# ---- gcd_core ----
**gcd_core: clock wiring as the flow saved it**

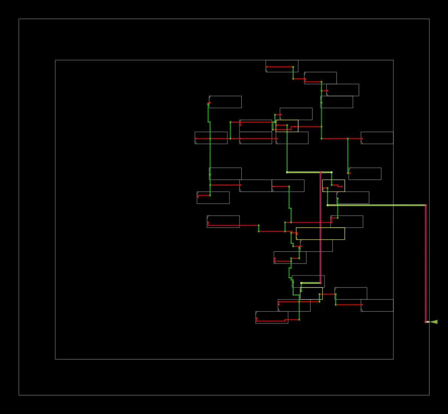
**gcd_core: routed metal, one colour a layer**

Drawn at 4 px/µm.
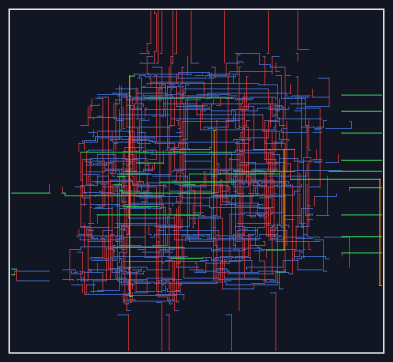
$ cat config.mk
export PLATFORM = sky130hd
export DESIGN_NAME = gcd_core
export DESIGN_NICKNAME = d
export VERILOG_FILES = /design/src/rtl/gcd_core.sv
export SDC_FILE = /design/constraint.sdc
export NUM_CORES = 1
export LEC_CHECK = 0
export CORE_ASPECT_RATIO = 0.9
export CORE_MARGIN = 8
export CORE_UTILIZATION = 38
export DETAILED_ROUTE_END_ITERATION = 7
export GPL_TIMING_DRIVEN = 0
export PLACE_DENSITY_LB_ADDON = 0.25
export SYNTH_ARGS = -nofsm -noshare
export SYNTH_HDL_FRONTEND = slang
export SYNTH_SLANG_ARGS = --single-unit
$ cat constraint.sdc
create_clock -name clk -period 7.6 [get_ports clk]
set_clock_uncertainty 0.15 [all_clocks]
set_input_delay 1.9 -clock clk [delete_from_list [all_inputs] [get_ports clk]]
set_output_delay 1.9 -clock clk [all_outputs]
set_load 0.03 [all_outputs]
$ cat src/rtl/gcd_core.sv
// -----------------------------------------------------------------------------
// gcd_core
//
// Iterative greatest-common-divisor engine based on Euclid's repeated
// subtraction. A host pulses ld with two unsigned operands. The engine then
// subtracts the smaller register from the larger once per clock until one
// register is zero or both are equal. It then presents the result on q
// together with a single-cycle rdy pulse.
//
// Parameters
//   WIDTH    operand / result width in bits (unsigned), default 8
//
// Ports
//   clk      in   1      rising-edge clock, the only clock
//   reset    in   1      synchronous active-low reset (0 = reset)
//   a        in   WIDTH  operand A, captured on the edge where ld=1
//   b        in   WIDTH  operand B, captured on the edge where ld=1
//   ld       in   1      load strobe, starts (or restarts) a computation
//   q        out  WIDTH  result, held until the next completion
//   rdy      out  1      one-cycle pulse per completed computation
//   busy     out  1      (only with GCD_BUSY_EN) high while computing
//
// Build option
//   GCD_BUSY_EN  when defined, adds the busy output (state == RUN).
// -----------------------------------------------------------------------------
module gcd_core #(
   parameter int WIDTH = 8
) (
   input  logic             clk,
   input  logic             reset,
   input  logic [WIDTH-1:0] a,
   input  logic [WIDTH-1:0] b,
   input  logic             ld,
   output logic [WIDTH-1:0] q,
`ifdef GCD_BUSY_EN
   output logic             busy,
`endif
   output logic             rdy
);

   localparam logic [0:0] S_IDLE = 1'b0;
   localparam logic [0:0] S_RUN  = 1'b1;

   logic [0:0]       r_state;
   logic [WIDTH-1:0] r_ra;
   logic [WIDTH-1:0] r_rb;
   logic [WIDTH-1:0] r_q;
   logic             r_rdy;

   logic             w_ra_zero;
   logic             w_rb_zero;
   logic             w_equal;
   logic             w_ra_gt;
   logic [WIDTH-1:0] w_ra_minus_rb;
   logic [WIDTH-1:0] w_rb_minus_ra;

   // Termination tests and both candidate differences. Only the difference
   // whose minuend is the larger register is ever committed, so the
   // subtraction cannot wrap.
   assign w_ra_zero     = (r_ra == '0);
   assign w_rb_zero     = (r_rb == '0);
   assign w_equal       = (r_ra == r_rb);
   assign w_ra_gt       = (r_ra > r_rb);
   assign w_ra_minus_rb = r_ra - r_rb;
   assign w_rb_minus_ra = r_rb - r_ra;

   always_ff @(posedge clk) begin
      if (!reset) begin
         r_state <= S_IDLE;
         r_ra    <= '0;
         r_rb    <= '0;
         r_q     <= '0;
         r_rdy   <= 1'b0;
      end else begin
         // rdy is a pulse. It drops on every edge unless a completion
         // happens on that same edge.
         r_rdy <= 1'b0;
         case (r_state)
            S_IDLE: begin
               if (ld) begin
                  r_ra    <= a;
                  r_rb    <= b;
                  r_state <= S_RUN;
               end
            end
            S_RUN: begin
               if (ld) begin
                  // A new load abandons the in-flight computation silently.
                  r_ra <= a;
                  r_rb <= b;
               end else if (w_ra_zero) begin
                  r_q     <= r_rb;
                  r_rdy   <= 1'b1;
                  r_state <= S_IDLE;
               end else if (w_rb_zero || w_equal) begin
                  r_q     <= r_ra;
                  r_rdy   <= 1'b1;
                  r_state <= S_IDLE;
               end else if (w_ra_gt) begin
                  r_ra <= w_ra_minus_rb;
               end else begin
                  r_rb <= w_rb_minus_ra;
               end
            end
            default: begin
               r_state <= S_IDLE;
            end
         endcase
      end
   end

   assign q   = r_q;
   assign rdy = r_rdy;

`ifdef GCD_BUSY_EN
   // busy follows the state directly. It is therefore low on the same cycle
   // that rdy rises.
   assign busy = (r_state == S_RUN);
`endif

endmodule

==> notes.md <==
run metrics: outcome complete, no violations, worst-path cell chain clkdlybuf4s50_1 > nand2b_1 > clkbuf_1 > buf_1 > nand2_1 > a311oi_1, # H-tree levels 1, die area 7980 µm², Worst Setup Start Kind input pin, Cell area leaders dfxtp_1 25%, ha_1 9.2%, a211oi_1 7.7%, Post-CTS Hold Fix Bufs 0, Post-synth ARST share 0%, Largest logic family AND-OR/OR-AND gates, Critical R2R Capture r_ra[7], n_diodes 0, CP Buf/Inv Count 3, CTS tree done, Overall Power 0.781 mW, post-synthesis chip area from yosys 2040 µm², yosys simple share 23.7%
## Picture notes: 'clock wiring as the flow saved it' of gcd_core
P_clk: 0.119 mW
Num Clock Sinks: 26

## Picture notes: 'routed metal, one colour a layer' of gcd_core
colour	layer	wire length
blue	metal 1	2660 µm
orange	metal 4	122 µm
red	metal 2	2680 µm
green	metal 3	414 µm

==> synthesized netlist by cell type (all sizes together) (5+ instances only) <==
cell,n
clkbuf,5
or4,7
dfxtp,26
buf,10
nand3b,5
a311oi,6
a21oi,28
a211oi,22
ha,15
nor3,5
nand2,16
nor2,28
o21ai,14
inv,18
nand2b,11
==> routing by layer <==
| metal | up-vias | routed length (µm) |
|---|---|---|
| li1 | 1014 | - |
| met1 | 927 | 2660 |
| met2 | 59 | 2680 |
| met3 | 8 | 413 |
| met4 | 0 | 122 |
| met5 | - | 0 |

# ---- mfcc_frame_sched ----
**mfcc_frame_sched: clock wiring as the flow saved it**

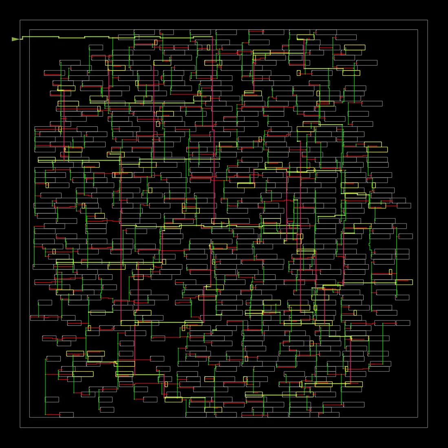
**mfcc_frame_sched: routed metal, one colour a layer**

Drawn at 1.5 px/µm.
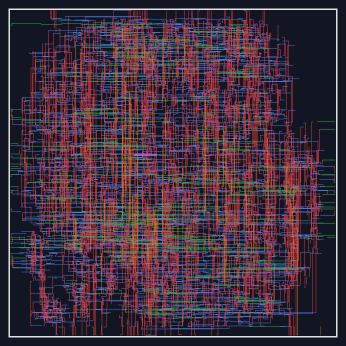
<file path="config.mk">
export PLATFORM = sky130hd
export DESIGN_NAME = mfcc_frame_sched
export DESIGN_NICKNAME = d
export VERILOG_FILES = /design/src/rtl/mfcc_frame_sched.sv
export SDC_FILE = /design/constraint.sdc
export NUM_CORES = 1
export LEC_CHECK = 0
export CORE_MARGIN = 5
export CORE_UTILIZATION = 60
export DETAILED_ROUTE_END_ITERATION = 6
export PLACE_DENSITY = 0.8
export SYNTH_ARGS = -nofsm -noshare
export SYNTH_HDL_FRONTEND = slang
export SYNTH_SLANG_ARGS = --single-unit
export TNS_END_PERCENT = 20
</file>
<file path="constraint.sdc">
create_clock -name clk -period 4.3 [get_ports clk]
set_clock_uncertainty 0.15 [all_clocks]
set_input_delay 1.29 -clock clk [delete_from_list [all_inputs] [get_ports clk]]
set_output_delay 1.29 -clock clk [all_outputs]
set_load 0.005 [all_outputs]
</file>
<file path="src/rtl/mfcc_frame_sched.sv">
// Per-frame MFCC scheduler: acks frames, gathers 13 coefficients plus log energy, streams the vector out.
// Optional completion timeout enabled by defining MFCC_SCHED_TIMEOUT_EN.
module mfcc_frame_sched #(
  parameter int NUM_COEF    = 13,
  parameter int DATA_W      = 32,
  parameter int STARTUP_CYC = 255,
  parameter int TIMEOUT_CYC = 4095
) (
  input  logic              clk,
  input  logic              rst,
  input  logic              frame_ready,
  output logic              frame_ack,
  output logic              mfcc_start,
  output logic              energy_start,
  input  logic              tvalid_mfcc_feat,
  input  logic [DATA_W-1:0] mfcc_feat,
  input  logic              tvalid_log_energy,
  input  logic [DATA_W-1:0] log_energy,
  output logic              out_tvalid,
  input  logic              out_tready,
  output logic [DATA_W-1:0] out_data,
  output logic              out_last,
  output logic              busy,
  output logic              err_timeout,
  output logic [15:0]       frame_cnt,
  output logic [1:0]        dbg_state
);

  localparam int IDX_W = $clog2(NUM_COEF + 1);
  localparam int SU_W  = $clog2(STARTUP_CYC + 1);
  localparam logic [IDX_W-1:0] FULL = IDX_W'(NUM_COEF);
  localparam logic [IDX_W-1:0] LAST = IDX_W'(NUM_COEF - 1);

  typedef enum logic [1:0] {S_STARTUP, S_IDLE, S_COLLECT, S_EMIT} state_t;

  state_t            state, nxt;
  logic [SU_W-1:0]   su_cnt;
  logic [IDX_W-1:0]  idx, k;
  logic [DATA_W-1:0] coef [NUM_COEF];
  logic [DATA_W-1:0] energy_reg;
  logic              energy_flag, e_prev, ack_q, err_q;
  logic              accept, energy_edge, complete, out_fire, timed_out;

  assign accept      = (state == S_IDLE) && frame_ready;
  assign energy_edge = tvalid_log_energy && !e_prev;
  assign complete    = (idx == FULL) && energy_flag;

  // Output stream: a beat moves on any cycle where out_tvalid && out_tready;
  // while out_tready is low the beat index k holds, so data and last hold too.
  assign out_tvalid = (state == S_EMIT);
  assign out_fire   = out_tvalid && out_tready;
  assign out_data   = !out_tvalid ? '0 : (k == '0) ? energy_reg : coef[k];
  assign out_last   = out_tvalid && (k == LAST);

  assign frame_ack    = ack_q;
  assign mfcc_start   = ack_q;
  assign energy_start = ack_q;
  assign err_timeout  = err_q;
  assign busy         = (state != S_IDLE);
  assign dbg_state    = state;

`ifdef MFCC_SCHED_TIMEOUT_EN
  localparam int TO_W = $clog2(TIMEOUT_CYC + 1);
  logic [TO_W-1:0] to_cnt;

  always_ff @(posedge clk) begin
    if (rst || state != S_COLLECT) to_cnt <= '0;
    else                           to_cnt <= to_cnt + TO_W'(1);
  end

  // Completion wins over an expiry landing in the same cycle.
  assign timed_out = (state == S_COLLECT) && !complete && (to_cnt == TO_W'(TIMEOUT_CYC - 1));
`else
  // Never true: without the timeout the frame waits indefinitely.
  assign timed_out = (TIMEOUT_CYC < 0);
`endif

  always_ff @(posedge clk) begin
    if (rst) state <= S_STARTUP;
    else     state <= nxt;
  end

  always_comb begin
    nxt = state;
    case (state)
      S_STARTUP: if (su_cnt == SU_W'(STARTUP_CYC - 1)) nxt = S_IDLE;
      S_IDLE:    if (frame_ready) nxt = S_COLLECT;
      S_COLLECT: begin
        if (complete)       nxt = S_EMIT;
        else if (timed_out) nxt = S_IDLE;
      end
      S_EMIT:    if (out_fire && k == LAST) nxt = S_IDLE;
      default:   nxt = S_STARTUP;
    endcase
  end

  always_ff @(posedge clk) begin
    if (rst) begin
      e_prev      <= 1'b0;
      ack_q       <= 1'b0;
      err_q       <= 1'b0;
      su_cnt      <= '0;
      idx         <= '0;
      k           <= '0;
      energy_reg  <= '0;
      energy_flag <= 1'b0;
      frame_cnt   <= '0;
      for (int i = 0; i < NUM_COEF; i++) coef[i] <= '0;
    end else begin
      e_prev <= tvalid_log_energy;
      ack_q  <= accept;
      err_q  <= timed_out;
      su_cnt <= (state == S_STARTUP) ? su_cnt + SU_W'(1) : '0;
      if (accept) begin
        idx         <= '0;
        k           <= '0;
        energy_flag <= 1'b0;
      end
      // Coefficient beat and energy edge in one cycle are both taken.
      if (state == S_COLLECT) begin
        if (tvalid_mfcc_feat && idx < FULL) begin
          coef[idx] <= mfcc_feat;
          idx       <= idx + IDX_W'(1);
        end
        if (energy_edge) begin
          energy_reg  <= log_energy;
          energy_flag <= 1'b1;
        end
      end
      if (out_fire) begin
        if (k == LAST) begin
          k         <= '0;
          frame_cnt <= frame_cnt + 16'd1;
        end else begin
          k <= k + IDX_W'(1);
        end
      end
    end
  end

endmodule

</file>
==> notes.md <==
run metrics: xor/xnor share 0.374%, yosys cell count 1809, worst vdd ir 0.349 mV, P_seq 6.38 mW, worst hold slack 321 ps, outcome complete, no violations, Final #Nets 2009, Max-area cell share 59.6%, number of flip-flops in the largest register 512, Worst path slowest cell clkdlybuf4s50_1, CTS tree done, standard-cell row count 76, Max Fclk 235 MHz, Critical Path Start k[1], Hold Crit Depth 2, Hold Vio Cnt, Final 0, fin crit period 4250 ps, setup ws final 46.9 ps
## Picture notes: 'clock wiring as the flow saved it' of mfcc_frame_sched
flop count: 585
later-pin clock latency in the skew report: 610 ps
P_clk: 5.18 mW
CTS Buf Count: 58
Num Clock Sinks: 585

## Picture notes: 'routed metal, one colour a layer' of mfcc_frame_sched
colour	layer	wire length
blue	metal 1	24.5 mm
orange	metal 4	2230 µm
green	metal 3	6220 µm
red	metal 2	32.7 mm
purple	metal 5	13.8 µm

[Yosys cell counts (12+ instances only)]
| cell type | count |
|---|---|
| nand2b_1 | 14 |
| a22oi_1 | 56 |
| dfxtp_1 | 73 |
| and2_1 | 418 |
| ha_1 | 14 |
| edfxtp_1 | 512 |
| inv_1 | 12 |
| nor2_1 | 38 |
| o21ai_0 | 42 |
| clkbuf_1 | 114 |
| a32oi_1 | 33 |
| mux4_2 | 73 |
| or2_2 | 14 |
| nand2_1 | 78 |
| nand3_1 | 17 |
| a21oi_1 | 49 |
| mux2i_1 | 144 |
| buf_2 | 19 |

# ---- simon_sequencer ----
**simon_sequencer: routed metal, one colour a layer**

Drawn at 4 px/µm.
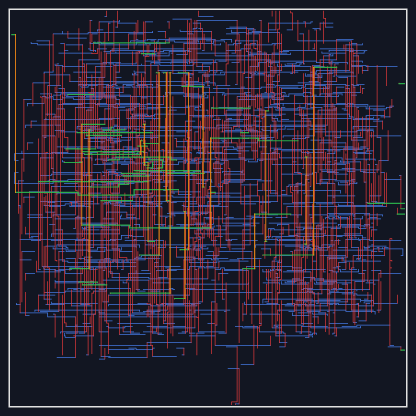
**simon_sequencer: where the registers sit**

Drawn at 3 px/µm. Other sequential cells in the stronger grey, the rest of the logic in the fainter grey.
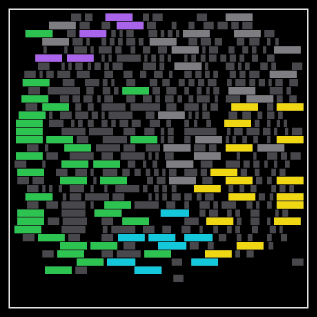
===== config.mk =====
export PLATFORM = sky130hd
export DESIGN_NAME = simon_sequencer
export DESIGN_NICKNAME = d
export VERILOG_FILES = /design/src/rtl/simon_sequencer.sv
export SDC_FILE = /design/constraint.sdc
export NUM_CORES = 1
export LEC_CHECK = 0
export CAP_MARGIN = 10
export CELL_PAD_IN_SITES_DETAIL_PLACEMENT = 1
export CELL_PAD_IN_SITES_GLOBAL_PLACEMENT = 1
export CORE_UTILIZATION = 49
export CTS_CLUSTER_SIZE = 28
export DETAILED_ROUTE_END_ITERATION = 7
export MAX_ROUTING_LAYER = met4
export PLACE_DENSITY = 0.9
export SLEW_MARGIN = 20
export SYNTH_ARGS = -nofsm -noshare
export SYNTH_HDL_FRONTEND = slang
export SYNTH_SLANG_ARGS = --single-unit

===== constraint.sdc =====
create_clock -name clk -period 3.55 [get_ports clk]
set_input_delay 0.8875 -clock clk [delete_from_list [all_inputs] [get_ports clk]]
set_output_delay 0.8875 -clock clk [all_outputs]
set_load 0.01 [all_outputs]

===== src/rtl/simon_sequencer.sv =====
// Simon game-control core: grows a random 2-bit code sequence, replays it, and checks the player's echo.
// Optional build macro SIMON_TIMEOUT_EN enables the WAIT_PRESS timeout.
module simon_sequencer #(
    parameter int          MAX_LEN        = 10,
    parameter int          TONE_CYCLES    = 8,
    parameter int          GAP_CYCLES     = 4,
    parameter int          TIMEOUT_CYCLES = 40,
    parameter logic [7:0]  LFSR_SEED      = 8'hA5
) (
    input  logic       clk,
    input  logic       reset,
    input  logic       start,
    input  logic [1:0] player_num,
    input  logic       player_pressed,
    output logic       simon_turn,
    output logic [1:0] simon_num,
    output logic       simon_pressed,
    output logic       game_over,
    output logic       win,
    output logic [3:0] level
);

    typedef enum logic [3:0] {
        S_IDLE, S_ADD, S_PLAY_ON, S_PLAY_OFF, S_WAIT_PRESS,
        S_WAIT_RELEASE, S_GAP, S_GAME_OVER, S_WIN
    } state_t;

    state_t      state;
    logic [7:0]  lfsr;
    logic [31:0] mem;
    logic [4:0]  len;
    logic [3:0]  idx;
    logic [15:0] cnt;
    logic        pp_q;

    logic        press;
    logic        last_step;
    logic        at_max;
    logic [3:0]  idx_inc;
    logic [1:0]  cur_code;
    logic [1:0]  nxt_code;
    logic [4:0]  len_inc;
    logic [3:0]  level_next;
    logic        timed_out;

    assign press      = player_pressed & ~pp_q;
    assign last_step  = ({1'b0, idx} == len - 5'd1);
    assign at_max     = (len == 5'(MAX_LEN));
    assign idx_inc    = idx + 4'd1;
    assign cur_code   = mem[{idx, 1'b0} +: 2];
    assign nxt_code   = mem[{idx_inc, 1'b0} +: 2];
    assign len_inc    = at_max ? len : len + 5'd1;
    // level is only 4 bits wide, so a 16-step game reads 15 on its last round
    assign level_next = (len_inc > 5'd15) ? 4'hF : len_inc[3:0];

`ifdef SIMON_TIMEOUT_EN
    logic [15:0] tcnt;

    assign timed_out = (tcnt == 16'(TIMEOUT_CYCLES - 1));

    always_ff @(posedge clk or negedge reset) begin
        if (!reset)
            tcnt <= '0;
        else if (state != S_WAIT_PRESS)
            tcnt <= '0;
        else
            tcnt <= tcnt + 16'd1;
    end
`else
    assign timed_out = 1'b0;
`endif

    always_ff @(posedge clk or negedge reset) begin
        if (!reset) begin
            state         <= S_IDLE;
            lfsr          <= LFSR_SEED;
            mem           <= '0;
            len           <= '0;
            idx           <= '0;
            cnt           <= '0;
            pp_q          <= 1'b0;
            simon_turn    <= 1'b0;
            simon_num     <= '0;
            simon_pressed <= 1'b0;
            game_over     <= 1'b0;
            win           <= 1'b0;
            level         <= '0;
        end else begin
            lfsr <= {lfsr[6:0], lfsr[7] ^ lfsr[5] ^ lfsr[4] ^ lfsr[3]};
            pp_q <= player_pressed;
            case (state)
                S_IDLE, S_GAME_OVER, S_WIN: begin
                    if (start) begin
                        state      <= S_ADD;
                        len        <= '0;
                        level      <= '0;
                        game_over  <= 1'b0;
                        win        <= 1'b0;
                        simon_turn <= 1'b1;
                    end
                end
                S_ADD: begin
                    mem[{len[3:0], 1'b0} +: 2] <= lfsr[1:0];
                    len           <= len_inc;
                    level         <= level_next;
                    idx           <= '0;
                    cnt           <= '0;
                    // step 0 is being written this same edge in the first round
                    simon_num     <= (len == '0) ? lfsr[1:0] : mem[1:0];
                    simon_pressed <= 1'b1;
                    state         <= S_PLAY_ON;
                end
                S_PLAY_ON: begin
                    if (cnt == 16'(TONE_CYCLES - 1)) begin
                        cnt           <= '0;
                        simon_pressed <= 1'b0;
                        state         <= S_PLAY_OFF;
                    end else begin
                        cnt <= cnt + 16'd1;
                    end
                end
                S_PLAY_OFF: begin
                    if (cnt == 16'(GAP_CYCLES - 1)) begin
                        cnt <= '0;
                        if (last_step) begin
                            idx        <= '0;
                            simon_turn <= 1'b0;
                            state      <= S_WAIT_PRESS;
                        end else begin
                            idx           <= idx_inc;
                            simon_num     <= nxt_code;
                            simon_pressed <= 1'b1;
                            state         <= S_PLAY_ON;
                        end
                    end else begin
                        cnt <= cnt + 16'd1;
                    end
                end
                S_WAIT_PRESS: begin
                    if (press) begin
                        if (player_num == cur_code) begin
                            state <= S_WAIT_RELEASE;
                        end else begin
                            game_over <= 1'b1;
                            state     <= S_GAME_OVER;
                        end
                    end else if (timed_out) begin
                        game_over <= 1'b1;
                        state     <= S_GAME_OVER;
                    end
                end
                S_WAIT_RELEASE: begin
                    if (!player_pressed) begin
                        if (last_step && at_max) begin
                            win   <= 1'b1;
                            state <= S_WIN;
                        end else if (last_step) begin
                            simon_turn <= 1'b1;
                            cnt        <= '0;
                            state      <= S_GAP;
                        end else begin
                            idx   <= idx_inc;
                            state <= S_WAIT_PRESS;
                        end
                    end
                end
                S_GAP: begin
                    if (cnt == 16'(GAP_CYCLES - 1)) begin
                        cnt   <= '0;
                        state <= S_ADD;
                    end else begin
                        cnt <= cnt + 16'd1;
                    end
                end
                default: state <= S_IDLE;
            endcase
        end
    end

endmodule

==> notes.md <==
run metrics: Reg power frac 34.6%, yosys warns 0, mean post-synth cell area 10.7 µm², Num Clock Sinks 80, worst-path cell chain inv_1 > ha_1 > nor3b_2 > a32oi_1 > a2111oi_4 > a31oi_1 > or4_1 > a221o_1, met3 routed wirelength 438 µm, P_clk 0.736 mW, inverter count 13, Post-synth ARST share 100%, DR top layer met4, Synth Cell Area 4610 µm², io pins 16, outcome complete, no violations, Signal buffers 22, met2 usage 47.0%, M1 WL 5130 µm, CTS Buf Count 9, yosys cell count 431, layout cells sized above 1 19.2%, CORE AREA 9200 µm², n_diodes 0, most frequent logic cell in the layout dfrtp_1, Comb gates 314, Final #Nets 453, Hold Path Sink lfsr[7], fin crit period 3280 ps, Hold Crit Depth 0, Leakage 2.26 nW
Notes on 'routed metal, one colour a layer' of simon_sequencer above:
colour	layer	wire length
orange	metal 4	494 µm
red	metal 2	6360 µm
green	metal 3	439 µm
blue	metal 1	5130 µm
GRT Total Usage: 28.4%
Vias: 3619
average routed wire per standard cell: 22.4 µm
final WL: 12400 µm

Notes on 'where the registers sit' of simon_sequencer above:
colour	netlist name	sequential cells
cyan	lfsr	8
purple	len	5
green	mem	32
yellow	cnt	16

==> registers in the layout, indices dropped and copies added, names as in the netlist, 2 cells and up <==
register	cells
len	5
mem	32
lfsr	8
cnt	16
level	4
idx	4
state	4
simon_num	2
==> logic make-up after synthesis <==
family                   Yosys count  share of synthesized area [%]
AND-OR/OR-AND                     85                           12.7
flip-flops                        80                           43.5
XOR/XNOR                          18                           3.42
multiplexers                      59                           18.6
AND/OR/NAND/NOR                  145                           16.4
adder cells (fa/ha/maj)            7                           1.90
buffers and inverters             37                           3.39

# ---- control_alineacion_bc ----
**control_alineacion_bc: gate families picked out**

Drawn at 6 px/µm.
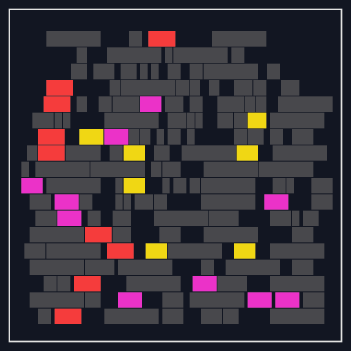
**control_alineacion_bc: routed metal, one colour a layer**

Drawn at 6 px/µm.
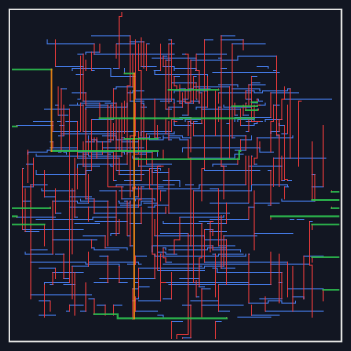
**control_alineacion_bc: wires at chosen ports, followed through buffers**

Drawn at 8 px/µm.
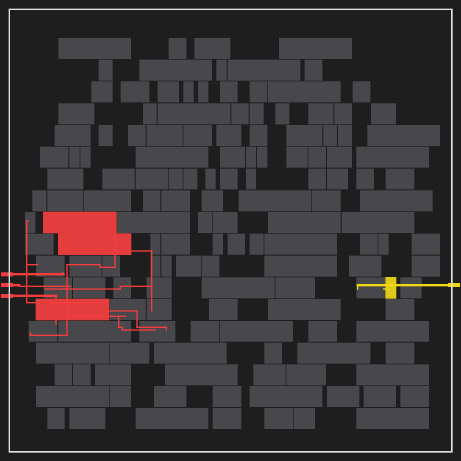
**src/rtl/control_alineacion_bc.sv**
```systemverilog
// +----------------------------------------------------------------------------+
// | Module  : control_alineacion_bc                                            |
// | Brief   : Serial 0xBC comma alignment, lock acquisition and byte delivery. |
// | Rev     : 1.0 - initial release                                            |
// +----------------------------------------------------------------------------+
`default_nettype none

module control_alineacion_bc #(
    parameter int BC_LOCK  = 4,
    parameter int MAX_NOBC = 16
) (
    input  logic       clk_32f,
    input  logic       reset,
    input  logic       data_input,
    output logic [7:0] data_out,
    output logic       valid_out,
    output logic       byte_strobe,
    output logic       active_out,
    output logic [2:0] BC_counter
);

    localparam logic [7:0] c_bc       = 8'hBC;
    localparam logic [2:0] c_bc_lock  = 3'(BC_LOCK);
    localparam logic [7:0] c_max_nobc = 8'(MAX_NOBC);

    typedef enum logic [1:0] {
        HUNT   = 2'd0,
        LOCK   = 2'd1,
        ACTIVE = 2'd2
    } state_t;

    state_t     r_state, w_state_nxt;
    logic [6:0] r_sr;
    logic [2:0] r_bit_cnt, w_bit_cnt_nxt;
    logic [7:0] r_nobc_cnt, w_nobc_cnt_nxt;
    logic [2:0] r_bc_cnt, w_bc_cnt_nxt;
    logic [7:0] r_data, w_data_nxt;
    logic       r_valid, w_valid_nxt;
    logic       r_strobe, w_strobe_nxt;

    logic [7:0] w_window;
    logic       w_boundary;
    logic       w_is_bc;
    logic [2:0] w_bc_inc;
    logic [7:0] w_nobc_inc;

    // The window always includes the bit being sampled, so a symbol is seen
    // on the very edge that captures its last bit.
    assign w_window   = {r_sr, data_input};
    assign w_boundary = (r_bit_cnt == 3'd7);
    assign w_is_bc    = (w_window == c_bc);
    assign w_bc_inc   = r_bc_cnt + 3'd1;
    assign w_nobc_inc = r_nobc_cnt + 8'd1;

    always_ff @(posedge clk_32f or posedge reset) begin
        if (reset) begin
            r_state    <= HUNT;
            r_sr       <= 7'd0;
            r_bit_cnt  <= 3'd0;
            r_nobc_cnt <= 8'd0;
            r_bc_cnt   <= 3'd0;
            r_data     <= 8'h00;
            r_valid    <= 1'b0;
            r_strobe   <= 1'b0;
        end else begin
            r_state    <= w_state_nxt;
            r_sr       <= w_window[6:0];
            r_bit_cnt  <= w_bit_cnt_nxt;
            r_nobc_cnt <= w_nobc_cnt_nxt;
            r_bc_cnt   <= w_bc_cnt_nxt;
            r_data     <= w_data_nxt;
            r_valid    <= w_valid_nxt;
            r_strobe   <= w_strobe_nxt;
        end
    end

    always_comb begin
        w_state_nxt    = r_state;
        w_bit_cnt_nxt  = r_bit_cnt + 3'd1;
        w_nobc_cnt_nxt = r_nobc_cnt;
        w_bc_cnt_nxt   = r_bc_cnt;
        w_data_nxt     = r_data;
        w_valid_nxt    = r_valid;
        w_strobe_nxt   = 1'b0;

        unique case (r_state)
            HUNT: begin
                w_valid_nxt   = 1'b0;
                w_bit_cnt_nxt = 3'd0;
                if (w_is_bc) begin
                    w_bc_cnt_nxt = 3'd1;
                    if (c_bc_lock == 3'd1) begin
                        w_state_nxt    = ACTIVE;
                        w_nobc_cnt_nxt = 8'd0;
                    end else begin
                        w_state_nxt = LOCK;
                    end
                end
            end

            LOCK: begin
                w_valid_nxt = 1'b0;
                if (w_boundary) begin
                    if (w_is_bc) begin
                        w_bc_cnt_nxt = w_bc_inc;
                        if (w_bc_inc == c_bc_lock) begin
                            w_state_nxt    = ACTIVE;
                            w_nobc_cnt_nxt = 8'd0;
                        end
                    end else begin
                        // A broken BC run drops straight back; this window
                        // is not reconsidered as a new candidate.
                        w_state_nxt  = HUNT;
                        w_bc_cnt_nxt = 3'd0;
                    end
                end
            end

            ACTIVE: begin
                if (w_boundary) begin
                    if (w_is_bc) begin
                        w_data_nxt     = c_bc;
                        w_valid_nxt    = 1'b0;
                        w_strobe_nxt   = 1'b1;
                        w_nobc_cnt_nxt = 8'd0;
                    end else if (w_nobc_inc < c_max_nobc) begin
                        w_data_nxt     = w_window;
                        w_valid_nxt    = 1'b1;
                        w_strobe_nxt   = 1'b1;
                        w_nobc_cnt_nxt = w_nobc_inc;
                    end else begin
                        // Too long without a comma: discard and re-hunt.
                        w_valid_nxt    = 1'b0;
                        w_state_nxt    = HUNT;
                        w_bc_cnt_nxt   = 3'd0;
                        w_nobc_cnt_nxt = 8'd0;
                    end
                end
            end

            default: begin
                w_state_nxt   = HUNT;
                w_bit_cnt_nxt = 3'd0;
            end
        endcase
    end

    assign data_out    = r_data;
    assign valid_out   = r_valid;
    assign byte_strobe = r_strobe;
    assign active_out  = (r_state == ACTIVE);
    assign BC_counter  = r_bc_cnt;

endmodule

`default_nettype wire

```
**config.mk**
```make
export PLATFORM = sky130hd
export DESIGN_NAME = control_alineacion_bc
export DESIGN_NICKNAME = d
export VERILOG_FILES = /design/src/rtl/control_alineacion_bc.sv
export SDC_FILE = /design/constraint.sdc
export NUM_CORES = 1
export LEC_CHECK = 0
export CORE_MARGIN = 1
export CORE_UTILIZATION = 54
export CTS_CLUSTER_DIAMETER = 50
export DETAILED_ROUTE_END_ITERATION = 16
export HOLD_SLACK_MARGIN = 0.12
export PLACE_DENSITY_LB_ADDON = 0.15
export SKIP_CTS_REPAIR_TIMING = 1
export SYNTH_ARGS = -nofsm -noshare
export SYNTH_HDL_FRONTEND = slang
export SYNTH_SLANG_ARGS = --single-unit
```
**constraint.sdc**
```tcl
create_clock -name clk_32f -period 3.1 [get_ports clk_32f]
set_input_delay 0.465 -clock clk_32f [delete_from_list [all_inputs] [get_ports clk_32f]]
set_output_delay 0.465 -clock clk_32f [all_outputs]
set_load 0.05 [all_outputs]
```
==> notes.md <==
run metrics: outcome complete, no violations, max-cap violations 0, clock-pin slew on the worst setup and hold paths 100 ps, crit path to BC_counter[2], Inst Count DP 170, flop count 33, met3 routed wirelength 156 µm, Setup TNS 0 ps, # H-tree levels 2, largest net degree at the start of global routing 34, register share of the cell area 46.1%, Worst Tran Pin Value 730 ps, worst setup path category in -> reg, Most Crowded Layer GR met2, Post-DP Area 1720 µm², yosys simple share 14.9%, Synth top cells by count 33 x dfrtp_1, 9 x ha_1, 9 x inv_1, 8 x nor2b_1, 7 x mux2_2, Critical Path Start data_input
About 'gate families picked out' of control_alineacion_bc:
colour	family	cells	most used
yellow	non-inverting ao/oa cells	7	a32o_1
magenta	mux cells	10	mux2_2
red	fa/ha/maj cells	9	ha_1
most frequent logic cell in the layout: dfrtp_1
Comb area share: 36.3%
non-filler cells, final: 178

About 'routed metal, one colour a layer' of control_alineacion_bc:
colour	layer	wire length
green	metal 3	156 µm
blue	metal 1	1220 µm
red	metal 2	1230 µm
orange	metal 4	54.4 µm
final WL: 2670 µm
GRT Total Usage: 22.3%
average routed wire per standard cell: 15.0 µm
Vias: 1042

About 'wires at chosen ports, followed through buffers' of control_alineacion_bc:
colour	port	bits	direction	edge	end cells	buffers	wire
red	BC_counter	3	output	left	3	3	117 µm
yellow	reset	1	input	right	1	1	12.4 µm
io pins: 17
IO buf count: 16

cells in the final DEF (no fill, tap or decap), drive strengths merged, types with 2 or more instances in the layout:
cell	netlist	routed
a211oi	2	2
and2	5	5
mux2i	2	2
and3	4	4
nor2b	8	8
nand3	3	3
clkdlybuf4s50	0	16
clkbuf	0	7
nor3	3	3
a21oi	2	2
mux2	8	8
o21ai	4	4
buf	3	2
nand2	4	4
xnor2	3	3
nand4	4	4
ha	9	9
nor2	3	3
a32o	3	3
inv	9	9
dfrtp	33	33

# ---- fetch_unit_flat ----
## config.mk

```make
export PLATFORM = sky130hd
export DESIGN_NAME = fetch_unit_flat
export DESIGN_NICKNAME = d
export VERILOG_FILES = /design/src/rtl/fetch_pkg.sv /design/src/rtl/fetch_unit_if.sv /design/src/rtl/fetch_fifo.sv /design/src/rtl/fetch_unit.sv /design/src/flat_wrapper.sv
export SDC_FILE = /design/constraint.sdc
export NUM_CORES = 1
export LEC_CHECK = 0
export CAP_MARGIN = 20
export CORE_MARGIN = 2
export CORE_UTILIZATION = 53
export DETAILED_ROUTE_END_ITERATION = 6
export PLACE_DENSITY = 0.79
export SKIP_LAST_GASP = 1
export SLEW_MARGIN = 20
export SYNTH_ARGS = -nofsm -noshare
export SYNTH_HDL_FRONTEND = slang
export SYNTH_SLANG_ARGS = --single-unit
```

## constraint.sdc

```tcl
create_clock -name clk -period 5.05 [get_ports clk]
set_clock_uncertainty 0.05 [all_clocks]
set_input_delay 0.7575 -clock clk [delete_from_list [all_inputs] [get_ports clk]]
set_output_delay 0.7575 -clock clk [all_outputs]
set_load 0.01 [all_outputs]
```

## src/rtl/fetch_pkg.sv

```systemverilog
// rtl/fetch_pkg.sv - shared constants and types for the instruction fetch unit
//
// Purpose : common definitions imported by fetch_unit_if, fetch_fifo and fetch_unit.
// Contents: XLEN, INSTR_NOP, fetch_state_e, fetch_entry_t, align_word().
// Ports   : none (package).
// Macro   : FETCH_MISALIGN_CHECK_EN is consumed by the interface and the top, not here.

package fetch_pkg;

   localparam int XLEN = 32;

   localparam logic [XLEN-1:0] INSTR_NOP = 32'h0000_0013;

   typedef enum logic {
      FETCH = 1'b0,
      HALT  = 1'b1
   } fetch_state_e;

   typedef struct packed {
      logic [XLEN-1:0] pc;
      logic [XLEN-1:0] instr;
   } fetch_entry_t;

   // Clear the byte offset so an address always names a full instruction word.
   function automatic logic [XLEN-1:0] align_word(input logic [XLEN-1:0] addr);
      return addr & 32'hFFFF_FFFC;
   endfunction

endpackage

```

## src/rtl/fetch_unit_if.sv

```systemverilog
// rtl/fetch_unit_if.sv - memory, decode and redirect signal bundle of the fetch unit
//
// Purpose : groups every handshake/bus signal of fetch_unit; clk/rst_n stay plain ports.
// Modports: master = fetch unit side, slave = memory/decode/PC-logic side.
// Signals :
//   mem_req_valid  fetch request valid           (master -> slave)
//   mem_req_ready  memory accepts request        (slave  -> master)
//   mem_addr       word-aligned fetch address    (master -> slave)
//   mem_rsp_valid  in-order response valid       (slave  -> master)
//   mem_rsp_data   instruction word              (slave  -> master)
//   instr_valid    buffer head valid             (master -> slave)
//   instr_ready    decode consumes head          (slave  -> master)
//   instr          head instruction              (master -> slave)
//   instr_pc       head instruction address      (master -> slave)
//   redirect       flush and restart             (slave  -> master)
//   redirect_pc    restart address               (slave  -> master)
//   misalign_err   misaligned redirect target, only with FETCH_MISALIGN_CHECK_EN

interface fetch_unit_if;
   import fetch_pkg::*;

   logic            mem_req_valid;
   logic            mem_req_ready;
   logic [XLEN-1:0] mem_addr;
   logic            mem_rsp_valid;
   logic [XLEN-1:0] mem_rsp_data;
   logic            instr_valid;
   logic            instr_ready;
   logic [XLEN-1:0] instr;
   logic [XLEN-1:0] instr_pc;
   logic            redirect;
   logic [XLEN-1:0] redirect_pc;
`ifdef FETCH_MISALIGN_CHECK_EN
   logic            misalign_err;
`endif

   modport master (
      output mem_req_valid,
      output mem_addr,
      input  mem_req_ready,
      input  mem_rsp_valid,
      input  mem_rsp_data,
      output instr_valid,
      output instr,
      output instr_pc,
      input  instr_ready,
`ifdef FETCH_MISALIGN_CHECK_EN
      output misalign_err,
`endif
      input  redirect,
      input  redirect_pc
   );

   modport slave (
      input  mem_req_valid,
      input  mem_addr,
      output mem_req_ready,
      output mem_rsp_valid,
      output mem_rsp_data,
      input  instr_valid,
      input  instr,
      input  instr_pc,
      output instr_ready,
`ifdef FETCH_MISALIGN_CHECK_EN
      input  misalign_err,
`endif
      output redirect,
      output redirect_pc
   );

endinterface

```

## src/rtl/fetch_fifo.sv

```systemverilog
// rtl/fetch_fifo.sv - small synchronous FIFO of fetch_entry_t with flush
//
// Purpose : used twice by fetch_unit, as the in-flight PC tag queue and as the
//           instruction buffer presented to decode.
// Ports   :
//   clk, rst_n  clock, asynchronous active-low reset
//   flush       empties the FIFO; wins over push/pop in the same cycle
//   push        write push_data (ignored when full unless a pop frees a slot)
//   push_data   entry to write
//   pop         drop the head entry (ignored when empty)
//   head        oldest entry (contents undefined while count == 0)
//   count       number of valid entries, 0..DEPTH

module fetch_fifo
   import fetch_pkg::*;
#(
   parameter int DEPTH = 2
) (
   input  logic                       clk,
   input  logic                       rst_n,
   input  logic                       flush,
   input  logic                       push,
   input  fetch_entry_t               push_data,
   input  logic                       pop,
   output fetch_entry_t               head,
   output logic [$clog2(DEPTH+1)-1:0] count
);

   localparam int            PW   = (DEPTH > 1) ? $clog2(DEPTH) : 1;
   localparam int            CW   = $clog2(DEPTH + 1);
   localparam logic [PW-1:0] LAST = PW'(DEPTH - 1);

   fetch_entry_t  mem [DEPTH];
   logic [PW-1:0] wr_ptr;
   logic [PW-1:0] rd_ptr;
   logic          do_push;
   logic          do_pop;

   function automatic logic [PW-1:0] next_ptr(input logic [PW-1:0] p);
      return (p == LAST) ? '0 : p + PW'(1);
   endfunction

   // A full FIFO may still take a push when the head leaves in the same cycle.
   assign do_pop  = pop && (count != '0);
   assign do_push = push && ((count != CW'(DEPTH)) || do_pop);
   assign head    = mem[rd_ptr];

   always_ff @(posedge clk or negedge rst_n) begin
      if (!rst_n) begin
         wr_ptr <= '0;
         rd_ptr <= '0;
         count  <= '0;
      end else if (flush) begin
         wr_ptr <= '0;
         rd_ptr <= '0;
         count  <= '0;
      end else begin
         if (do_push) begin
            wr_ptr <= next_ptr(wr_ptr);
         end
         if (do_pop) begin
            rd_ptr <= next_ptr(rd_ptr);
         end
         count <= count + CW'(do_push) - CW'(do_pop);
      end
   end

   // Storage carries no reset; readers qualify head with count.
   always_ff @(posedge clk) begin
      if (do_push && !flush) begin
         mem[wr_ptr] <= push_data;
      end
   end

endmodule

```

## src/rtl/fetch_unit.sv

```systemverilog
// rtl/fetch_unit.sv - sequential instruction fetch with credit-limited issue and redirect flush
//
// Purpose : issues word-aligned fetch addresses to the instruction memory, matches the
//           in-order responses with their PCs and presents {pc, instr} to decode.
// Params  : RESET_PC  (fetch address after reset, 4-byte aligned)
//           BUF_DEPTH (instruction buffer entries and in-flight credit limit, >= 1)
// Ports   : clk, rst_n (asynchronous active-low)
//           bus (fetch_unit_if.master): mem_req_*/mem_addr request channel,
//           mem_rsp_* response channel, instr_* decode channel, redirect/redirect_pc,
//           misalign_err when FETCH_MISALIGN_CHECK_EN is defined.
// Macro   : FETCH_MISALIGN_CHECK_EN - misaligned redirect halts fetch and raises a sticky
//           misalign_err until the next aligned redirect; otherwise the target's low two
//           bits are simply cleared.

module fetch_unit
   import fetch_pkg::*;
#(
   parameter logic [XLEN-1:0] RESET_PC  = 32'h0000_0000,
   parameter int              BUF_DEPTH = 2
) (
   input logic          clk,
   input logic          rst_n,
   fetch_unit_if.master bus
);

   localparam int            CW      = $clog2(BUF_DEPTH + 1);
   localparam logic [CW:0]   DEPTH_C = (CW + 1)'(BUF_DEPTH);

   fetch_state_e    state;
   logic [XLEN-1:0] fetch_pc;
   logic [CW-1:0]   inflight;
   logic [CW-1:0]   drop;
   logic [CW-1:0]   buf_count;
   logic [CW-1:0]   tag_count;
   logic [CW:0]     credit_used;
   logic            live;
   logic            req_valid;
   logic            accept;
   logic            rsp_seen;
   logic            rsp_keep;
   logic            dec_pop;
   logic            misalign;
   logic [XLEN-1:0] target;
   fetch_entry_t    tag_in;
   fetch_entry_t    tag_head;
   fetch_entry_t    buf_in;
   fetch_entry_t    buf_head;
`ifdef FETCH_MISALIGN_CHECK_EN
   logic            misalign_err_q;
`endif

`ifdef FETCH_MISALIGN_CHECK_EN
   assign misalign         = (bus.redirect_pc[1:0] != 2'b00);
   assign bus.misalign_err = misalign_err_q;
`else
   assign misalign = 1'b0;
`endif
   assign target = align_word(bus.redirect_pc);

   // Every entry either in flight or sitting in the buffer holds one credit, so a
   // response can always be written without overflowing the buffer.
   assign credit_used = {1'b0, inflight} + {1'b0, buf_count};
   assign req_valid   = live && (state == FETCH) && !bus.redirect && (credit_used < DEPTH_C);
   assign accept      = req_valid && bus.mem_req_ready;

   // Responses with nothing outstanding are leftovers from before a reset.
   assign rsp_seen = bus.mem_rsp_valid && (inflight != '0);
   assign rsp_keep = rsp_seen && (drop == '0) && !bus.redirect && (tag_count != '0);
   assign dec_pop  = bus.instr_valid && bus.instr_ready && !bus.redirect;

   assign tag_in = '{pc: fetch_pc, instr: INSTR_NOP};

   always_comb begin
      buf_in       = tag_head;
      buf_in.instr = bus.mem_rsp_data;
   end

   fetch_fifo #(.DEPTH(BUF_DEPTH)) u_tag_q (
      .clk       (clk),
      .rst_n     (rst_n),
      .flush     (bus.redirect),
      .push      (accept),
      .push_data (tag_in),
      .pop       (rsp_keep),
      .head      (tag_head),
      .count     (tag_count)
   );

   fetch_fifo #(.DEPTH(BUF_DEPTH)) u_instr_buf (
      .clk       (clk),
      .rst_n     (rst_n),
      .flush     (bus.redirect),
      .push      (rsp_keep),
      .push_data (buf_in),
      .pop       (dec_pop),
      .head      (buf_head),
      .count     (buf_count)
   );

   assign bus.mem_req_valid = req_valid;
   assign bus.mem_addr      = fetch_pc;
   assign bus.instr_valid   = (buf_count != '0);
   assign bus.instr         = bus.instr_valid ? buf_head.instr : '0;
   assign bus.instr_pc      = bus.instr_valid ? buf_head.pc : '0;

   // live holds off the first request until one clock after reset release, which keeps
   // mem_req_valid low for the whole reset period.
   always_ff @(posedge clk or negedge rst_n) begin
      if (!rst_n) begin
         state    <= FETCH;
         fetch_pc <= RESET_PC;
         inflight <= '0;
         drop     <= '0;
         live     <= 1'b0;
`ifdef FETCH_MISALIGN_CHECK_EN
         misalign_err_q <= 1'b0;
`endif
      end else begin
         live     <= 1'b1;
         inflight <= inflight + CW'(accept) - CW'(rsp_seen);
         if (bus.redirect) begin
            // Everything still outstanding after this cycle belongs to the old stream.
            fetch_pc <= target;
            drop     <= inflight - CW'(rsp_seen);
            state    <= misalign ? HALT : FETCH;
`ifdef FETCH_MISALIGN_CHECK_EN
            misalign_err_q <= misalign;
`endif
         end else begin
            if (accept) begin
               fetch_pc <= fetch_pc + 32'd4;
            end
            if (rsp_seen && (drop != '0)) begin
               drop <= drop - CW'(1);
            end
         end
      end
   end

endmodule

```

## src/flat_wrapper.sv

```systemverilog
// flat-port wrapper written by rule: the top's interface ports become plain ports
module fetch_unit_flat import fetch_pkg::*;
#(
   parameter logic [XLEN-1:0] RESET_PC  = 32'h0000_0000,
   parameter int              BUF_DEPTH = 2
)
  (clk, rst_n, bus_mem_req_valid, bus_mem_addr, bus_mem_req_ready, bus_mem_rsp_valid, bus_mem_rsp_data, bus_instr_valid, bus_instr, bus_instr_pc, bus_instr_ready, bus_redirect, bus_redirect_pc);
  fetch_unit_if bus_i ();
  input logic clk;
  input logic rst_n;
  output wire logic [$bits(bus_i.mem_req_valid)-1:0] bus_mem_req_valid;
  output wire logic [$bits(bus_i.mem_addr)-1:0] bus_mem_addr;
  input wire logic [$bits(bus_i.mem_req_ready)-1:0] bus_mem_req_ready;
  input wire logic [$bits(bus_i.mem_rsp_valid)-1:0] bus_mem_rsp_valid;
  input wire logic [$bits(bus_i.mem_rsp_data)-1:0] bus_mem_rsp_data;
  output wire logic [$bits(bus_i.instr_valid)-1:0] bus_instr_valid;
  output wire logic [$bits(bus_i.instr)-1:0] bus_instr;
  output wire logic [$bits(bus_i.instr_pc)-1:0] bus_instr_pc;
  input wire logic [$bits(bus_i.instr_ready)-1:0] bus_instr_ready;
  input wire logic [$bits(bus_i.redirect)-1:0] bus_redirect;
  input wire logic [$bits(bus_i.redirect_pc)-1:0] bus_redirect_pc;
  assign bus_mem_req_valid = bus_i.mem_req_valid;
  assign bus_mem_addr = bus_i.mem_addr;
  assign bus_i.mem_req_ready = bus_mem_req_ready;
  assign bus_i.mem_rsp_valid = bus_mem_rsp_valid;
  assign bus_i.mem_rsp_data = bus_mem_rsp_data;
  assign bus_instr_valid = bus_i.instr_valid;
  assign bus_instr = bus_i.instr;
  assign bus_instr_pc = bus_i.instr_pc;
  assign bus_i.instr_ready = bus_instr_ready;
  assign bus_i.redirect = bus_redirect;
  assign bus_i.redirect_pc = bus_redirect_pc;
  fetch_unit #(.RESET_PC(RESET_PC), .BUF_DEPTH(BUF_DEPTH)) u_core (.clk(clk), .rst_n(rst_n), .bus(bus_i));
endmodule
```

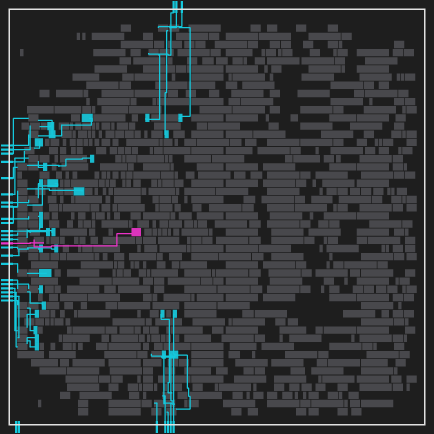
**Above:** fetch_unit_flat (wires at chosen ports, followed through buffers).
Drawn at 3 px/µm.
colour	port	bits	direction	edge	end cells	buffers	wire
magenta	bus_mem_req_valid	1	output	left	1	1	50.4 µm
cyan	bus_redirect_pc	32	input	22 left, 7 bottom, 3 top	30	30	702 µm

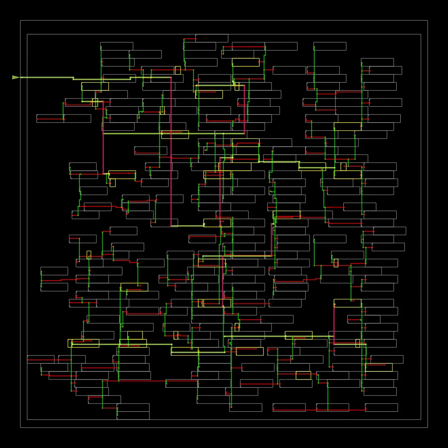
**Above:** fetch_unit_flat (clock wiring as the flow saved it).
flop count: 227
Num Clock Sinks: 227

## layer usage
metal / track usage, % / part of all wire (%)
met5: 0 / 0
met3: 3.65 / 8.1
met4: 6.92 / 2.1
met1: 25.9 / 41
met2: 35.8 / 49
## kinds of logic (layout without fill, tap and decap cells)
family / Yosys count / count (layout) / synth area share [%]
DFF: 227 / 227 / 69.4
and+or+nand+nor: 214 / 214 / 10.8
muxes: 98 / 98 / 10.7
buffers and inverters: 53 / 230 / 2.30
AOI/OAI and AO/OA: 46 / 46 / 3.64
xor gates and xnor gates: 20 / 20 / 1.84
adders and majority gates: 9 / 9 / 1.26
other: 2 / 5 / 0.0789
==> notes.md <==
run metrics: outcome complete, no violations, worst hold slack 208 ps, Post-CTS Repair Setup Buffers 0, Crit path max-delay family simple AND/OR/NAND/NOR gates, max-cap violations 0, TAP cells 225, CTS tree done, Vias 6062, Crit. End Element primary output, Overall Power 4.17 mW, setup ws final 1510 ps, FF-to-FF path depth 7, sw frac 22.2%, register share after synthesis 69.4%, CTS Buf Count 22, P_int 3.24 mW, number of clock-tree buffers in the layout 32, n_diodes 0, Worst Setup Start Kind flop, register share of the cell area 54.7%, worst rel slew slack 37.6%, power per cell area 345 nW/µm², non-filler cells, final 1074, Final HPWL DP 13200 µm, signal buffers share of area 14.1%, P_clk 1.54 mW, largest power group registers

# ---- conv_mac_feeder ----
--- src/rtl/conv_mac_feeder.sv ---
// conv_mac_feeder: operand sequencer and result collector for the convolution MAC.
//
// Holds one x vector and one w vector in local register arrays, loaded through a
// simple write port. A start pulse clears the MAC and streams LEN (x[i], w[i])
// pairs with a valid strobe. The block then counts the MAC's valid returns and
// captures the final accumulator value as the dot product y.
//
// Ports:
//   clk, reset          clock, synchronous active-high reset
//   wr_en/sel/addr/data operand array write port (sel 0 = x, 1 = w)
//   start               single-cycle start pulse
//   mac_clr/a/b/valid   registered drive to the MAC
//   mac_f/valid_out     MAC accumulator and its valid strobe
//   y, y_valid          captured dot product and one-cycle update pulse
//   busy, err           activity flag; sticky timeout flag
//
// Optional build macro: FEEDER_RELU_EN clamps a negative captured result to zero.
module conv_mac_feeder #(
  parameter int unsigned WIDTH   = 14,
  parameter int unsigned LEN     = 8,
  parameter int unsigned TIMEOUT = 64
) (
  input  logic                        clk,
  input  logic                        reset,
  input  logic                        wr_en,
  input  logic                        wr_sel,
  input  logic [$clog2(LEN)-1:0]      wr_addr,
  input  logic signed [WIDTH-1:0]     wr_data,
  input  logic                        start,
  output logic                        mac_clr,
  output logic signed [WIDTH-1:0]     mac_a,
  output logic signed [WIDTH-1:0]     mac_b,
  output logic                        mac_valid,
  input  logic signed [2*WIDTH-1:0]   mac_f,
  input  logic                        mac_valid_out,
  output logic signed [2*WIDTH-1:0]   y,
  output logic                        y_valid,
  output logic                        busy,
  output logic                        err
);

  localparam int unsigned AW = $clog2(LEN);
  localparam int unsigned RW = $clog2(LEN + 1);
  localparam int unsigned WW = $clog2(TIMEOUT + 1);

  localparam logic [AW-1:0] LastIdx     = AW'(LEN - 1);
  localparam logic [RW-1:0] LenCnt      = RW'(LEN);
  localparam logic [RW-1:0] LenLast     = RW'(LEN - 1);
  localparam logic [WW-1:0] TimeoutLast = WW'(TIMEOUT - 1);

  typedef enum logic [2:0] {StIdle, StClear, StRun, StWait, StDone} state_e;

  state_e state_q, state_d;
  logic [AW-1:0] idx_q, idx_d;
  logic [RW-1:0] ret_q, ret_d;
  logic [WW-1:0] wait_q, wait_d;
  logic          accept_start, capture, timeout;

  logic signed [WIDTH-1:0] x_mem [LEN];
  logic signed [WIDTH-1:0] w_mem [LEN];

  logic signed [WIDTH-1:0]   mac_a_d, mac_b_d;
  logic signed [2*WIDTH-1:0] y_d;
  logic                      mac_clr_d, mac_valid_d, y_valid_d, busy_d, err_d;

  logic idle_like;
  assign idle_like = (state_q == StIdle) || (state_q == StDone);

  // Operand arrays: writable only while the sequencer is not using them.
  always_ff @(posedge clk) begin
    if (wr_en && idle_like && ({1'b0, wr_addr} < LEN[AW:0])) begin
      if (wr_sel) w_mem[wr_addr] <= wr_data;
      else        x_mem[wr_addr] <= wr_data;
    end
  end

  // State and counters
  always_ff @(posedge clk) begin
    if (reset) begin
      state_q <= StIdle;
      idx_q   <= '0;
      ret_q   <= '0;
      wait_q  <= '0;
    end else begin
      state_q <= state_d;
      idx_q   <= idx_d;
      ret_q   <= ret_d;
      wait_q  <= wait_d;
    end
  end

  // Next state
  always_comb begin
    state_d      = state_q;
    idx_d        = idx_q;
    ret_d        = ret_q;
    wait_d       = wait_q;
    accept_start = 1'b0;
    capture      = 1'b0;
    timeout      = 1'b0;

    // Returns overlap RUN because the MAC latency is shorter than LEN.
    if ((state_q == StRun || state_q == StWait) && mac_valid_out && (ret_q != LenCnt)) begin
      ret_d   = ret_q + 1'b1;
      capture = (ret_q == LenLast);
    end

    unique case (state_q)
      StIdle, StDone: begin
        if (start) begin
          accept_start = 1'b1;
          state_d      = StClear;
          idx_d        = '0;
          ret_d        = '0;
          wait_d       = '0;
        end
      end
      StClear: state_d = StRun;
      StRun: begin
        if (idx_q == LastIdx) state_d = StWait;
        else                  idx_d   = idx_q + 1'b1;
      end
      StWait: begin
        if (ret_q == LenCnt) begin
          state_d = StDone;
        end else if ((wait_q == TimeoutLast) && !capture) begin
          // A capture landing on the last WAIT cycle counts as success.
          timeout = 1'b1;
          state_d = StDone;
        end else begin
          wait_d = wait_q + 1'b1;
        end
      end
      default: state_d = StIdle;
    endcase
  end

  // Output next values, derived from the upcoming state so outputs stay registered.
  always_comb begin
    mac_clr_d   = (state_d == StClear);
    mac_valid_d = (state_d == StRun);
    mac_a_d     = mac_valid_d ? x_mem[idx_d] : '0;
    mac_b_d     = mac_valid_d ? w_mem[idx_d] : '0;
    busy_d      = (state_d == StClear) || (state_d == StRun) || (state_d == StWait);
    y_valid_d   = capture;
    y_d         = y;
    if (capture) begin
`ifdef FEEDER_RELU_EN
      y_d = mac_f[2*WIDTH-1] ? '0 : mac_f;
`else
      y_d = mac_f;
`endif
    end
    err_d = err;
    if (accept_start) err_d = 1'b0;
    if (timeout)      err_d = 1'b1;
  end

  always_ff @(posedge clk) begin
    if (reset) begin
      mac_clr   <= 1'b0;
      mac_valid <= 1'b0;
      mac_a     <= '0;
      mac_b     <= '0;
      y         <= '0;
      y_valid   <= 1'b0;
      busy      <= 1'b0;
      err       <= 1'b0;
    end else begin
      mac_clr   <= mac_clr_d;
      mac_valid <= mac_valid_d;
      mac_a     <= mac_a_d;
      mac_b     <= mac_b_d;
      y         <= y_d;
      y_valid   <= y_valid_d;
      busy      <= busy_d;
      err       <= err_d;
    end
  end

endmodule

--- config.mk ---
export PLATFORM = sky130hd
export DESIGN_NAME = conv_mac_feeder
export DESIGN_NICKNAME = d
export VERILOG_FILES = /design/src/rtl/conv_mac_feeder.sv
export SDC_FILE = /design/constraint.sdc
export NUM_CORES = 1
export LEC_CHECK = 0
export ABC_AREA = 0
export CORE_MARGIN = 3
export CORE_UTILIZATION = 62
export CTS_CLUSTER_DIAMETER = 80
export DETAILED_ROUTE_END_ITERATION = 7
export HOLD_SLACK_MARGIN = 0.03
export PLACE_DENSITY = 0.92
export REMOVE_ABC_BUFFERS = 1
export SETUP_SLACK_MARGIN = 0.05
export SYNTH_ARGS = -nofsm -noshare
export SYNTH_HDL_FRONTEND = slang
export SYNTH_SLANG_ARGS = --single-unit
--- constraint.sdc ---
create_clock -name clk -period 7.18 [get_ports clk]
set_clock_uncertainty 0.15 [all_clocks]
set_input_delay 1.077 -clock clk [delete_from_list [all_inputs] [get_ports clk]]
set_output_delay 1.077 -clock clk [all_outputs]
set_load 0.005 [all_outputs]
==> notes.md <==
run metrics: outcome complete, no violations, Final Wtd Congestion 0.814, antenna-violating nets left 0, Post-synth EDFFs 224, setup ws final 3520 ps, Synth Area in Adders 0.409%, fin crit period 3660 ps, non-filler cells, final 1350, CTS tree done, fp util 64.2%, # H-tree levels 1, Tightest Hold Check Type reg -> reg, Worst Setup Start Kind input pin, Crit. End Element flop, xor/xnor share 0.358%, n_diodes 0, Num Clock Sinks 302, Pins Over Slew Limit 0, Crit path max-delay family AND-OR/OR-AND gates, CORE AREA 19100 µm², CP Buf/Inv Count 3, Overall Power 3.78 mW, vias in the first global route 8899, Inst Count DP 1294, clk buf depth 3, power per cell area 257 nW/µm², Worst Tran Pin Value 1290 ps, Final HPWL DP 18400 µm
[metal layers]
layer	part of all wire [%]	vias up	track usage (%)
met1	36	4235	36.1
met2	50	584	50.4
li1	-	3882	-
met5	0	-	0
met4	4.0	0	12.6
met3	9.5	117	5.37
[final timing paths]
kind,to,slack (ps),depth (start not counted)
setup / recovery,mac_a[5],3520,7
hold reg to reg,y[4],300,2
hold / removal,y[4],300,2
setup reg to reg,mac_a[5],3530,8
[area by class of cell]
class,count,area [µm²]
fill,1078,4380
sequential,302,8290
timing repair buffer,140,1330
tap,260,325
inverter,91,342
clock inverter,15,180
multi-input combinational,501,3400
clock buffer,41,842
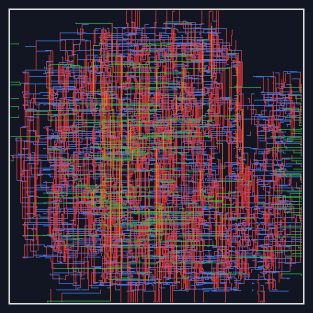
**Above:** conv_mac_feeder (routed metal, one colour a layer).
Drawn at 2 px/µm.
colour	layer	wire length
orange	metal 4	1260 µm
blue	metal 1	11400 µm
red	metal 2	15900 µm
green	metal 3	2990 µm
GRT Total Usage: 29.1%
final WL: 31500 µm
average routed wire per standard cell: 23.4 µm
Vias: 8818


# ---- sync_fifo_param_flat ----
**sync_fifo_param_flat: clock wiring as the flow saved it**

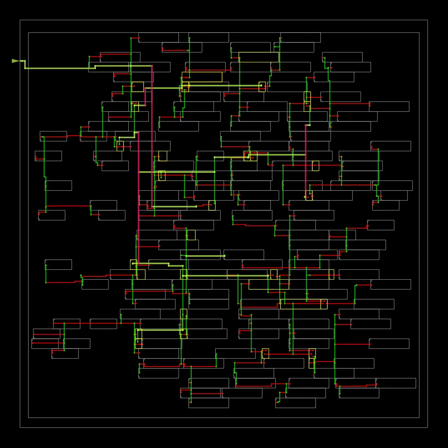
**sync_fifo_param_flat: where the registers sit**

Drawn at 2 px/µm. Other sequential cells in the stronger grey, the rest of the logic in the fainter grey.
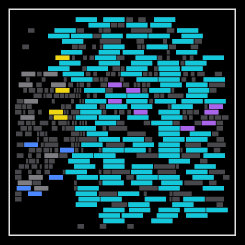
**sync_fifo_param_flat: wires at chosen ports, followed through buffers**

Drawn at 4 px/µm.
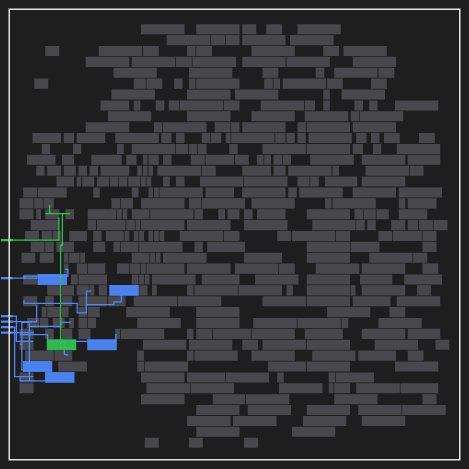
$ cat config.mk
export PLATFORM = sky130hd
export DESIGN_NAME = sync_fifo_param_flat
export DESIGN_NICKNAME = d
export VERILOG_FILES = /design/src/rtl/sync_fifo_param_if.sv /design/src/rtl/sync_fifo_param.sv /design/src/flat_wrapper.sv
export SDC_FILE = /design/constraint.sdc
export NUM_CORES = 1
export LEC_CHECK = 0
export CAP_MARGIN = 0
export CORE_MARGIN = 2
export CORE_UTILIZATION = 53
export CTS_BUF_LIST = sky130_fd_sc_hd__clkbuf_2
export CTS_CLUSTER_SIZE = 40
export DETAILED_ROUTE_END_ITERATION = 8
export GPL_TIMING_DRIVEN = 1
export PLACE_DENSITY = 0.75
export SYNTH_ARGS = -nofsm -noshare
export SYNTH_HDL_FRONTEND = slang
export SYNTH_SLANG_ARGS = --single-unit
$ cat constraint.sdc
create_clock -name clk -period 7.2 [get_ports clk]
set_input_delay 1.08 -clock clk [delete_from_list [all_inputs] [get_ports clk]]
set_output_delay 1.08 -clock clk [all_outputs]
set_load 0.01 [all_outputs]
$ cat src/rtl/sync_fifo_param_if.sv
// Handshake/data bundle between a synchronous FIFO and its user.
// The master side pushes/pops and clears errors; the slave side is the FIFO.
interface sync_fifo_if #(
  parameter int WIDTH = 8,
  parameter int DEPTH = 16
);
  logic                     wr_en;
  logic [WIDTH-1:0]         wr_data;
  logic                     rd_en;
  logic [WIDTH-1:0]         rd_data;
  logic                     full;
  logic                     almost_full;
  logic                     empty;
  logic                     almost_empty;
  logic [$clog2(DEPTH):0]   count;
  logic                     overflow;
  logic                     underflow;
  logic                     clr_err;

  modport master (
    output wr_en, wr_data, rd_en, clr_err,
    input  rd_data, full, almost_full, empty, almost_empty, count,
           overflow, underflow
  );

  modport slave (
    input  wr_en, wr_data, rd_en, clr_err,
    output rd_data, full, almost_full, empty, almost_empty, count,
           overflow, underflow
  );
endinterface

$ cat src/rtl/sync_fifo_param.sv
// Single-clock FIFO with registered status flags, sticky overflow/underflow
// error flags and a selectable registered or first-word-fall-through read.
// Reset is synchronous and active-low; the storage array itself is never
// cleared, only pointers, occupancy, flags and the read register.
module sync_fifo_param #(
  parameter int WIDTH    = 8,
  parameter int DEPTH    = 16,
  parameter int AF_LEVEL = DEPTH - 2,
  parameter int AE_LEVEL = 2,
  parameter int FWFT     = 0
) (
  input logic       clk,
  input logic       rst,
  sync_fifo_if.slave bus
);

  localparam int AW = $clog2(DEPTH);
  localparam int CW = AW + 1;
  localparam logic [CW-1:0] C_DEPTH = CW'(DEPTH);
  localparam logic [CW-1:0] C_AF    = CW'(AF_LEVEL);
  localparam logic [CW-1:0] C_AE    = CW'(AE_LEVEL);

  logic [WIDTH-1:0] r_mem [DEPTH];
  logic [AW-1:0]    r_wptr;
  logic [AW-1:0]    r_rptr;
  logic [CW-1:0]    r_count;
  logic             r_full;
  logic             r_almost_full;
  logic             r_empty;
  logic             r_almost_empty;
  logic             r_overflow;
  logic             r_underflow;
  logic [WIDTH-1:0] r_rd_data;

  logic             w_wr_acc;
  logic             w_rd_acc;
  logic             w_wr_rej;
  logic             w_rd_rej;
  logic [CW-1:0]    w_count_nxt;

  // Acceptance decisions use only the flags registered at the start of the
  // cycle, so a write into an empty FIFO can never be read in the same cycle.
  always_comb begin
    w_wr_acc    = bus.wr_en & ~r_full;
    w_rd_acc    = bus.rd_en & ~r_empty;
    w_wr_rej    = bus.wr_en & r_full;
    w_rd_rej    = bus.rd_en & r_empty;
    w_count_nxt = r_count + CW'(w_wr_acc) - CW'(w_rd_acc);
  end

  // Storage write; no reset so the array is left untouched by rst.
  always_ff @(posedge clk) begin
    if (rst && w_wr_acc) begin
      r_mem[r_wptr] <= bus.wr_data;
    end
  end

  // Pointers, occupancy and status flags; flags are derived from the next
  // count so they are valid the cycle after the causing edge.
  always_ff @(posedge clk) begin
    if (!rst) begin
      r_wptr         <= '0;
      r_rptr         <= '0;
      r_count        <= '0;
      r_full         <= 1'b0;
      r_almost_full  <= 1'b0;
      r_empty        <= 1'b1;
      r_almost_empty <= 1'b1;
    end else begin
      if (w_wr_acc) r_wptr <= r_wptr + AW'(1);
      if (w_rd_acc) r_rptr <= r_rptr + AW'(1);
      r_count        <= w_count_nxt;
      r_full         <= (w_count_nxt == C_DEPTH);
      r_almost_full  <= (w_count_nxt >= C_AF);
      r_empty        <= (w_count_nxt == '0);
      r_almost_empty <= (w_count_nxt <= C_AE);
    end
  end

  // Sticky error flags; a fresh error wins over a simultaneous clear.
  always_ff @(posedge clk) begin
    if (!rst) begin
      r_overflow  <= 1'b0;
      r_underflow <= 1'b0;
    end else begin
      r_overflow  <= (r_overflow  & ~bus.clr_err) | w_wr_rej;
      r_underflow <= (r_underflow & ~bus.clr_err) | w_rd_rej;
    end
  end

  // Read register captures the word being popped; it doubles as the stable
  // value shown in fall-through mode while the FIFO is empty.
  always_ff @(posedge clk) begin
    if (!rst) begin
      r_rd_data <= '0;
    end else if (w_rd_acc) begin
      r_rd_data <= r_mem[r_rptr];
    end
  end

  // Output mapping; fall-through mode shows the head entry directly.
  always_comb begin
    if (FWFT != 0) begin
      bus.rd_data = r_empty ? r_rd_data : r_mem[r_rptr];
    end else begin
      bus.rd_data = r_rd_data;
    end
    bus.full         = r_full;
    bus.almost_full  = r_almost_full;
    bus.empty        = r_empty;
    bus.almost_empty = r_almost_empty;
    bus.count        = r_count;
    bus.overflow     = r_overflow;
    bus.underflow    = r_underflow;
  end

endmodule

$ cat src/flat_wrapper.sv
// flat-port wrapper written by rule: the top's interface ports become plain ports
module sync_fifo_param_flat 
#(
  parameter int WIDTH    = 8,
  parameter int DEPTH    = 16,
  parameter int AF_LEVEL = DEPTH - 2,
  parameter int AE_LEVEL = 2,
  parameter int FWFT     = 0
)
  (clk, rst, bus_wr_en, bus_wr_data, bus_rd_en, bus_clr_err, bus_rd_data, bus_full, bus_almost_full, bus_empty, bus_almost_empty, bus_count, bus_overflow, bus_underflow);
  sync_fifo_if #(.WIDTH(WIDTH), .DEPTH(DEPTH)) bus_i ();
  input logic clk;
  input logic rst;
  input wire logic [$bits(bus_i.wr_en)-1:0] bus_wr_en;
  input wire logic [$bits(bus_i.wr_data)-1:0] bus_wr_data;
  input wire logic [$bits(bus_i.rd_en)-1:0] bus_rd_en;
  input wire logic [$bits(bus_i.clr_err)-1:0] bus_clr_err;
  output wire logic [$bits(bus_i.rd_data)-1:0] bus_rd_data;
  output wire logic [$bits(bus_i.full)-1:0] bus_full;
  output wire logic [$bits(bus_i.almost_full)-1:0] bus_almost_full;
  output wire logic [$bits(bus_i.empty)-1:0] bus_empty;
  output wire logic [$bits(bus_i.almost_empty)-1:0] bus_almost_empty;
  output wire logic [$bits(bus_i.count)-1:0] bus_count;
  output wire logic [$bits(bus_i.overflow)-1:0] bus_overflow;
  output wire logic [$bits(bus_i.underflow)-1:0] bus_underflow;
  assign bus_i.wr_en = bus_wr_en;
  assign bus_i.wr_data = bus_wr_data;
  assign bus_i.rd_en = bus_rd_en;
  assign bus_i.clr_err = bus_clr_err;
  assign bus_rd_data = bus_i.rd_data;
  assign bus_full = bus_i.full;
  assign bus_almost_full = bus_i.almost_full;
  assign bus_empty = bus_i.empty;
  assign bus_almost_empty = bus_i.almost_empty;
  assign bus_count = bus_i.count;
  assign bus_overflow = bus_i.overflow;
  assign bus_underflow = bus_i.underflow;
  sync_fifo_param #(.WIDTH(WIDTH), .DEPTH(DEPTH), .AF_LEVEL(AF_LEVEL), .AE_LEVEL(AE_LEVEL), .FWFT(FWFT)) u_core (.clk(clk), .rst(rst), .bus(bus_i));
endmodule
==> notes.md <==
run metrics: root buffer cell clkbuf_2, Critical R2R Capture u_core.bus.full, Final period util 45.8%, Post-CTS Hold Fix Bufs 0, number of clock-tree buffers in the layout 18, worst setup path category in -> reg, Yosys cell types 40, vias in the first global route 3249, die width 112 µm, worst hold slack 519 ps, Hold Crit Depth 1, GRT Total Usage 18.6%, Post-synth EDFFs 128, initial antenna violation count 0, Final Wtd Congestion 0.749, setup ws final 3900 ps, Final HPWL DP 7020 µm, outcome complete, no violations, Post-synth ARST share 0%, tool warnings 29, xor/xnor share 1.41%, Comb area share 24.6%, Top cell by count, worst path ha_1, n_diodes 0, largest net degree at the start of global routing 61, Largest logic family multiplexers, metal2 WL 5460 µm, worst-path cell chain clkdlybuf4s50_1 > nor2b_1 > ha_1 > inv_1 > ha_1 > fa_1 > a21o_1 > a21oi_1 > mux2i_1 > nor3b_1
About 'clock wiring as the flow saved it' of sync_fifo_param_flat:
CTS Buf Count: 17
later-pin clock latency in the skew report: 690 ps
P_clk: 0.518 mW
skew final: 29.5 ps
flop count: 155

About 'where the registers sit' of sync_fifo_param_flat:
colour	netlist name	sequential cells
cyan	u_core.r_mem	128
purple	u_core.bus.rd_data	8
blue	u_core.bus.count	5
yellow	u_core.r_wptr	4
not coloured	10
P_seq: 1.05 mW
Final Core Density: 60.3%
FF/Latch Area: 4390 µm²
register share of the cell area: 63.7%

About 'wires at chosen ports, followed through buffers' of sync_fifo_param_flat:
colour	port	bits	direction	edge	end cells	buffers	wire
blue	bus_count	5	output	left	5	5	200 µm
green	bus_full	1	output	left	1	1	63.2 µm
io pins: 32
IO buf count: 31

report_power, final:
group	leakage, nW	total (mW)	switching [mW]	internal [mW]
Clock	0.173	0.518	0.291	0.227
Sequential	1.38	1.05	0.0379	1.02
Combinational	0.699	0.347	0.174	0.173
Total	2.25	1.92	0.503	1.42
worst max-delay path by stage:
stage	startpoint	end
final	bus_rd_en	u_core.bus.full
after global routing	bus_rd_en	u_core.bus.full
after CTS	bus_rd_en	u_core.bus.full
after detailed placement	bus_rd_en	u_core.bus.full
after global placement	bus_rd_en	u_core.bus.full
after floorplan	bus_rd_en	u_core.bus.full

# ---- spi_arb ----
**src/rtl/spi_arb_pkg.sv**
```systemverilog
// Shared types for the SPI controller arbiter: FSM state encoding and
// a helper that sizes requester index fields.
package spi_arb_pkg;

    typedef enum logic [1:0] {
        S_IDLE  = 2'd0,
        S_ISSUE = 2'd1,
        S_WAIT  = 2'd2,
        S_RESP  = 2'd3
    } state_t;

    // A single requester still needs one bit to hold its index.
    function automatic int idx_width(input int n);
        return (n > 1) ? $clog2(n) : 1;
    endfunction

endpackage

```
**src/rtl/rr_pick.sv**
```systemverilog
// Combinational round-robin picker: first set request at or above ptr,
// wrapping to the lowest set request below ptr.
module rr_pick
    import spi_arb_pkg::*;
#(
    parameter int NREQ = 2,
    parameter int GW   = idx_width(NREQ)
) (
    input  logic [NREQ-1:0] req,
    input  logic [GW-1:0]   ptr,
    output logic [GW-1:0]   grant,
    output logic            any
);

    logic          hi_any;
    logic          lo_any;
    logic [GW-1:0] hi_idx;
    logic [GW-1:0] lo_idx;

    // Scan downward so the last hit in each half is its lowest index.
    always_comb begin
        hi_any = 1'b0;
        lo_any = 1'b0;
        hi_idx = '0;
        lo_idx = '0;
        for (int i = NREQ - 1; i >= 0; i--) begin
            if (req[i]) begin
                if (GW'(i) >= ptr) begin
                    hi_any = 1'b1;
                    hi_idx = GW'(i);
                end else begin
                    lo_any = 1'b1;
                    lo_idx = GW'(i);
                end
            end
        end
        any   = hi_any | lo_any;
        grant = hi_any ? hi_idx : lo_idx;
    end

endmodule

```
**src/rtl/spi_arb.sv**
```systemverilog
// Round-robin arbiter sharing one SPI controller between NREQ bus requesters,
// with a timeout that completes a hung transfer with an error.
module spi_arb
    import spi_arb_pkg::*;
#(
    parameter int NREQ    = 2,
    parameter int AW      = 32,
    parameter int DW      = 32,
    parameter int TIMEOUT = 1024
) (
    input  logic              clk,
    input  logic              rst,
    input  logic [NREQ-1:0]   req_stb,
    input  logic [NREQ-1:0]   req_we,
    input  logic [NREQ*AW-1:0] req_addr,
    input  logic [NREQ*DW-1:0] req_wdata,
    output logic [NREQ-1:0]   req_ack,
    output logic              req_err,
    output logic [DW-1:0]     req_rdata,
    output logic              spi_stb,
    output logic              spi_we,
    output logic [AW-1:0]     spi_addr,
    output logic [DW-1:0]     spi_wdata,
    input  logic              spi_ack,
    input  logic [DW-1:0]     spi_rdata
);

    localparam int GW = idx_width(NREQ);
    localparam int CW = $clog2(TIMEOUT) + 1;

    state_t         state;
    logic [GW-1:0]  ptr;
    logic [GW-1:0]  gnt;
    logic [CW-1:0]  cnt;

    logic [GW-1:0]  pick;
    logic           pick_any;
    logic           pick_we;
    logic [AW-1:0]  pick_addr;
    logic [DW-1:0]  pick_wdata;
    logic [NREQ-1:0] gnt_onehot;
    logic [GW-1:0]  next_ptr;
    logic           timeout_hit;

    rr_pick #(
        .NREQ (NREQ),
        .GW   (GW)
    ) u_pick (
        .req   (req_stb),
        .ptr   (ptr),
        .grant (pick),
        .any   (pick_any)
    );

    always_comb begin
        pick_we    = 1'b0;
        pick_addr  = '0;
        pick_wdata = '0;
        for (int i = 0; i < NREQ; i++) begin
            if (pick == GW'(i)) begin
                pick_we    = req_we[i];
                pick_addr  = req_addr[i*AW +: AW];
                pick_wdata = req_wdata[i*DW +: DW];
            end
        end
    end

    assign gnt_onehot  = NREQ'(1) << gnt;
    assign next_ptr    = (gnt == GW'(NREQ - 1)) ? '0 : gnt + GW'(1);
    assign timeout_hit = (cnt == CW'(TIMEOUT - 1));

    // An ack arriving on the timeout cycle takes priority over the error.
    always_ff @(posedge clk) begin
        if (!rst) begin
            state     <= S_IDLE;
            ptr       <= '0;
            gnt       <= '0;
            cnt       <= '0;
            req_ack   <= '0;
            req_err   <= 1'b0;
            req_rdata <= '0;
            spi_stb   <= 1'b0;
            spi_we    <= 1'b0;
            spi_addr  <= '0;
            spi_wdata <= '0;
        end else begin
            case (state)
                S_IDLE: begin
                    if (pick_any) begin
                        gnt       <= pick;
                        spi_we    <= pick_we;
                        spi_addr  <= pick_addr;
                        spi_wdata <= pick_wdata;
                        spi_stb   <= 1'b1;
                        state     <= S_ISSUE;
                    end
                end
                S_ISSUE: begin
                    spi_stb <= 1'b0;
                    cnt     <= '0;
                    state   <= S_WAIT;
                end
                S_WAIT: begin
                    if (spi_ack) begin
                        req_rdata <= spi_rdata;
                        req_err   <= 1'b0;
                        req_ack   <= gnt_onehot;
                        state     <= S_RESP;
                    end else if (timeout_hit) begin
                        req_rdata <= '0;
                        req_err   <= 1'b1;
                        req_ack   <= gnt_onehot;
                        state     <= S_RESP;
                    end else if (cnt != '1) begin
                        cnt <= cnt + CW'(1);
                    end
                end
                S_RESP: begin
                    req_ack <= '0;
                    ptr     <= next_ptr;
                    state   <= S_IDLE;
                end
                default: state <= S_IDLE;
            endcase
        end
    end

endmodule

```
**config.mk**
```make
export PLATFORM = sky130hd
export DESIGN_NAME = spi_arb
export DESIGN_NICKNAME = d
export VERILOG_FILES = /design/src/rtl/spi_arb_pkg.sv /design/src/rtl/rr_pick.sv /design/src/rtl/spi_arb.sv
export SDC_FILE = /design/constraint.sdc
export NUM_CORES = 1
export LEC_CHECK = 0
export CAP_MARGIN = 20
export CELL_PAD_IN_SITES_DETAIL_PLACEMENT = 0
export CELL_PAD_IN_SITES_GLOBAL_PLACEMENT = 1
export CORE_ASPECT_RATIO = 1.4
export CORE_MARGIN = 4
export CORE_UTILIZATION = 26
export CTS_BUF_LIST = sky130_fd_sc_hd__clkbuf_4 sky130_fd_sc_hd__clkbuf_8
export DETAILED_ROUTE_END_ITERATION = 8
export GPL_ROUTABILITY_DRIVEN = 0
export GPL_TIMING_DRIVEN = 0
export HOLD_SLACK_MARGIN = 0.12
export PLACE_DENSITY_LB_ADDON = 0.2
export SYNTH_ARGS = -nofsm -noshare
export SYNTH_HDL_FRONTEND = slang
export SYNTH_HIERARCHICAL = 1
export SYNTH_SLANG_ARGS = --single-unit
```
**constraint.sdc**
```tcl
create_clock -name clk -period 1.6 [get_ports clk]
set_input_delay 0.32 -clock clk [delete_from_list [all_inputs] [get_ports clk]]
set_output_delay 0.32 -clock clk [all_outputs]
set_load 0.02 [all_outputs]
```
==> notes.md <==
run metrics: outcome finished, violations left, failing checks setup timing, Yosys cell types 42, xor/xnor share 0%, CORE AREA 18600 µm², Synth top cells by count 116 x dfxtp_1, 78 x nor2_1, 67 x mux2i_1, 65 x a211oi_1, 32 x a22o_1, Hold Vio Cnt, Final 0, clock-pin slew on the worst setup and hold paths 80 ps, Num Clock Sinks 116, Layout clock area frac 5.13%, Cell area leaders dfxtp_1 47%, mux2i_1 14%, a211oi_1 10%, skew final 12.0 ps, FF-to-FF path depth 6, Final Core Density 46.9%, endpoints failing setup 36, Setup TNS -1150 ps, setup ws final -56.5 ps, Critical R2R Capture req_ack[0], maximum fanout along the worst path 7, Worst Tran Pin Value 580 ps
-- where the power goes --
| part | leakage [nW] | switching, mW | total (mW) | internal [mW] |
|---|---|---|---|---|
| clock network | 0.216 | 1.29 | 3.05 | 1.76 |
| logic | 2.50 | 3.10 | 5.48 | 2.38 |
| registers | 0.957 | 0.413 | 4.11 | 3.70 |
| total | 3.67 | 4.80 | 12.6 | 7.83 |
-- routing by layer --
layer	global-route usage [%]	share of wire [%]	vias to the layer above	wire, µm
met5	0	0	-	0
met2	30.2	54	176	9600
li1	-	-	2441	-
met3	6.48	8.1	21	1450
met1	17.5	37	2345	6560
met4	5.00	1.4	0	257
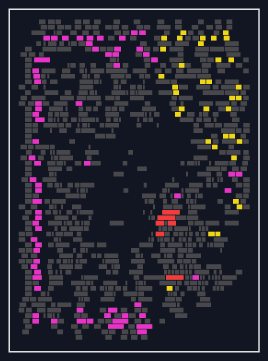
**Above:** spi_arb (gate families picked out).
Drawn at 2 px/µm.
colour	family	cells
yellow	non-inverting ao/oa cells	35
magenta	mux cells	67
red	fa/ha/maj cells	6


# ---- dmem_port_arbiter ----
**dmem_port_arbiter: where the registers sit**

Drawn at 2 px/µm. Other sequential cells in the stronger grey, the rest of the logic in the fainter grey.
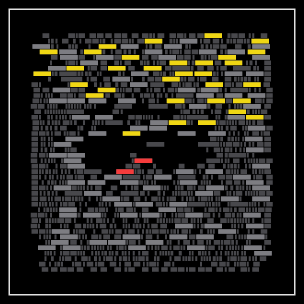
## src/rtl/dmem_port_arbiter.sv

```systemverilog
// Two-requester round-robin arbiter in front of a single-port data memory.
// Each access runs IDLE -> ACCESS -> DONE; the granted requester's fields are
// latched at the grant edge, so later changes on its inputs are ignored.
module dmem_port_arbiter #(
  parameter int AW = 32,
  parameter int DW = 32
) (
  input  logic          clk,
  input  logic          reset,
  input  logic          m0_req,
  input  logic          m0_we,
  input  logic [AW-1:0] m0_addr,
  input  logic [DW-1:0] m0_wd,
  output logic          m0_ack,
  output logic [DW-1:0] m0_rdata,
  input  logic          m1_req,
  input  logic          m1_we,
  input  logic [AW-1:0] m1_addr,
  input  logic [DW-1:0] m1_wd,
  output logic          m1_ack,
  output logic [DW-1:0] m1_rdata,
  output logic          mem_we,
  output logic [AW-1:0] mem_addr,
  output logic [DW-1:0] mem_wd,
  input  logic [DW-1:0] mem_rd,
  output logic          busy
);

  typedef enum logic [1:0] {IDLE, ACCESS, DONE} state_t;

  state_t        state, state_nxt;
  logic          lat_we;
  logic [AW-1:0] lat_addr;
  logic [DW-1:0] lat_wd;
  logic          grant;       // requester currently being served
  logic          last_grant;  // reset to 1 so requester 0 wins the first tie
  logic          grant_vld;
  logic          grant_sel;

  // Arbitration and next-state: a tie goes to the requester not served last.
  always_comb begin
    state_nxt = state;
    grant_vld = 1'b0;
    grant_sel = 1'b0;
    case (state)
      IDLE: begin
        if (m0_req && m1_req) begin
          grant_vld = 1'b1;
          grant_sel = ~last_grant;
        end else if (m0_req) begin
          grant_vld = 1'b1;
          grant_sel = 1'b0;
        end else if (m1_req) begin
          grant_vld = 1'b1;
          grant_sel = 1'b1;
        end
        if (grant_vld) state_nxt = ACCESS;
      end
      ACCESS:  state_nxt = DONE;
      DONE:    state_nxt = IDLE;
      default: state_nxt = IDLE;
    endcase
  end

  // State register.
  always_ff @(posedge clk or posedge reset) begin
    if (reset) state <= IDLE;
    else       state <= state_nxt;
  end

  // Latch the winner's request, then complete it: read data and ack are
  // registered at the ACCESS edge so both are visible together in DONE.
  always_ff @(posedge clk or posedge reset) begin
    if (reset) begin
      lat_we     <= 1'b0;
      lat_addr   <= '0;
      lat_wd     <= '0;
      grant      <= 1'b0;
      last_grant <= 1'b1;
      m0_ack     <= 1'b0;
      m1_ack     <= 1'b0;
      m0_rdata   <= '0;
      m1_rdata   <= '0;
    end else begin
      if (grant_vld) begin
        lat_we     <= grant_sel ? m1_we   : m0_we;
        lat_addr   <= grant_sel ? m1_addr : m0_addr;
        lat_wd     <= grant_sel ? m1_wd   : m0_wd;
        grant      <= grant_sel;
        last_grant <= grant_sel;
      end
      // Ack is high only in the cycle following ACCESS, i.e. during DONE.
      m0_ack <= (state == ACCESS) && !grant;
      m1_ack <= (state == ACCESS) &&  grant;
      if (state == ACCESS && !lat_we) begin
        if (grant) m1_rdata <= mem_rd;
        else       m0_rdata <= mem_rd;
      end
    end
  end

  // Memory port: write strobe only in ACCESS, so an async reset drops it at once.
  assign mem_we   = (state == ACCESS) && lat_we;
  assign mem_addr = lat_addr;
  assign mem_wd   = lat_wd;
  assign busy     = (state != IDLE);

endmodule

```

## config.mk

```make
export PLATFORM = sky130hd
export DESIGN_NAME = dmem_port_arbiter
export DESIGN_NICKNAME = d
export VERILOG_FILES = /design/src/rtl/dmem_port_arbiter.sv
export SDC_FILE = /design/constraint.sdc
export NUM_CORES = 1
export LEC_CHECK = 0
export ABC_AREA = 1
export CAP_MARGIN = 25
export CORE_MARGIN = 10
export CORE_UTILIZATION = 45
export CTS_CLUSTER_SIZE = 12
export DETAILED_ROUTE_END_ITERATION = 6
export GPL_ROUTABILITY_DRIVEN = 0
export PLACE_DENSITY = 0.85
export SLEW_MARGIN = 10
export SYNTH_ARGS = -nofsm -noshare
export SYNTH_HDL_FRONTEND = slang
export SYNTH_SLANG_ARGS = --single-unit
```

## constraint.sdc

```tcl
create_clock -name clk -period 7.8 [get_ports clk]
set_input_delay 1.95 -clock clk [delete_from_list [all_inputs] [get_ports clk]]
set_output_delay 1.95 -clock clk [all_outputs]
set_load 0.01 [all_outputs]
```

==> notes.md <==
run metrics: Design Area, Final 10400 µm², Post-DP Area 9770 µm², Leakage 5.78 nW, clk buf depth 2, Max-area cell share 50.1%, Worst Setup Start Kind flop, drt via density 4.62, crit path to mem_we, outcome complete, no violations, flop count 135, setup ws final 4080 ps, standard-cell row count 44, Overall Power 3.91 mW, r2r setup slk 6020 ps, Syn Inst Count 949, Critical R2R Capture mem_wd[3], IO buf count 297, Post-synth EDFFs 0, initial antenna violation count 0, Num Clock Sinks 135, Tightest Hold Check Type reg -> reg, tool warnings 26, Comb gates 533, Synth top cells by count 392 x nand2_1, 215 x inv_1, 134 x dfrtp_1, 66 x nand3_1, 63 x o21ai_0, register share after synthesis 50.4%
Notes on 'where the registers sit' of dmem_port_arbiter above:
colour	netlist name	sequential cells
red	state	2
yellow	m0_rdata	32
not coloured	101

==> per-layer routing <==
metal  track usage (%)  wire length (µm)  part of all wire (%)  vias up
li1                  -                 -                     -     3279
met1              25.1              8650                    39     3058
met2              36.6             11400                    52      214
met3              6.54              1490                   6.7       26
met4              7.69               516                   2.3        0
met5                 0                 0                     0        -
==> placed cells by master, fill, tap and decap left out, drive strengths merged <==
cell / instances
buf: 9
bufinv: 3
clkinvlp: 5
inv: 219
nand2: 393
clkdlybuf4s50: 296
o21ai: 65
dfstp: 1
clkbuf: 18
dfrtp: 134
clkinv: 21
nor2: 7
nand3: 68

# ---- dac_pulse_scheduler ----
--- src/rtl/dac_pulse_scheduler.sv ---
// ============================================================================
// dac_pulse_scheduler : timed DAC pulse trains driven through an SPI master
// Optional SCHED_CLEAR_ON_ABORT_EN: abort pulses dac_clear instead of a zero write.
// Revision: 1.0
// ============================================================================
`default_nettype none

module dac_pulse_scheduler #(
  parameter int                DATA_W    = 16,
  parameter int                CNT_W     = 24,
  parameter logic [DATA_W-1:0] ZERO_CODE = 16'h0000
) (
  input  logic              clk,
  input  logic              rst_n,
  input  logic              start,
  input  logic              stop,
  input  logic [DATA_W-1:0] amplitude,
  input  logic [CNT_W-1:0]  pulse_width,
  input  logic [CNT_W-1:0]  gap_width,
  input  logic [15:0]       n_pulses,
  output logic              spi_req,
  output logic [DATA_W-1:0] spi_data,
  input  logic              spi_ack,
  output logic              dac_clear,
  output logic              busy,
  output logic              done,
  output logic [15:0]       pulse_cnt
);

  localparam logic [2:0] IDLE  = 3'd0;
  localparam logic [2:0] WR_HI = 3'd1;
  localparam logic [2:0] HIGH  = 3'd2;
  localparam logic [2:0] WR_LO = 3'd3;
  localparam logic [2:0] LOW   = 3'd4;
  localparam logic [2:0] ABORT = 3'd5;

`ifdef SCHED_CLEAR_ON_ABORT_EN
  localparam bit CLR_ON_ABORT = 1'b1;
`else
  localparam bit CLR_ON_ABORT = 1'b0;
`endif

  logic [2:0]        state_q, state_d;
  logic [DATA_W-1:0] amp_q, amp_d;
  logic [CNT_W-1:0]  pw_q, pw_d, gw_q, gw_d;
  logic [15:0]       np_q, np_d;
  logic [CNT_W-1:0]  cnt_q, cnt_d;
  logic [15:0]       pulse_cnt_q, pulse_cnt_d;
  logic              spi_req_q, spi_req_d;
  logic [DATA_W-1:0] spi_data_q, spi_data_d;
  logic              done_q, done_d;
  logic              dac_clear_q, dac_clear_d;
  logic              stop_pend_q, stop_pend_d;

  logic [15:0] pulse_cnt_inc;
  logic        go_hi, go_abort, go_finish;

  assign pulse_cnt_inc = pulse_cnt_q + 16'd1;

  always_comb begin
    state_d     = state_q;
    amp_d       = amp_q;
    pw_d        = pw_q;
    gw_d        = gw_q;
    np_d        = np_q;
    cnt_d       = cnt_q;
    pulse_cnt_d = pulse_cnt_q;
    spi_req_d   = spi_req_q;
    spi_data_d  = spi_data_q;
    done_d      = 1'b0;
    dac_clear_d = dac_clear_q;
    stop_pend_d = stop_pend_q;
    go_hi       = 1'b0;
    go_abort    = 1'b0;
    go_finish   = 1'b0;

    case (state_q)
      IDLE: begin
        if (start) begin
          amp_d       = amplitude;
          pw_d        = pulse_width;
          gw_d        = gap_width;
          np_d        = n_pulses;
          pulse_cnt_d = 16'd0;
          stop_pend_d = 1'b0;
          state_d     = WR_HI;
          spi_req_d   = 1'b1;
          spi_data_d  = amplitude;
        end
      end
      WR_HI: begin
        // A stop during a pending write is remembered until the ack lands.
        if (spi_ack) begin
          if (stop || stop_pend_q) begin
            go_abort = 1'b1;
          end else begin
            state_d   = HIGH;
            spi_req_d = 1'b0;
            cnt_d     = {{(CNT_W-1){1'b0}}, 1'b1};
          end
        end else if (stop) begin
          stop_pend_d = 1'b1;
        end
      end
      HIGH: begin
        if (stop) begin
          go_abort = 1'b1;
        end else if (cnt_q >= pw_q) begin
          state_d    = WR_LO;
          spi_req_d  = 1'b1;
          spi_data_d = ZERO_CODE;
        end else begin
          cnt_d = cnt_q + 1'b1;
        end
      end
      WR_LO: begin
        if (spi_ack) begin
          pulse_cnt_d = pulse_cnt_inc;
          if (stop || stop_pend_q) begin
            go_abort = 1'b1;
          end else if (gw_q == '0) begin
            if (np_q == 16'd0 || pulse_cnt_inc < np_q) go_hi = 1'b1;
            else                                        go_finish = 1'b1;
          end else begin
            state_d   = LOW;
            spi_req_d = 1'b0;
            cnt_d     = {{(CNT_W-1){1'b0}}, 1'b1};
          end
        end else if (stop) begin
          stop_pend_d = 1'b1;
        end
      end
      LOW: begin
        if (stop) begin
          go_abort = 1'b1;
        end else if (cnt_q >= gw_q) begin
          if (np_q == 16'd0 || pulse_cnt_q < np_q) go_hi = 1'b1;
          else                                      go_finish = 1'b1;
        end else begin
          cnt_d = cnt_q + 1'b1;
        end
      end
      ABORT: begin
        if (CLR_ON_ABORT) begin
          if (cnt_q >= CNT_W'(2)) go_finish = 1'b1;
          else                    cnt_d = cnt_q + 1'b1;
        end else if (spi_ack) begin
          go_finish = 1'b1;
        end
      end
      default: state_d = IDLE;
    endcase

    if (go_hi) begin
      state_d    = WR_HI;
      spi_req_d  = 1'b1;
      spi_data_d = amp_q;
    end
    if (go_abort) begin
      state_d     = ABORT;
      stop_pend_d = 1'b0;
      if (CLR_ON_ABORT) begin
        spi_req_d   = 1'b0;
        dac_clear_d = 1'b1;
        cnt_d       = {{(CNT_W-1){1'b0}}, 1'b1};
      end else begin
        spi_req_d  = 1'b1;
        spi_data_d = ZERO_CODE;
      end
    end
    if (go_finish) begin
      state_d     = IDLE;
      spi_req_d   = 1'b0;
      spi_data_d  = ZERO_CODE;
      dac_clear_d = 1'b0;
      stop_pend_d = 1'b0;
      done_d      = 1'b1;
    end
  end

  always_ff @(posedge clk or negedge rst_n) begin
    if (!rst_n) begin
      state_q     <= IDLE;
      amp_q       <= '0;
      pw_q        <= '0;
      gw_q        <= '0;
      np_q        <= '0;
      cnt_q       <= '0;
      pulse_cnt_q <= '0;
      spi_req_q   <= 1'b0;
      spi_data_q  <= ZERO_CODE;
      done_q      <= 1'b0;
      dac_clear_q <= 1'b0;
      stop_pend_q <= 1'b0;
    end else begin
      state_q     <= state_d;
      amp_q       <= amp_d;
      pw_q        <= pw_d;
      gw_q        <= gw_d;
      np_q        <= np_d;
      cnt_q       <= cnt_d;
      pulse_cnt_q <= pulse_cnt_d;
      spi_req_q   <= spi_req_d;
      spi_data_q  <= spi_data_d;
      done_q      <= done_d;
      dac_clear_q <= dac_clear_d;
      stop_pend_q <= stop_pend_d;
    end
  end

  assign spi_req   = spi_req_q;
  assign spi_data  = spi_data_q;
  assign dac_clear = dac_clear_q;
  assign busy      = (state_q != IDLE);
  assign done      = done_q;
  assign pulse_cnt = pulse_cnt_q;

endmodule

`default_nettype wire
--- config.mk ---
export PLATFORM = sky130hd
export DESIGN_NAME = dac_pulse_scheduler
export DESIGN_NICKNAME = d
export VERILOG_FILES = /design/src/rtl/dac_pulse_scheduler.sv
export SDC_FILE = /design/constraint.sdc
export NUM_CORES = 1
export LEC_CHECK = 0
export CAP_MARGIN = 20
export CORE_ASPECT_RATIO = 1.25
export CORE_MARGIN = 2
export CORE_UTILIZATION = 50
export DETAILED_ROUTE_END_ITERATION = 10
export GPL_ROUTABILITY_DRIVEN = 0
export HOLD_SLACK_MARGIN = 0.05
export PLACE_DENSITY = 0.76
export SLEW_MARGIN = 40
export SYNTH_ARGS = -nofsm -noshare
export SYNTH_HDL_FRONTEND = slang
export SYNTH_SLANG_ARGS = --single-unit
export TNS_END_PERCENT = 10
--- constraint.sdc ---
create_clock -name clk -period 3.95 [get_ports clk]
set_input_delay 0.5925 -clock clk [delete_from_list [all_inputs] [get_ports clk]]
set_output_delay 0.5925 -clock clk [all_outputs]
set_load 0.005 [all_outputs]
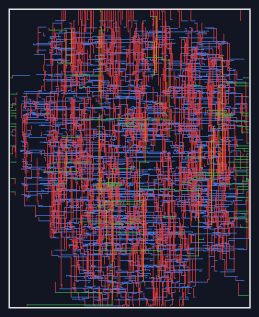
**Above:** dac_pulse_scheduler (routed metal, one colour a layer).
Drawn at 2 px/µm.
colour	layer	wire length
blue	metal 1	8900 µm
red	metal 2	11100 µm
orange	metal 4	692 µm
green	metal 3	808 µm

==> notes.md <==
run metrics: dpl ws 167 ps, Hold Vio Cnt, Final 0, Critical Path Start pulse_cnt[0], met3 routed wirelength 807 µm, endpoints failing setup 0, GR Util met1 30.3%, r2r setup slk 190 ps, mean post-synth cell area 9.00 µm², CTS tree done, Leading cell kind multi-input combinational cells, M1 WL 8900 µm, Layout area overhead 26.4%, met3 Track Usage GR 4.06%, post-synthesis chip area from yosys 8350 µm², outcome complete, no violations, non-filler cells, final 1276, Post-synth EDFFs 0, Max Fclk 266 MHz, Setup TNS 0 ps, Synth Area in Adders 12.0%, signal buffers share of area 13.4%, met2 usage 44.5%, FF/Latch Area 3560 µm², r2r startpoint pulse_cnt[0], Pins Over Slew Limit 0
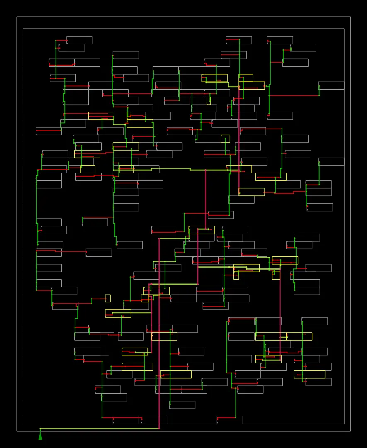
**Above:** dac_pulse_scheduler (clock wiring as the flow saved it).
Num Clock Sinks: 142
P_clk: 1.79 mW
skew final: 8.99 ps

==> worst max-delay path: stages, from the launching register on <==
cell      delay (ps)
dfrtp_2          450
and4_1           230
and2_1           180
and3_1           210
and3_1           230
and3_1           200
buf_4            140
xor2_1           130
ha_1             300
a21oi_1          150
o21ai_1          110
a41oi_1          210
a21oi_2          130
nand2_1           80
o211ai_1         130
or3_1            420
buf_4            190
o21ai_0          180
==> report_power, final <==
part           internal [mW]  switching, mW
combinational           1.07           1.42
clock                   1.17          0.616
sequential              1.99          0.330
total                   4.23           2.37

# ---- tt_misr ----
**tt_misr: gate families picked out**

Drawn at 8 px/µm.
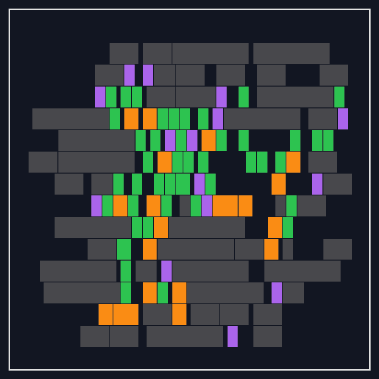
**tt_misr: clock wiring as the flow saved it**

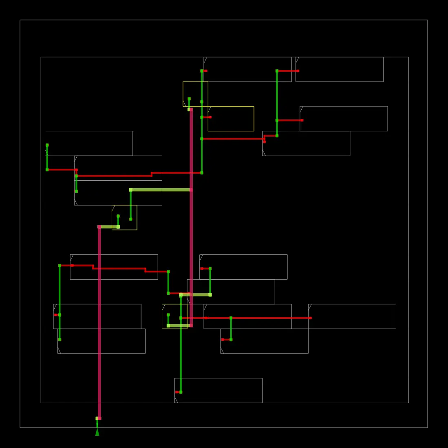
$ cat src/rtl/tt_response_checker_pkg.sv
// Shared types and constants for the truth-table response checker.
// Optional signature register enabled by TT_CHECK_SIGNATURE_EN.
package tt_check_pkg;

    typedef enum logic [1:0] {
        IDLE = 2'd0,
        RUN  = 2'd1,
        DONE = 2'd2
    } state_t;

    // x^16 + x^12 + x^5 + 1
    localparam logic [15:0] MISR_POLY = 16'h1021;
    localparam logic [15:0] MISR_SEED = 16'hFFFF;

    // Widest golden table the lookup helper accepts (N_IN <= 8).
    localparam int TBL_MAX_W = 256;

    function automatic logic golden_bit(
        input logic [TBL_MAX_W-1:0] tbl,
        input logic [7:0]           idx
    );
        return tbl[idx];
    endfunction

endpackage

$ cat src/rtl/tt_response_checker_misr.sv
// 16-bit multiple-input signature register over accepted beats.
// Used only when TT_CHECK_SIGNATURE_EN is defined.
module tt_misr
    import tt_check_pkg::*;
#(
    parameter int DATA_W = 5
) (
    input  logic              clk,
    input  logic              rst_n,
    input  logic              load_i,
    input  logic              en_i,
    input  logic [DATA_W-1:0] data_i,
    output logic [15:0]       sig_o
);

    logic [15:0] sig_q;
    logic [15:0] sig_d;

    // Seed on load, otherwise shift with feedback and fold in the beat.
    always_comb begin
        sig_d = sig_q;
        if (load_i) begin
            sig_d = MISR_SEED;
        end else if (en_i) begin
            sig_d = {sig_q[14:0], 1'b0}
                  ^ (sig_q[15] ? MISR_POLY : 16'h0000)
                  ^ 16'(data_i);
        end
    end

    // Signature register.
    always_ff @(posedge clk or negedge rst_n) begin
        if (!rst_n) begin
            sig_q <= MISR_SEED;
        end else begin
            sig_q <= sig_d;
        end
    end

    assign sig_o = sig_q;

endmodule

$ cat config.mk
export PLATFORM = sky130hd
export DESIGN_NAME = tt_misr
export DESIGN_NICKNAME = d
export VERILOG_FILES = /design/src/rtl/tt_response_checker_pkg.sv /design/src/rtl/tt_response_checker_misr.sv
export SDC_FILE = /design/constraint.sdc
export NUM_CORES = 1
export LEC_CHECK = 0
export ABC_AREA = 1
export CAP_MARGIN = 10
export CORE_MARGIN = 2
export CORE_UTILIZATION = 48
export CTS_CLUSTER_DIAMETER = 200
export CTS_CLUSTER_SIZE = 10
export DETAILED_ROUTE_END_ITERATION = 12
export PLACE_DENSITY = 0.9
export SYNTH_ARGS = -nofsm -noshare
export SYNTH_HDL_FRONTEND = slang
export SYNTH_SLANG_ARGS = --single-unit
$ cat constraint.sdc
create_clock -name clk -period 2.4 [get_ports clk]
set_input_delay 0.48 -clock clk [delete_from_list [all_inputs] [get_ports clk]]
set_output_delay 0.48 -clock clk [all_outputs]
set_load 0.005 [all_outputs]
==> notes.md <==
run metrics: outcome complete, no violations, power per cell area 578 nW/µm², Comb. pwr 0.114 mW, crit path to sig_o[15], mean post-synth cell area 8.02 µm², antenna-violating nets left 0, initial antenna violation count 0, Critical Path Start sig_o[15], Worst Tran Pin Value 662 ps, most frequent cells in the layout 41 x nand2_1, 24 x clkdlybuf4s50_1, 16 x dfstp_2, 15 x inv_1, 11 x a21oi_1, xor/xnor share 0%, Reg power frac 52.0%, P_int 0.455 mW, slowest cell delay on critical path 590 ps, M1 WL 757 µm, hold path startpoint sig_o[14], Crit. End Element primary output, Seq cells post-synth 16, # H-tree levels 1, Largest logic family simple AND/OR/NAND/NOR gates, Leakage 0.533 nW, first-pass GRT wire length 2830 µm, largest net degree at the start of global routing 20, Layout area overhead 32.0%, Logic pwr share 18.6%, Post-synth EDFFs 0, RSZ-0062 raised after global routing no, vias in the first global route 655
Notes on 'gate families picked out' of tt_misr above:
colour	family	cells	most used
orange	aoi and oai cells	19	a21oi_1
green	nand cells	43	nand2_1
purple	inv cells	15	inv_1
non-filler cells, final: 141
most frequent logic cell in the layout: nand2_1
Comb area share: 26.2%

Notes on 'clock wiring as the flow saved it' of tt_misr above:
skew final: 1.87 ps
number of clock-tree buffers in the layout: 4

## final cells by class
cell class,count,area (µm²),share of cell area [%]
flip-flops and latches,16,420,39.7
inverters,15,56.3,5.32
well taps,16,20.0,1.89
multi-input cells,65,278,26.2
clock buffers,4,36.3,3.43
repair buffers,25,248,23.4
## through the flow
stage | worst slack (ps) | utilization, %
final | 529 | 68.7
after global routing | 483 | 68.7
after CTS | 532 | 68.7
after detailed placement | 633 | 66.3
after global placement | 752 | 66.3
after floorplan | 1380 | -
## worst min-delay path: stages, from the launching register on
cell and delay, ps:
dfstp_2 390, nand2_1 60, nand3_1 60

# ---- uart_line_receiver ----
**uart_line_receiver: clock wiring as the flow saved it**

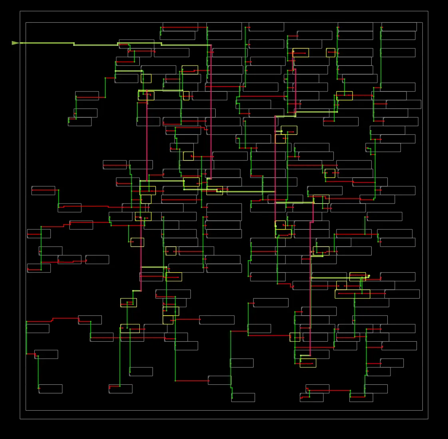
**uart_line_receiver: wires at chosen ports, followed through buffers**

Drawn at 4 px/µm.
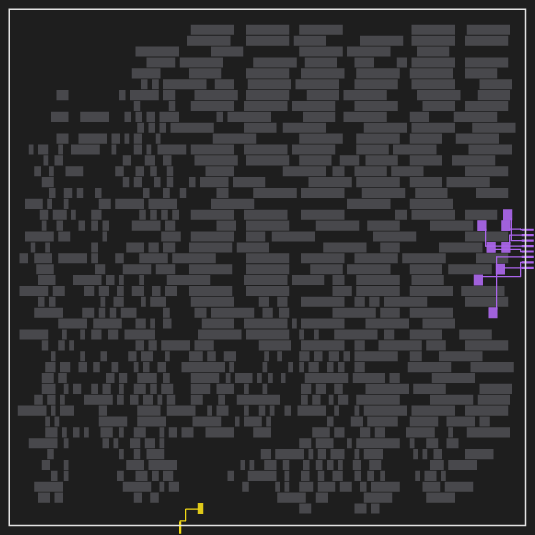
File: config.mk
export PLATFORM = sky130hd
export DESIGN_NAME = uart_line_receiver
export DESIGN_NICKNAME = d
export VERILOG_FILES = /design/src/rtl/uart_line_receiver_pkg.sv /design/src/rtl/uart_rx_fifo.sv /design/src/rtl/uart_line_receiver.sv
export SDC_FILE = /design/constraint.sdc
export NUM_CORES = 1
export LEC_CHECK = 0
export CELL_PAD_IN_SITES_DETAIL_PLACEMENT = 1
export CELL_PAD_IN_SITES_GLOBAL_PLACEMENT = 2
export CORE_MARGIN = 1.5
export CORE_UTILIZATION = 48
export CTS_BUF_LIST = sky130_fd_sc_hd__clkbuf_4 sky130_fd_sc_hd__clkbuf_8
export CTS_CLUSTER_DIAMETER = 40
export CTS_CLUSTER_SIZE = 16
export DETAILED_ROUTE_END_ITERATION = 10
export DONT_BUFFER_PORTS = 1
export PLACE_DENSITY = 0.82
export RECOVER_POWER = 25
export SETUP_SLACK_MARGIN = 0.05
export SLEW_MARGIN = 20
export SYNTH_ARGS = -nofsm -noshare
export SYNTH_HDL_FRONTEND = slang
export SYNTH_SLANG_ARGS = --single-unit
File: constraint.sdc
create_clock -name clock -period 3.7 [get_ports clock]
set_clock_uncertainty 0.15 [all_clocks]
set_input_delay 0.74 -clock clock [delete_from_list [all_inputs] [get_ports clock]]
set_output_delay 0.74 -clock clock [all_outputs]
set_load 0.02 [all_outputs]
File: src/rtl/uart_line_receiver_pkg.sv
// Shared UART definitions: receiver state encodings and bit-timing derivation.
package uart_line_receiver_pkg;

    localparam int unsigned DATA_BITS = 8;

    localparam logic [1:0] ST_IDLE  = 2'd0;
    localparam logic [1:0] ST_START = 2'd1;
    localparam logic [1:0] ST_DATA  = 2'd2;
    localparam logic [1:0] ST_STOP  = 2'd3;

    // Clock cycles spent on one serial bit (integer truncation).
    function automatic int unsigned cycles_per_bit(input int unsigned clock_frequency,
                                                   input int unsigned baud_rate);
        return clock_frequency / baud_rate;
    endfunction

    // Offset from the start edge to the middle of the start bit.
    function automatic int unsigned half_bit(input int unsigned clock_frequency,
                                             input int unsigned baud_rate);
        return cycles_per_bit(clock_frequency, baud_rate) / 2;
    endfunction

endpackage

File: src/rtl/uart_rx_fifo.sv
// Receive byte buffer: power-of-two depth, head byte presented combinationally.
module uart_rx_fifo
    import uart_line_receiver_pkg::*;
#(
    parameter int unsigned FIFO_DEPTH = 16
) (
    input  logic                          clock,
    input  logic                          reset,
    input  logic                          push,
    input  logic [DATA_BITS-1:0]          push_data,
    input  logic                          pop,
    output logic [DATA_BITS-1:0]          pop_data,
    output logic                          full,
    output logic                          empty,
    output logic [$clog2(FIFO_DEPTH):0]   count
);

    localparam int unsigned ADDR_W  = $clog2(FIFO_DEPTH);
    localparam int unsigned COUNT_W = ADDR_W + 1;

    logic [DATA_BITS-1:0] mem [FIFO_DEPTH];
    logic [ADDR_W-1:0]    wr_ptr;
    logic [ADDR_W-1:0]    rd_ptr;
    logic                 push_ok;
    logic                 pop_ok;

    // A full buffer still accepts a push when the head leaves the same cycle.
    assign empty    = (count == '0);
    assign full     = (count == COUNT_W'(FIFO_DEPTH));
    assign pop_ok   = pop & ~empty;
    assign push_ok  = push & (~full | pop_ok);
    assign pop_data = empty ? '0 : mem[rd_ptr];

    // Storage array, written only on accepted pushes.
    always_ff @(posedge clock) begin
        if (push_ok) begin
            mem[wr_ptr] <= push_data;
        end
    end

    // Pointers wrap naturally at the power-of-two depth; count tracks occupancy.
    always_ff @(posedge clock) begin
        if (reset) begin
            wr_ptr <= '0;
            rd_ptr <= '0;
            count  <= '0;
        end else begin
            if (push_ok) begin
                wr_ptr <= wr_ptr + ADDR_W'(1);
            end
            if (pop_ok) begin
                rd_ptr <= rd_ptr + ADDR_W'(1);
            end
            unique case ({push_ok, pop_ok})
                2'b10:   count <= count + COUNT_W'(1);
                2'b01:   count <= count - COUNT_W'(1);
                default: count <= count;
            endcase
        end
    end

endmodule

File: src/rtl/uart_line_receiver.sv
// 8N1 UART receiver with mid-bit sampling, glitch rejection and a byte FIFO.
module uart_line_receiver
    import uart_line_receiver_pkg::*;
#(
    parameter int unsigned CLOCK_FREQUENCY = 50000000,
    parameter int unsigned UART_BAUD_RATE  = 9600,
    parameter int unsigned FIFO_DEPTH      = 16
) (
    input  logic                 clock,
    input  logic                 reset,
    input  logic                 uart_rx,
    output logic [DATA_BITS-1:0] rx_data,
    output logic                 rx_valid,
    input  logic                 rx_ready,
    output logic                 frame_error,
    output logic                 overrun
);

    localparam int unsigned CYCLES_PER_BIT = cycles_per_bit(CLOCK_FREQUENCY, UART_BAUD_RATE);
    localparam int unsigned HALF_BIT       = half_bit(CLOCK_FREQUENCY, UART_BAUD_RATE);
    localparam int unsigned TIMER_W        = $clog2(CYCLES_PER_BIT) + 1;
    localparam logic [TIMER_W-1:0] BIT_RELOAD  = TIMER_W'(CYCLES_PER_BIT - 1);
    localparam logic [TIMER_W-1:0] HALF_RELOAD = TIMER_W'(HALF_BIT - 1);

    logic                 rx_meta;
    logic                 rx_s;
    logic [1:0]           state_q,      state_d;
    logic [TIMER_W-1:0]   timer_q,      timer_d;
    logic [2:0]           bit_idx_q,    bit_idx_d;
    logic [DATA_BITS-1:0] shift_q,      shift_d;
    logic                 break_wait_q, break_wait_d;
    logic                 frame_error_d;
    logic                 push_c;
    logic                 fifo_full;
    logic                 fifo_empty;
    logic [$clog2(FIFO_DEPTH):0] fifo_count;
    logic                 fifo_count_unused;

    assign fifo_count_unused = ^fifo_count;
    assign rx_valid          = ~fifo_empty;

    // Two-flop synchronizer for the asynchronous line, idling high.
    always_ff @(posedge clock) begin
        if (reset) begin
            rx_meta <= 1'b1;
            rx_s    <= 1'b1;
        end else begin
            rx_meta <= uart_rx;
            rx_s    <= rx_meta;
        end
    end

    // Receiver state and registered error pulses.
    always_ff @(posedge clock) begin
        if (reset) begin
            state_q      <= ST_IDLE;
            timer_q      <= '0;
            bit_idx_q    <= '0;
            shift_q      <= '0;
            break_wait_q <= 1'b0;
            frame_error  <= 1'b0;
            overrun      <= 1'b0;
        end else begin
            state_q      <= state_d;
            timer_q      <= timer_d;
            bit_idx_q    <= bit_idx_d;
            shift_q      <= shift_d;
            break_wait_q <= break_wait_d;
            frame_error  <= frame_error_d;
            overrun      <= push_c & fifo_full & ~(rx_ready & rx_valid);
        end
    end

    // Next-state logic; after a bad stop bit, wait for the line to go high before re-arming.
    always_comb begin
        state_d       = state_q;
        timer_d       = timer_q;
        bit_idx_d     = bit_idx_q;
        shift_d       = shift_q;
        break_wait_d  = break_wait_q & ~rx_s;
        frame_error_d = 1'b0;
        push_c        = 1'b0;

        unique case (state_q)
            ST_IDLE: begin
                if (!rx_s && !break_wait_q) begin
                    state_d = ST_START;
                    timer_d = HALF_RELOAD;
                end
            end
            ST_START: begin
                if (timer_q == '0) begin
                    if (!rx_s) begin
                        state_d   = ST_DATA;
                        timer_d   = BIT_RELOAD;
                        bit_idx_d = '0;
                    end else begin
                        state_d = ST_IDLE;
                    end
                end else begin
                    timer_d = timer_q - TIMER_W'(1);
                end
            end
            ST_DATA: begin
                if (timer_q == '0) begin
                    shift_d[bit_idx_q] = rx_s;
                    timer_d            = BIT_RELOAD;
                    if (bit_idx_q == 3'd7) begin
                        state_d = ST_STOP;
                    end else begin
                        bit_idx_d = bit_idx_q + 3'd1;
                    end
                end else begin
                    timer_d = timer_q - TIMER_W'(1);
                end
            end
            ST_STOP: begin
                if (timer_q == '0) begin
                    state_d = ST_IDLE;
                    if (rx_s) begin
                        push_c = 1'b1;
                    end else begin
                        frame_error_d = 1'b1;
                        break_wait_d  = 1'b1;
                    end
                end else begin
                    timer_d = timer_q - TIMER_W'(1);
                end
            end
            default: state_d = ST_IDLE;
        endcase
    end

    // Received-byte buffer.
    uart_rx_fifo #(
        .FIFO_DEPTH (FIFO_DEPTH)
    ) u_fifo (
        .clock     (clock),
        .reset     (reset),
        .push      (push_c),
        .push_data (shift_q),
        .pop       (rx_ready),
        .pop_data  (rx_data),
        .full      (fifo_full),
        .empty     (fifo_empty),
        .count     (fifo_count)
    );

endmodule

==> notes.md <==
run metrics: outcome complete, no violations, Largest logic family multiplexers, io pins 15, average routed wire per standard cell 21.9 µm, post-synthesis chip area from yosys 7590 µm², CORE AREA 15300 µm², Post-synth top flop edfxtp_1, Critical R2R Capture u_fifo.count[2], Max Fclk 292 MHz, Final HPWL DP 11500 µm, Hold Crit Depth 1, fp util 49.5%, Seq cells post-synth 177, worst vdd ir 0.234 mV, final WL 16900 µm, worst hold slack 194 ps, residual overflow from global routing 0, Synth top cells by count 128 x edfxtp_1, 49 x dfxtp_1, 40 x mux4_2, 38 x nor2_1, 31 x nand2_1, die height 129 µm, Logic pwr share 11.8%, Yosys top cell by area edfxtp_1, Cell area leaders edfxtp_1 51%, dfxtp_1 13%, mux4_2 12%, Post-CTS Hold Fix Bufs 0, worst rel slew slack 53.4%, Max-area cell share 50.7%, slowest cell delay on critical path 600 ps, root buffer cell clkbuf_8, Final Wtd Congestion 0.807, Final Core Density 54.2%
Notes on 'clock wiring as the flow saved it' of uart_line_receiver above:
number of clock-tree buffers in the layout: 18
P_clk: 1.30 mW
CTS Buf Count: 17
flop count: 177

Notes on 'wires at chosen ports, followed through buffers' of uart_line_receiver above:
colour	port	bits	direction	edge	end cells	buffers	wire
purple	rx_data	8	output	right	8	0	77.9 µm
yellow	rx_ready	1	input	bottom	1	0	8.30 µm

cell type report:
| class | instances | area, µm² |
|---|---|---|
| timing repair buffer | 25 | 188 |
| tap | 211 | 264 |
| sequential | 177 | 4830 |
| fill | 1538 | 7010 |
| clock buffer | 18 | 241 |
| multi-input combinational | 310 | 2570 |
| inverter | 16 | 60.1 |
| clock inverter | 14 | 150 |
metal layers:
layer / vias to the layer above / track usage (%)
met3: 28 / 3.58
met2: 92 / 37.2
li1: 2070 / -
met4: 0 / 8.39
met5: - / 0
met1: 2268 / 28.9

# ---- switch_event_filter ----
**switch_event_filter: routed metal, one colour a layer**

Drawn at 4 px/µm.
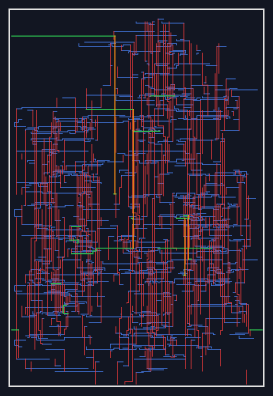
**switch_event_filter: where the registers sit**

Drawn at 3 px/µm. Other sequential cells in the stronger grey, the rest of the logic in the fainter grey.
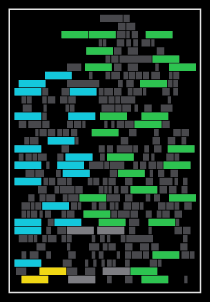
### config.mk
export PLATFORM = sky130hd
export DESIGN_NAME = switch_event_filter
export DESIGN_NICKNAME = d
export VERILOG_FILES = /design/src/rtl/switch_pkg.sv /design/src/rtl/switch_debounce_core.sv /design/src/rtl/switch_event_filter.sv
export SDC_FILE = /design/constraint.sdc
export NUM_CORES = 1
export LEC_CHECK = 0
export ABC_CLOCK_PERIOD_IN_PS = 2400
export CORE_ASPECT_RATIO = 1.5
export CORE_UTILIZATION = 45
export DETAILED_ROUTE_END_ITERATION = 12
export PLACE_DENSITY = 0.63
export REMOVE_ABC_BUFFERS = 1
export SYNTH_ARGS = -nofsm -noshare
export SYNTH_HDL_FRONTEND = slang
export SYNTH_SLANG_ARGS = --single-unit
### constraint.sdc
create_clock -name clk_i -period 2.4 [get_ports clk_i]
set_input_delay 0.6 -clock clk_i [delete_from_list [all_inputs] [get_ports clk_i]]
set_output_delay 0.6 -clock clk_i [all_outputs]
set_load 0.01 [all_outputs]
### src/rtl/switch_pkg.sv
// Shared definitions for the switch event filter: FSM state encoding and default timing.
package switch_pkg;

  localparam int DEF_DEBOUNCE_CYCLES   = 250000;
  localparam int DEF_LONG_PRESS_CYCLES = 25000000;
  localparam int DEF_REPEAT_CYCLES     = 5000000;

  typedef enum logic [1:0] {
    IDLE      = 2'd0,
    PRESSED   = 2'd1,
    LONG_HELD = 2'd2
  } sw_state_e;

endpackage

### src/rtl/switch_debounce_core.sv
// Two-flop synchroniser plus stable-sample debounce counter that owns the debounced level.
module switch_debounce_core
  import switch_pkg::*;
#(
  parameter int DEBOUNCE_CYCLES = DEF_DEBOUNCE_CYCLES
) (
  input  logic clk_i,
  input  logic rst_n_i,
  input  logic sw_i,
  output logic sw_o
);

  localparam int CW = $clog2(DEBOUNCE_CYCLES + 1);
  localparam logic [CW-1:0] CNT_LAST = CW'(DEBOUNCE_CYCLES - 1);

  if (DEBOUNCE_CYCLES < 1) begin : g_bad_debounce
    $error("switch_debounce_core: DEBOUNCE_CYCLES must be at least 1");
  end

  logic [1:0]    sync_q, sync_d;
  logic          sw_q, sw_d;
  logic [CW-1:0] cnt_q, cnt_d;

  always_comb begin
    sync_d = {sync_q[0], sw_i};
    sw_d   = sw_q;
    cnt_d  = '0;
    // Any sample equal to the current level is treated as bounce and restarts the count.
    if (sync_q[1] != sw_q) begin
      if (cnt_q >= CNT_LAST) begin
        sw_d  = ~sw_q;
        cnt_d = '0;
      end else begin
        cnt_d = cnt_q + CW'(1);
      end
    end
  end

  always_ff @(posedge clk_i or negedge rst_n_i) begin
    if (!rst_n_i) begin
      sync_q <= '0;
      sw_q   <= 1'b0;
      cnt_q  <= '0;
    end else begin
      sync_q <= sync_d;
      sw_q   <= sw_d;
      cnt_q  <= cnt_d;
    end
  end

  assign sw_o = sw_q;

endmodule

### src/rtl/switch_event_filter.sv
// Switch event filter: debounced level, press/release pulses, long-press and auto-repeat.
// Auto-repeat is generated only when the macro SWITCH_AUTO_REPEAT_EN is defined.
module switch_event_filter
  import switch_pkg::*;
#(
  parameter int DEBOUNCE_CYCLES   = DEF_DEBOUNCE_CYCLES,
  parameter int LONG_PRESS_CYCLES = DEF_LONG_PRESS_CYCLES,
  parameter int REPEAT_CYCLES     = DEF_REPEAT_CYCLES
) (
  input  logic clk_i,
  input  logic rst_n_i,
  input  logic sw_i,
  output logic sw_o,
  output logic press_o,
  output logic release_o,
  output logic long_o,
  output logic repeat_o
);

  localparam int HW = $clog2(LONG_PRESS_CYCLES + 1);
  localparam logic [HW-1:0] HOLD_MAX = HW'(LONG_PRESS_CYCLES);

  if (DEBOUNCE_CYCLES < 1 || LONG_PRESS_CYCLES < 1 || REPEAT_CYCLES < 1) begin : g_bad_params
    $error("switch_event_filter: all timing parameters must be at least 1");
  end

  switch_debounce_core #(
    .DEBOUNCE_CYCLES(DEBOUNCE_CYCLES)
  ) u_core (
    .clk_i  (clk_i),
    .rst_n_i(rst_n_i),
    .sw_i   (sw_i),
    .sw_o   (sw_o)
  );

  logic          sw_prev_q, sw_prev_d;
  sw_state_e     state_q, state_d;
  logic [HW-1:0] hold_q, hold_d;

  assign press_o   = sw_o & ~sw_prev_q;
  assign release_o = ~sw_o & sw_prev_q;

  always_comb begin
    sw_prev_d = sw_o;
    state_d   = state_q;
    long_o    = 1'b0;
    // Hold count reads 0 in the press cycle, so it equals N exactly N cycles later.
    hold_d    = '0;
    if (state_q == IDLE) begin
      hold_d = press_o ? HW'(1) : '0;
    end else if (hold_q != HOLD_MAX) begin
      hold_d = hold_q + HW'(1);
    end else begin
      hold_d = hold_q;
    end

    case (state_q)
      IDLE: begin
        if (press_o) state_d = PRESSED;
      end
      PRESSED: begin
        // A release in the threshold cycle wins: sw_o is already 0 then.
        if (!sw_o) begin
          state_d = IDLE;
        end else if (hold_q == HOLD_MAX) begin
          long_o  = 1'b1;
          state_d = LONG_HELD;
        end
      end
      LONG_HELD: begin
        if (!sw_o) state_d = IDLE;
      end
      default: state_d = IDLE;
    endcase
  end

  always_ff @(posedge clk_i or negedge rst_n_i) begin
    if (!rst_n_i) begin
      sw_prev_q <= 1'b0;
      state_q   <= IDLE;
      hold_q    <= '0;
    end else begin
      sw_prev_q <= sw_prev_d;
      state_q   <= state_d;
      hold_q    <= hold_d;
    end
  end

`ifdef SWITCH_AUTO_REPEAT_EN
  localparam int RW = $clog2(REPEAT_CYCLES + 1);
  localparam logic [RW-1:0] REP_MAX = RW'(REPEAT_CYCLES);

  logic [RW-1:0] rep_q, rep_d;

  // Phase counter reads 0 in the long_o cycle and reloads to 1 after each pulse.
  always_comb begin
    rep_d    = '0;
    repeat_o = 1'b0;
    if (long_o) begin
      rep_d = RW'(1);
    end else if (state_q == LONG_HELD && sw_o) begin
      if (rep_q == REP_MAX) begin
        repeat_o = 1'b1;
        rep_d    = RW'(1);
      end else begin
        rep_d = rep_q + RW'(1);
      end
    end
  end

  always_ff @(posedge clk_i or negedge rst_n_i) begin
    if (!rst_n_i) begin
      rep_q <= '0;
    end else begin
      rep_q <= rep_d;
    end
  end
`else
  assign repeat_o = 1'b0;
`endif

endmodule

==> notes.md <==
run metrics: Synth Cell Area 2530 µm², Final HPWL DP 3970 µm, DRC viols 0, setup ws final 72.7 ps, initial antenna violation count 0, Clock power frac 44.4%, outcome complete, no violations, largest net degree at the start of global routing 50, Post-CTS Repair Setup Buffers 1, P_seq 0.836 mW, Layout clock area frac 4.39%, CP required 1800 ps, Synth Area in Adders 1.48%, GR Util met1 21.4%, worst-path cell chain inv_2 > ha_1 > nor4bb_4 > and3_4 > nand4_1 > inv_1 > clkbuf_2
Notes on 'routed metal, one colour a layer' of switch_event_filter above:
colour	layer	wire length
red	metal 2	3260 µm
orange	metal 4	99.3 µm
blue	metal 1	2200 µm
green	metal 3	102 µm
average routed wire per standard cell: 15.2 µm
GRT Total Usage: 21.2%
Vias: 2104
final WL: 5660 µm

Notes on 'where the registers sit' of switch_event_filter above:
colour	netlist name	sequential cells
yellow	u_core.sync_q	2
cyan	u_core.cnt_q	18
green	hold_q	25
not coloured	4

## path summary, 6_finish.rpt
path	end	startpoint	cells after the start	slack (ps)
setup / recovery	long_o	hold_q[0]	7	70
hold / removal	u_core.sync_q[1]	u_core.sync_q[0]	0	360
setup reg to reg	hold_q[20]	hold_q[0]	6	210
hold reg to reg	u_core.sync_q[1]	u_core.sync_q[0]	0	360
max in group asynchronous	hold_q[8]	rst_n_i	2	1580
min in group asynchronous	hold_q[20]	rst_n_i	2	390


## Gallery

Clock wiring as the flow saved it.
(a)
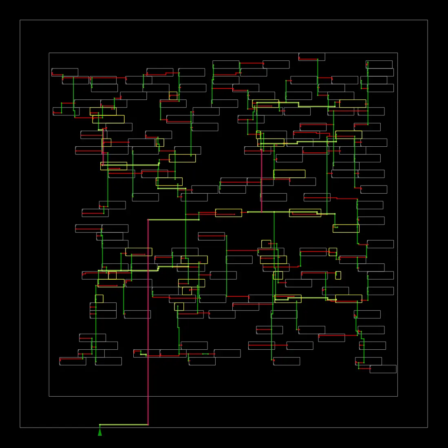
(b)
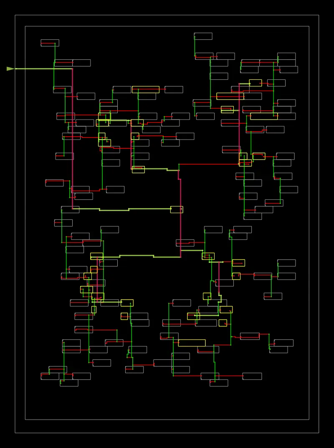
(c)
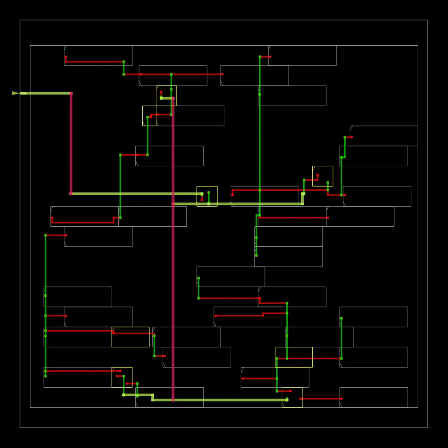
(d)
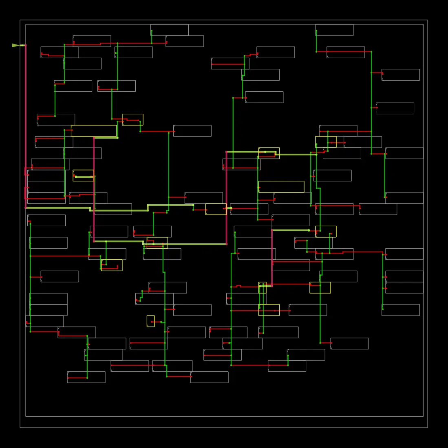
(e)
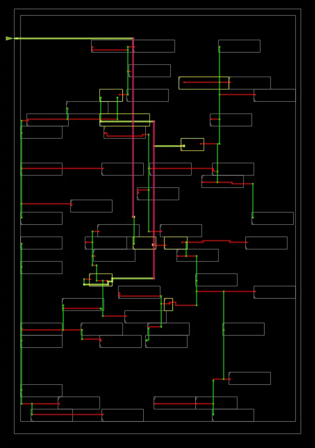
(f)
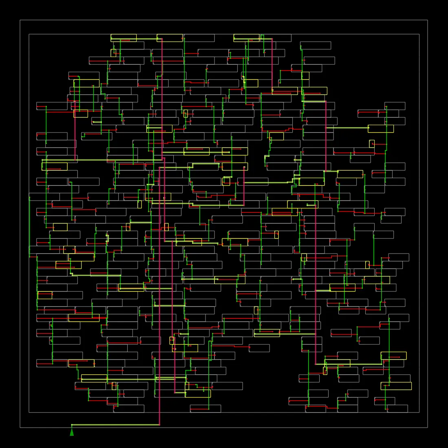
spi_arb: (b)
conv_mac_feeder: (f)
control_alineacion_bc: (c)
switch_event_filter: (e)
dmem_port_arbiter: (a)
simon_sequencer: (d)
The one with the most sequential cells is (f).
The one with the most clock buffers is (f).


## Gallery

Where the registers sit.
image #1
Drawn at 2 px/µm. Other sequential cells in the stronger grey, the rest of the logic in the fainter grey.
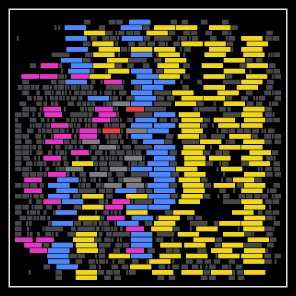
image #2
Drawn at 1.5 px/µm. Other sequential cells in the stronger grey, the rest of the logic in the fainter grey.
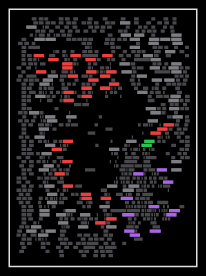
image #3
Drawn at 2 px/µm. Other sequential cells in the stronger grey, the rest of the logic in the fainter grey.
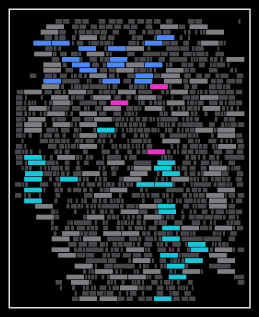
image #4
Drawn at 1 px/µm. Other sequential cells in the stronger grey, the rest of the logic in the fainter grey.
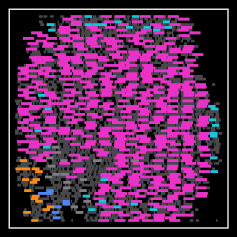
image #5
Drawn at 4 px/µm. Other sequential cells in the stronger grey, the rest of the logic in the fainter grey.
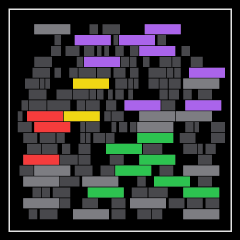
image #6
Drawn at 2 px/µm. Other sequential cells in the stronger grey, the rest of the logic in the fainter grey.
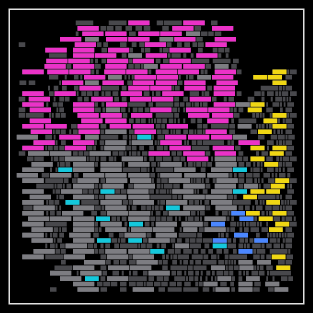
The one with the most cells is image #4.
The one with the smallest die is image #5.
image #4: mfcc_frame_sched
image #2: spi_arb
image #5: control_alineacion_bc
image #6: conv_mac_feeder
image #1: fetch_unit_flat
image #3: dac_pulse_scheduler

No activity file was given, so power comes from the tool's default toggle rates.
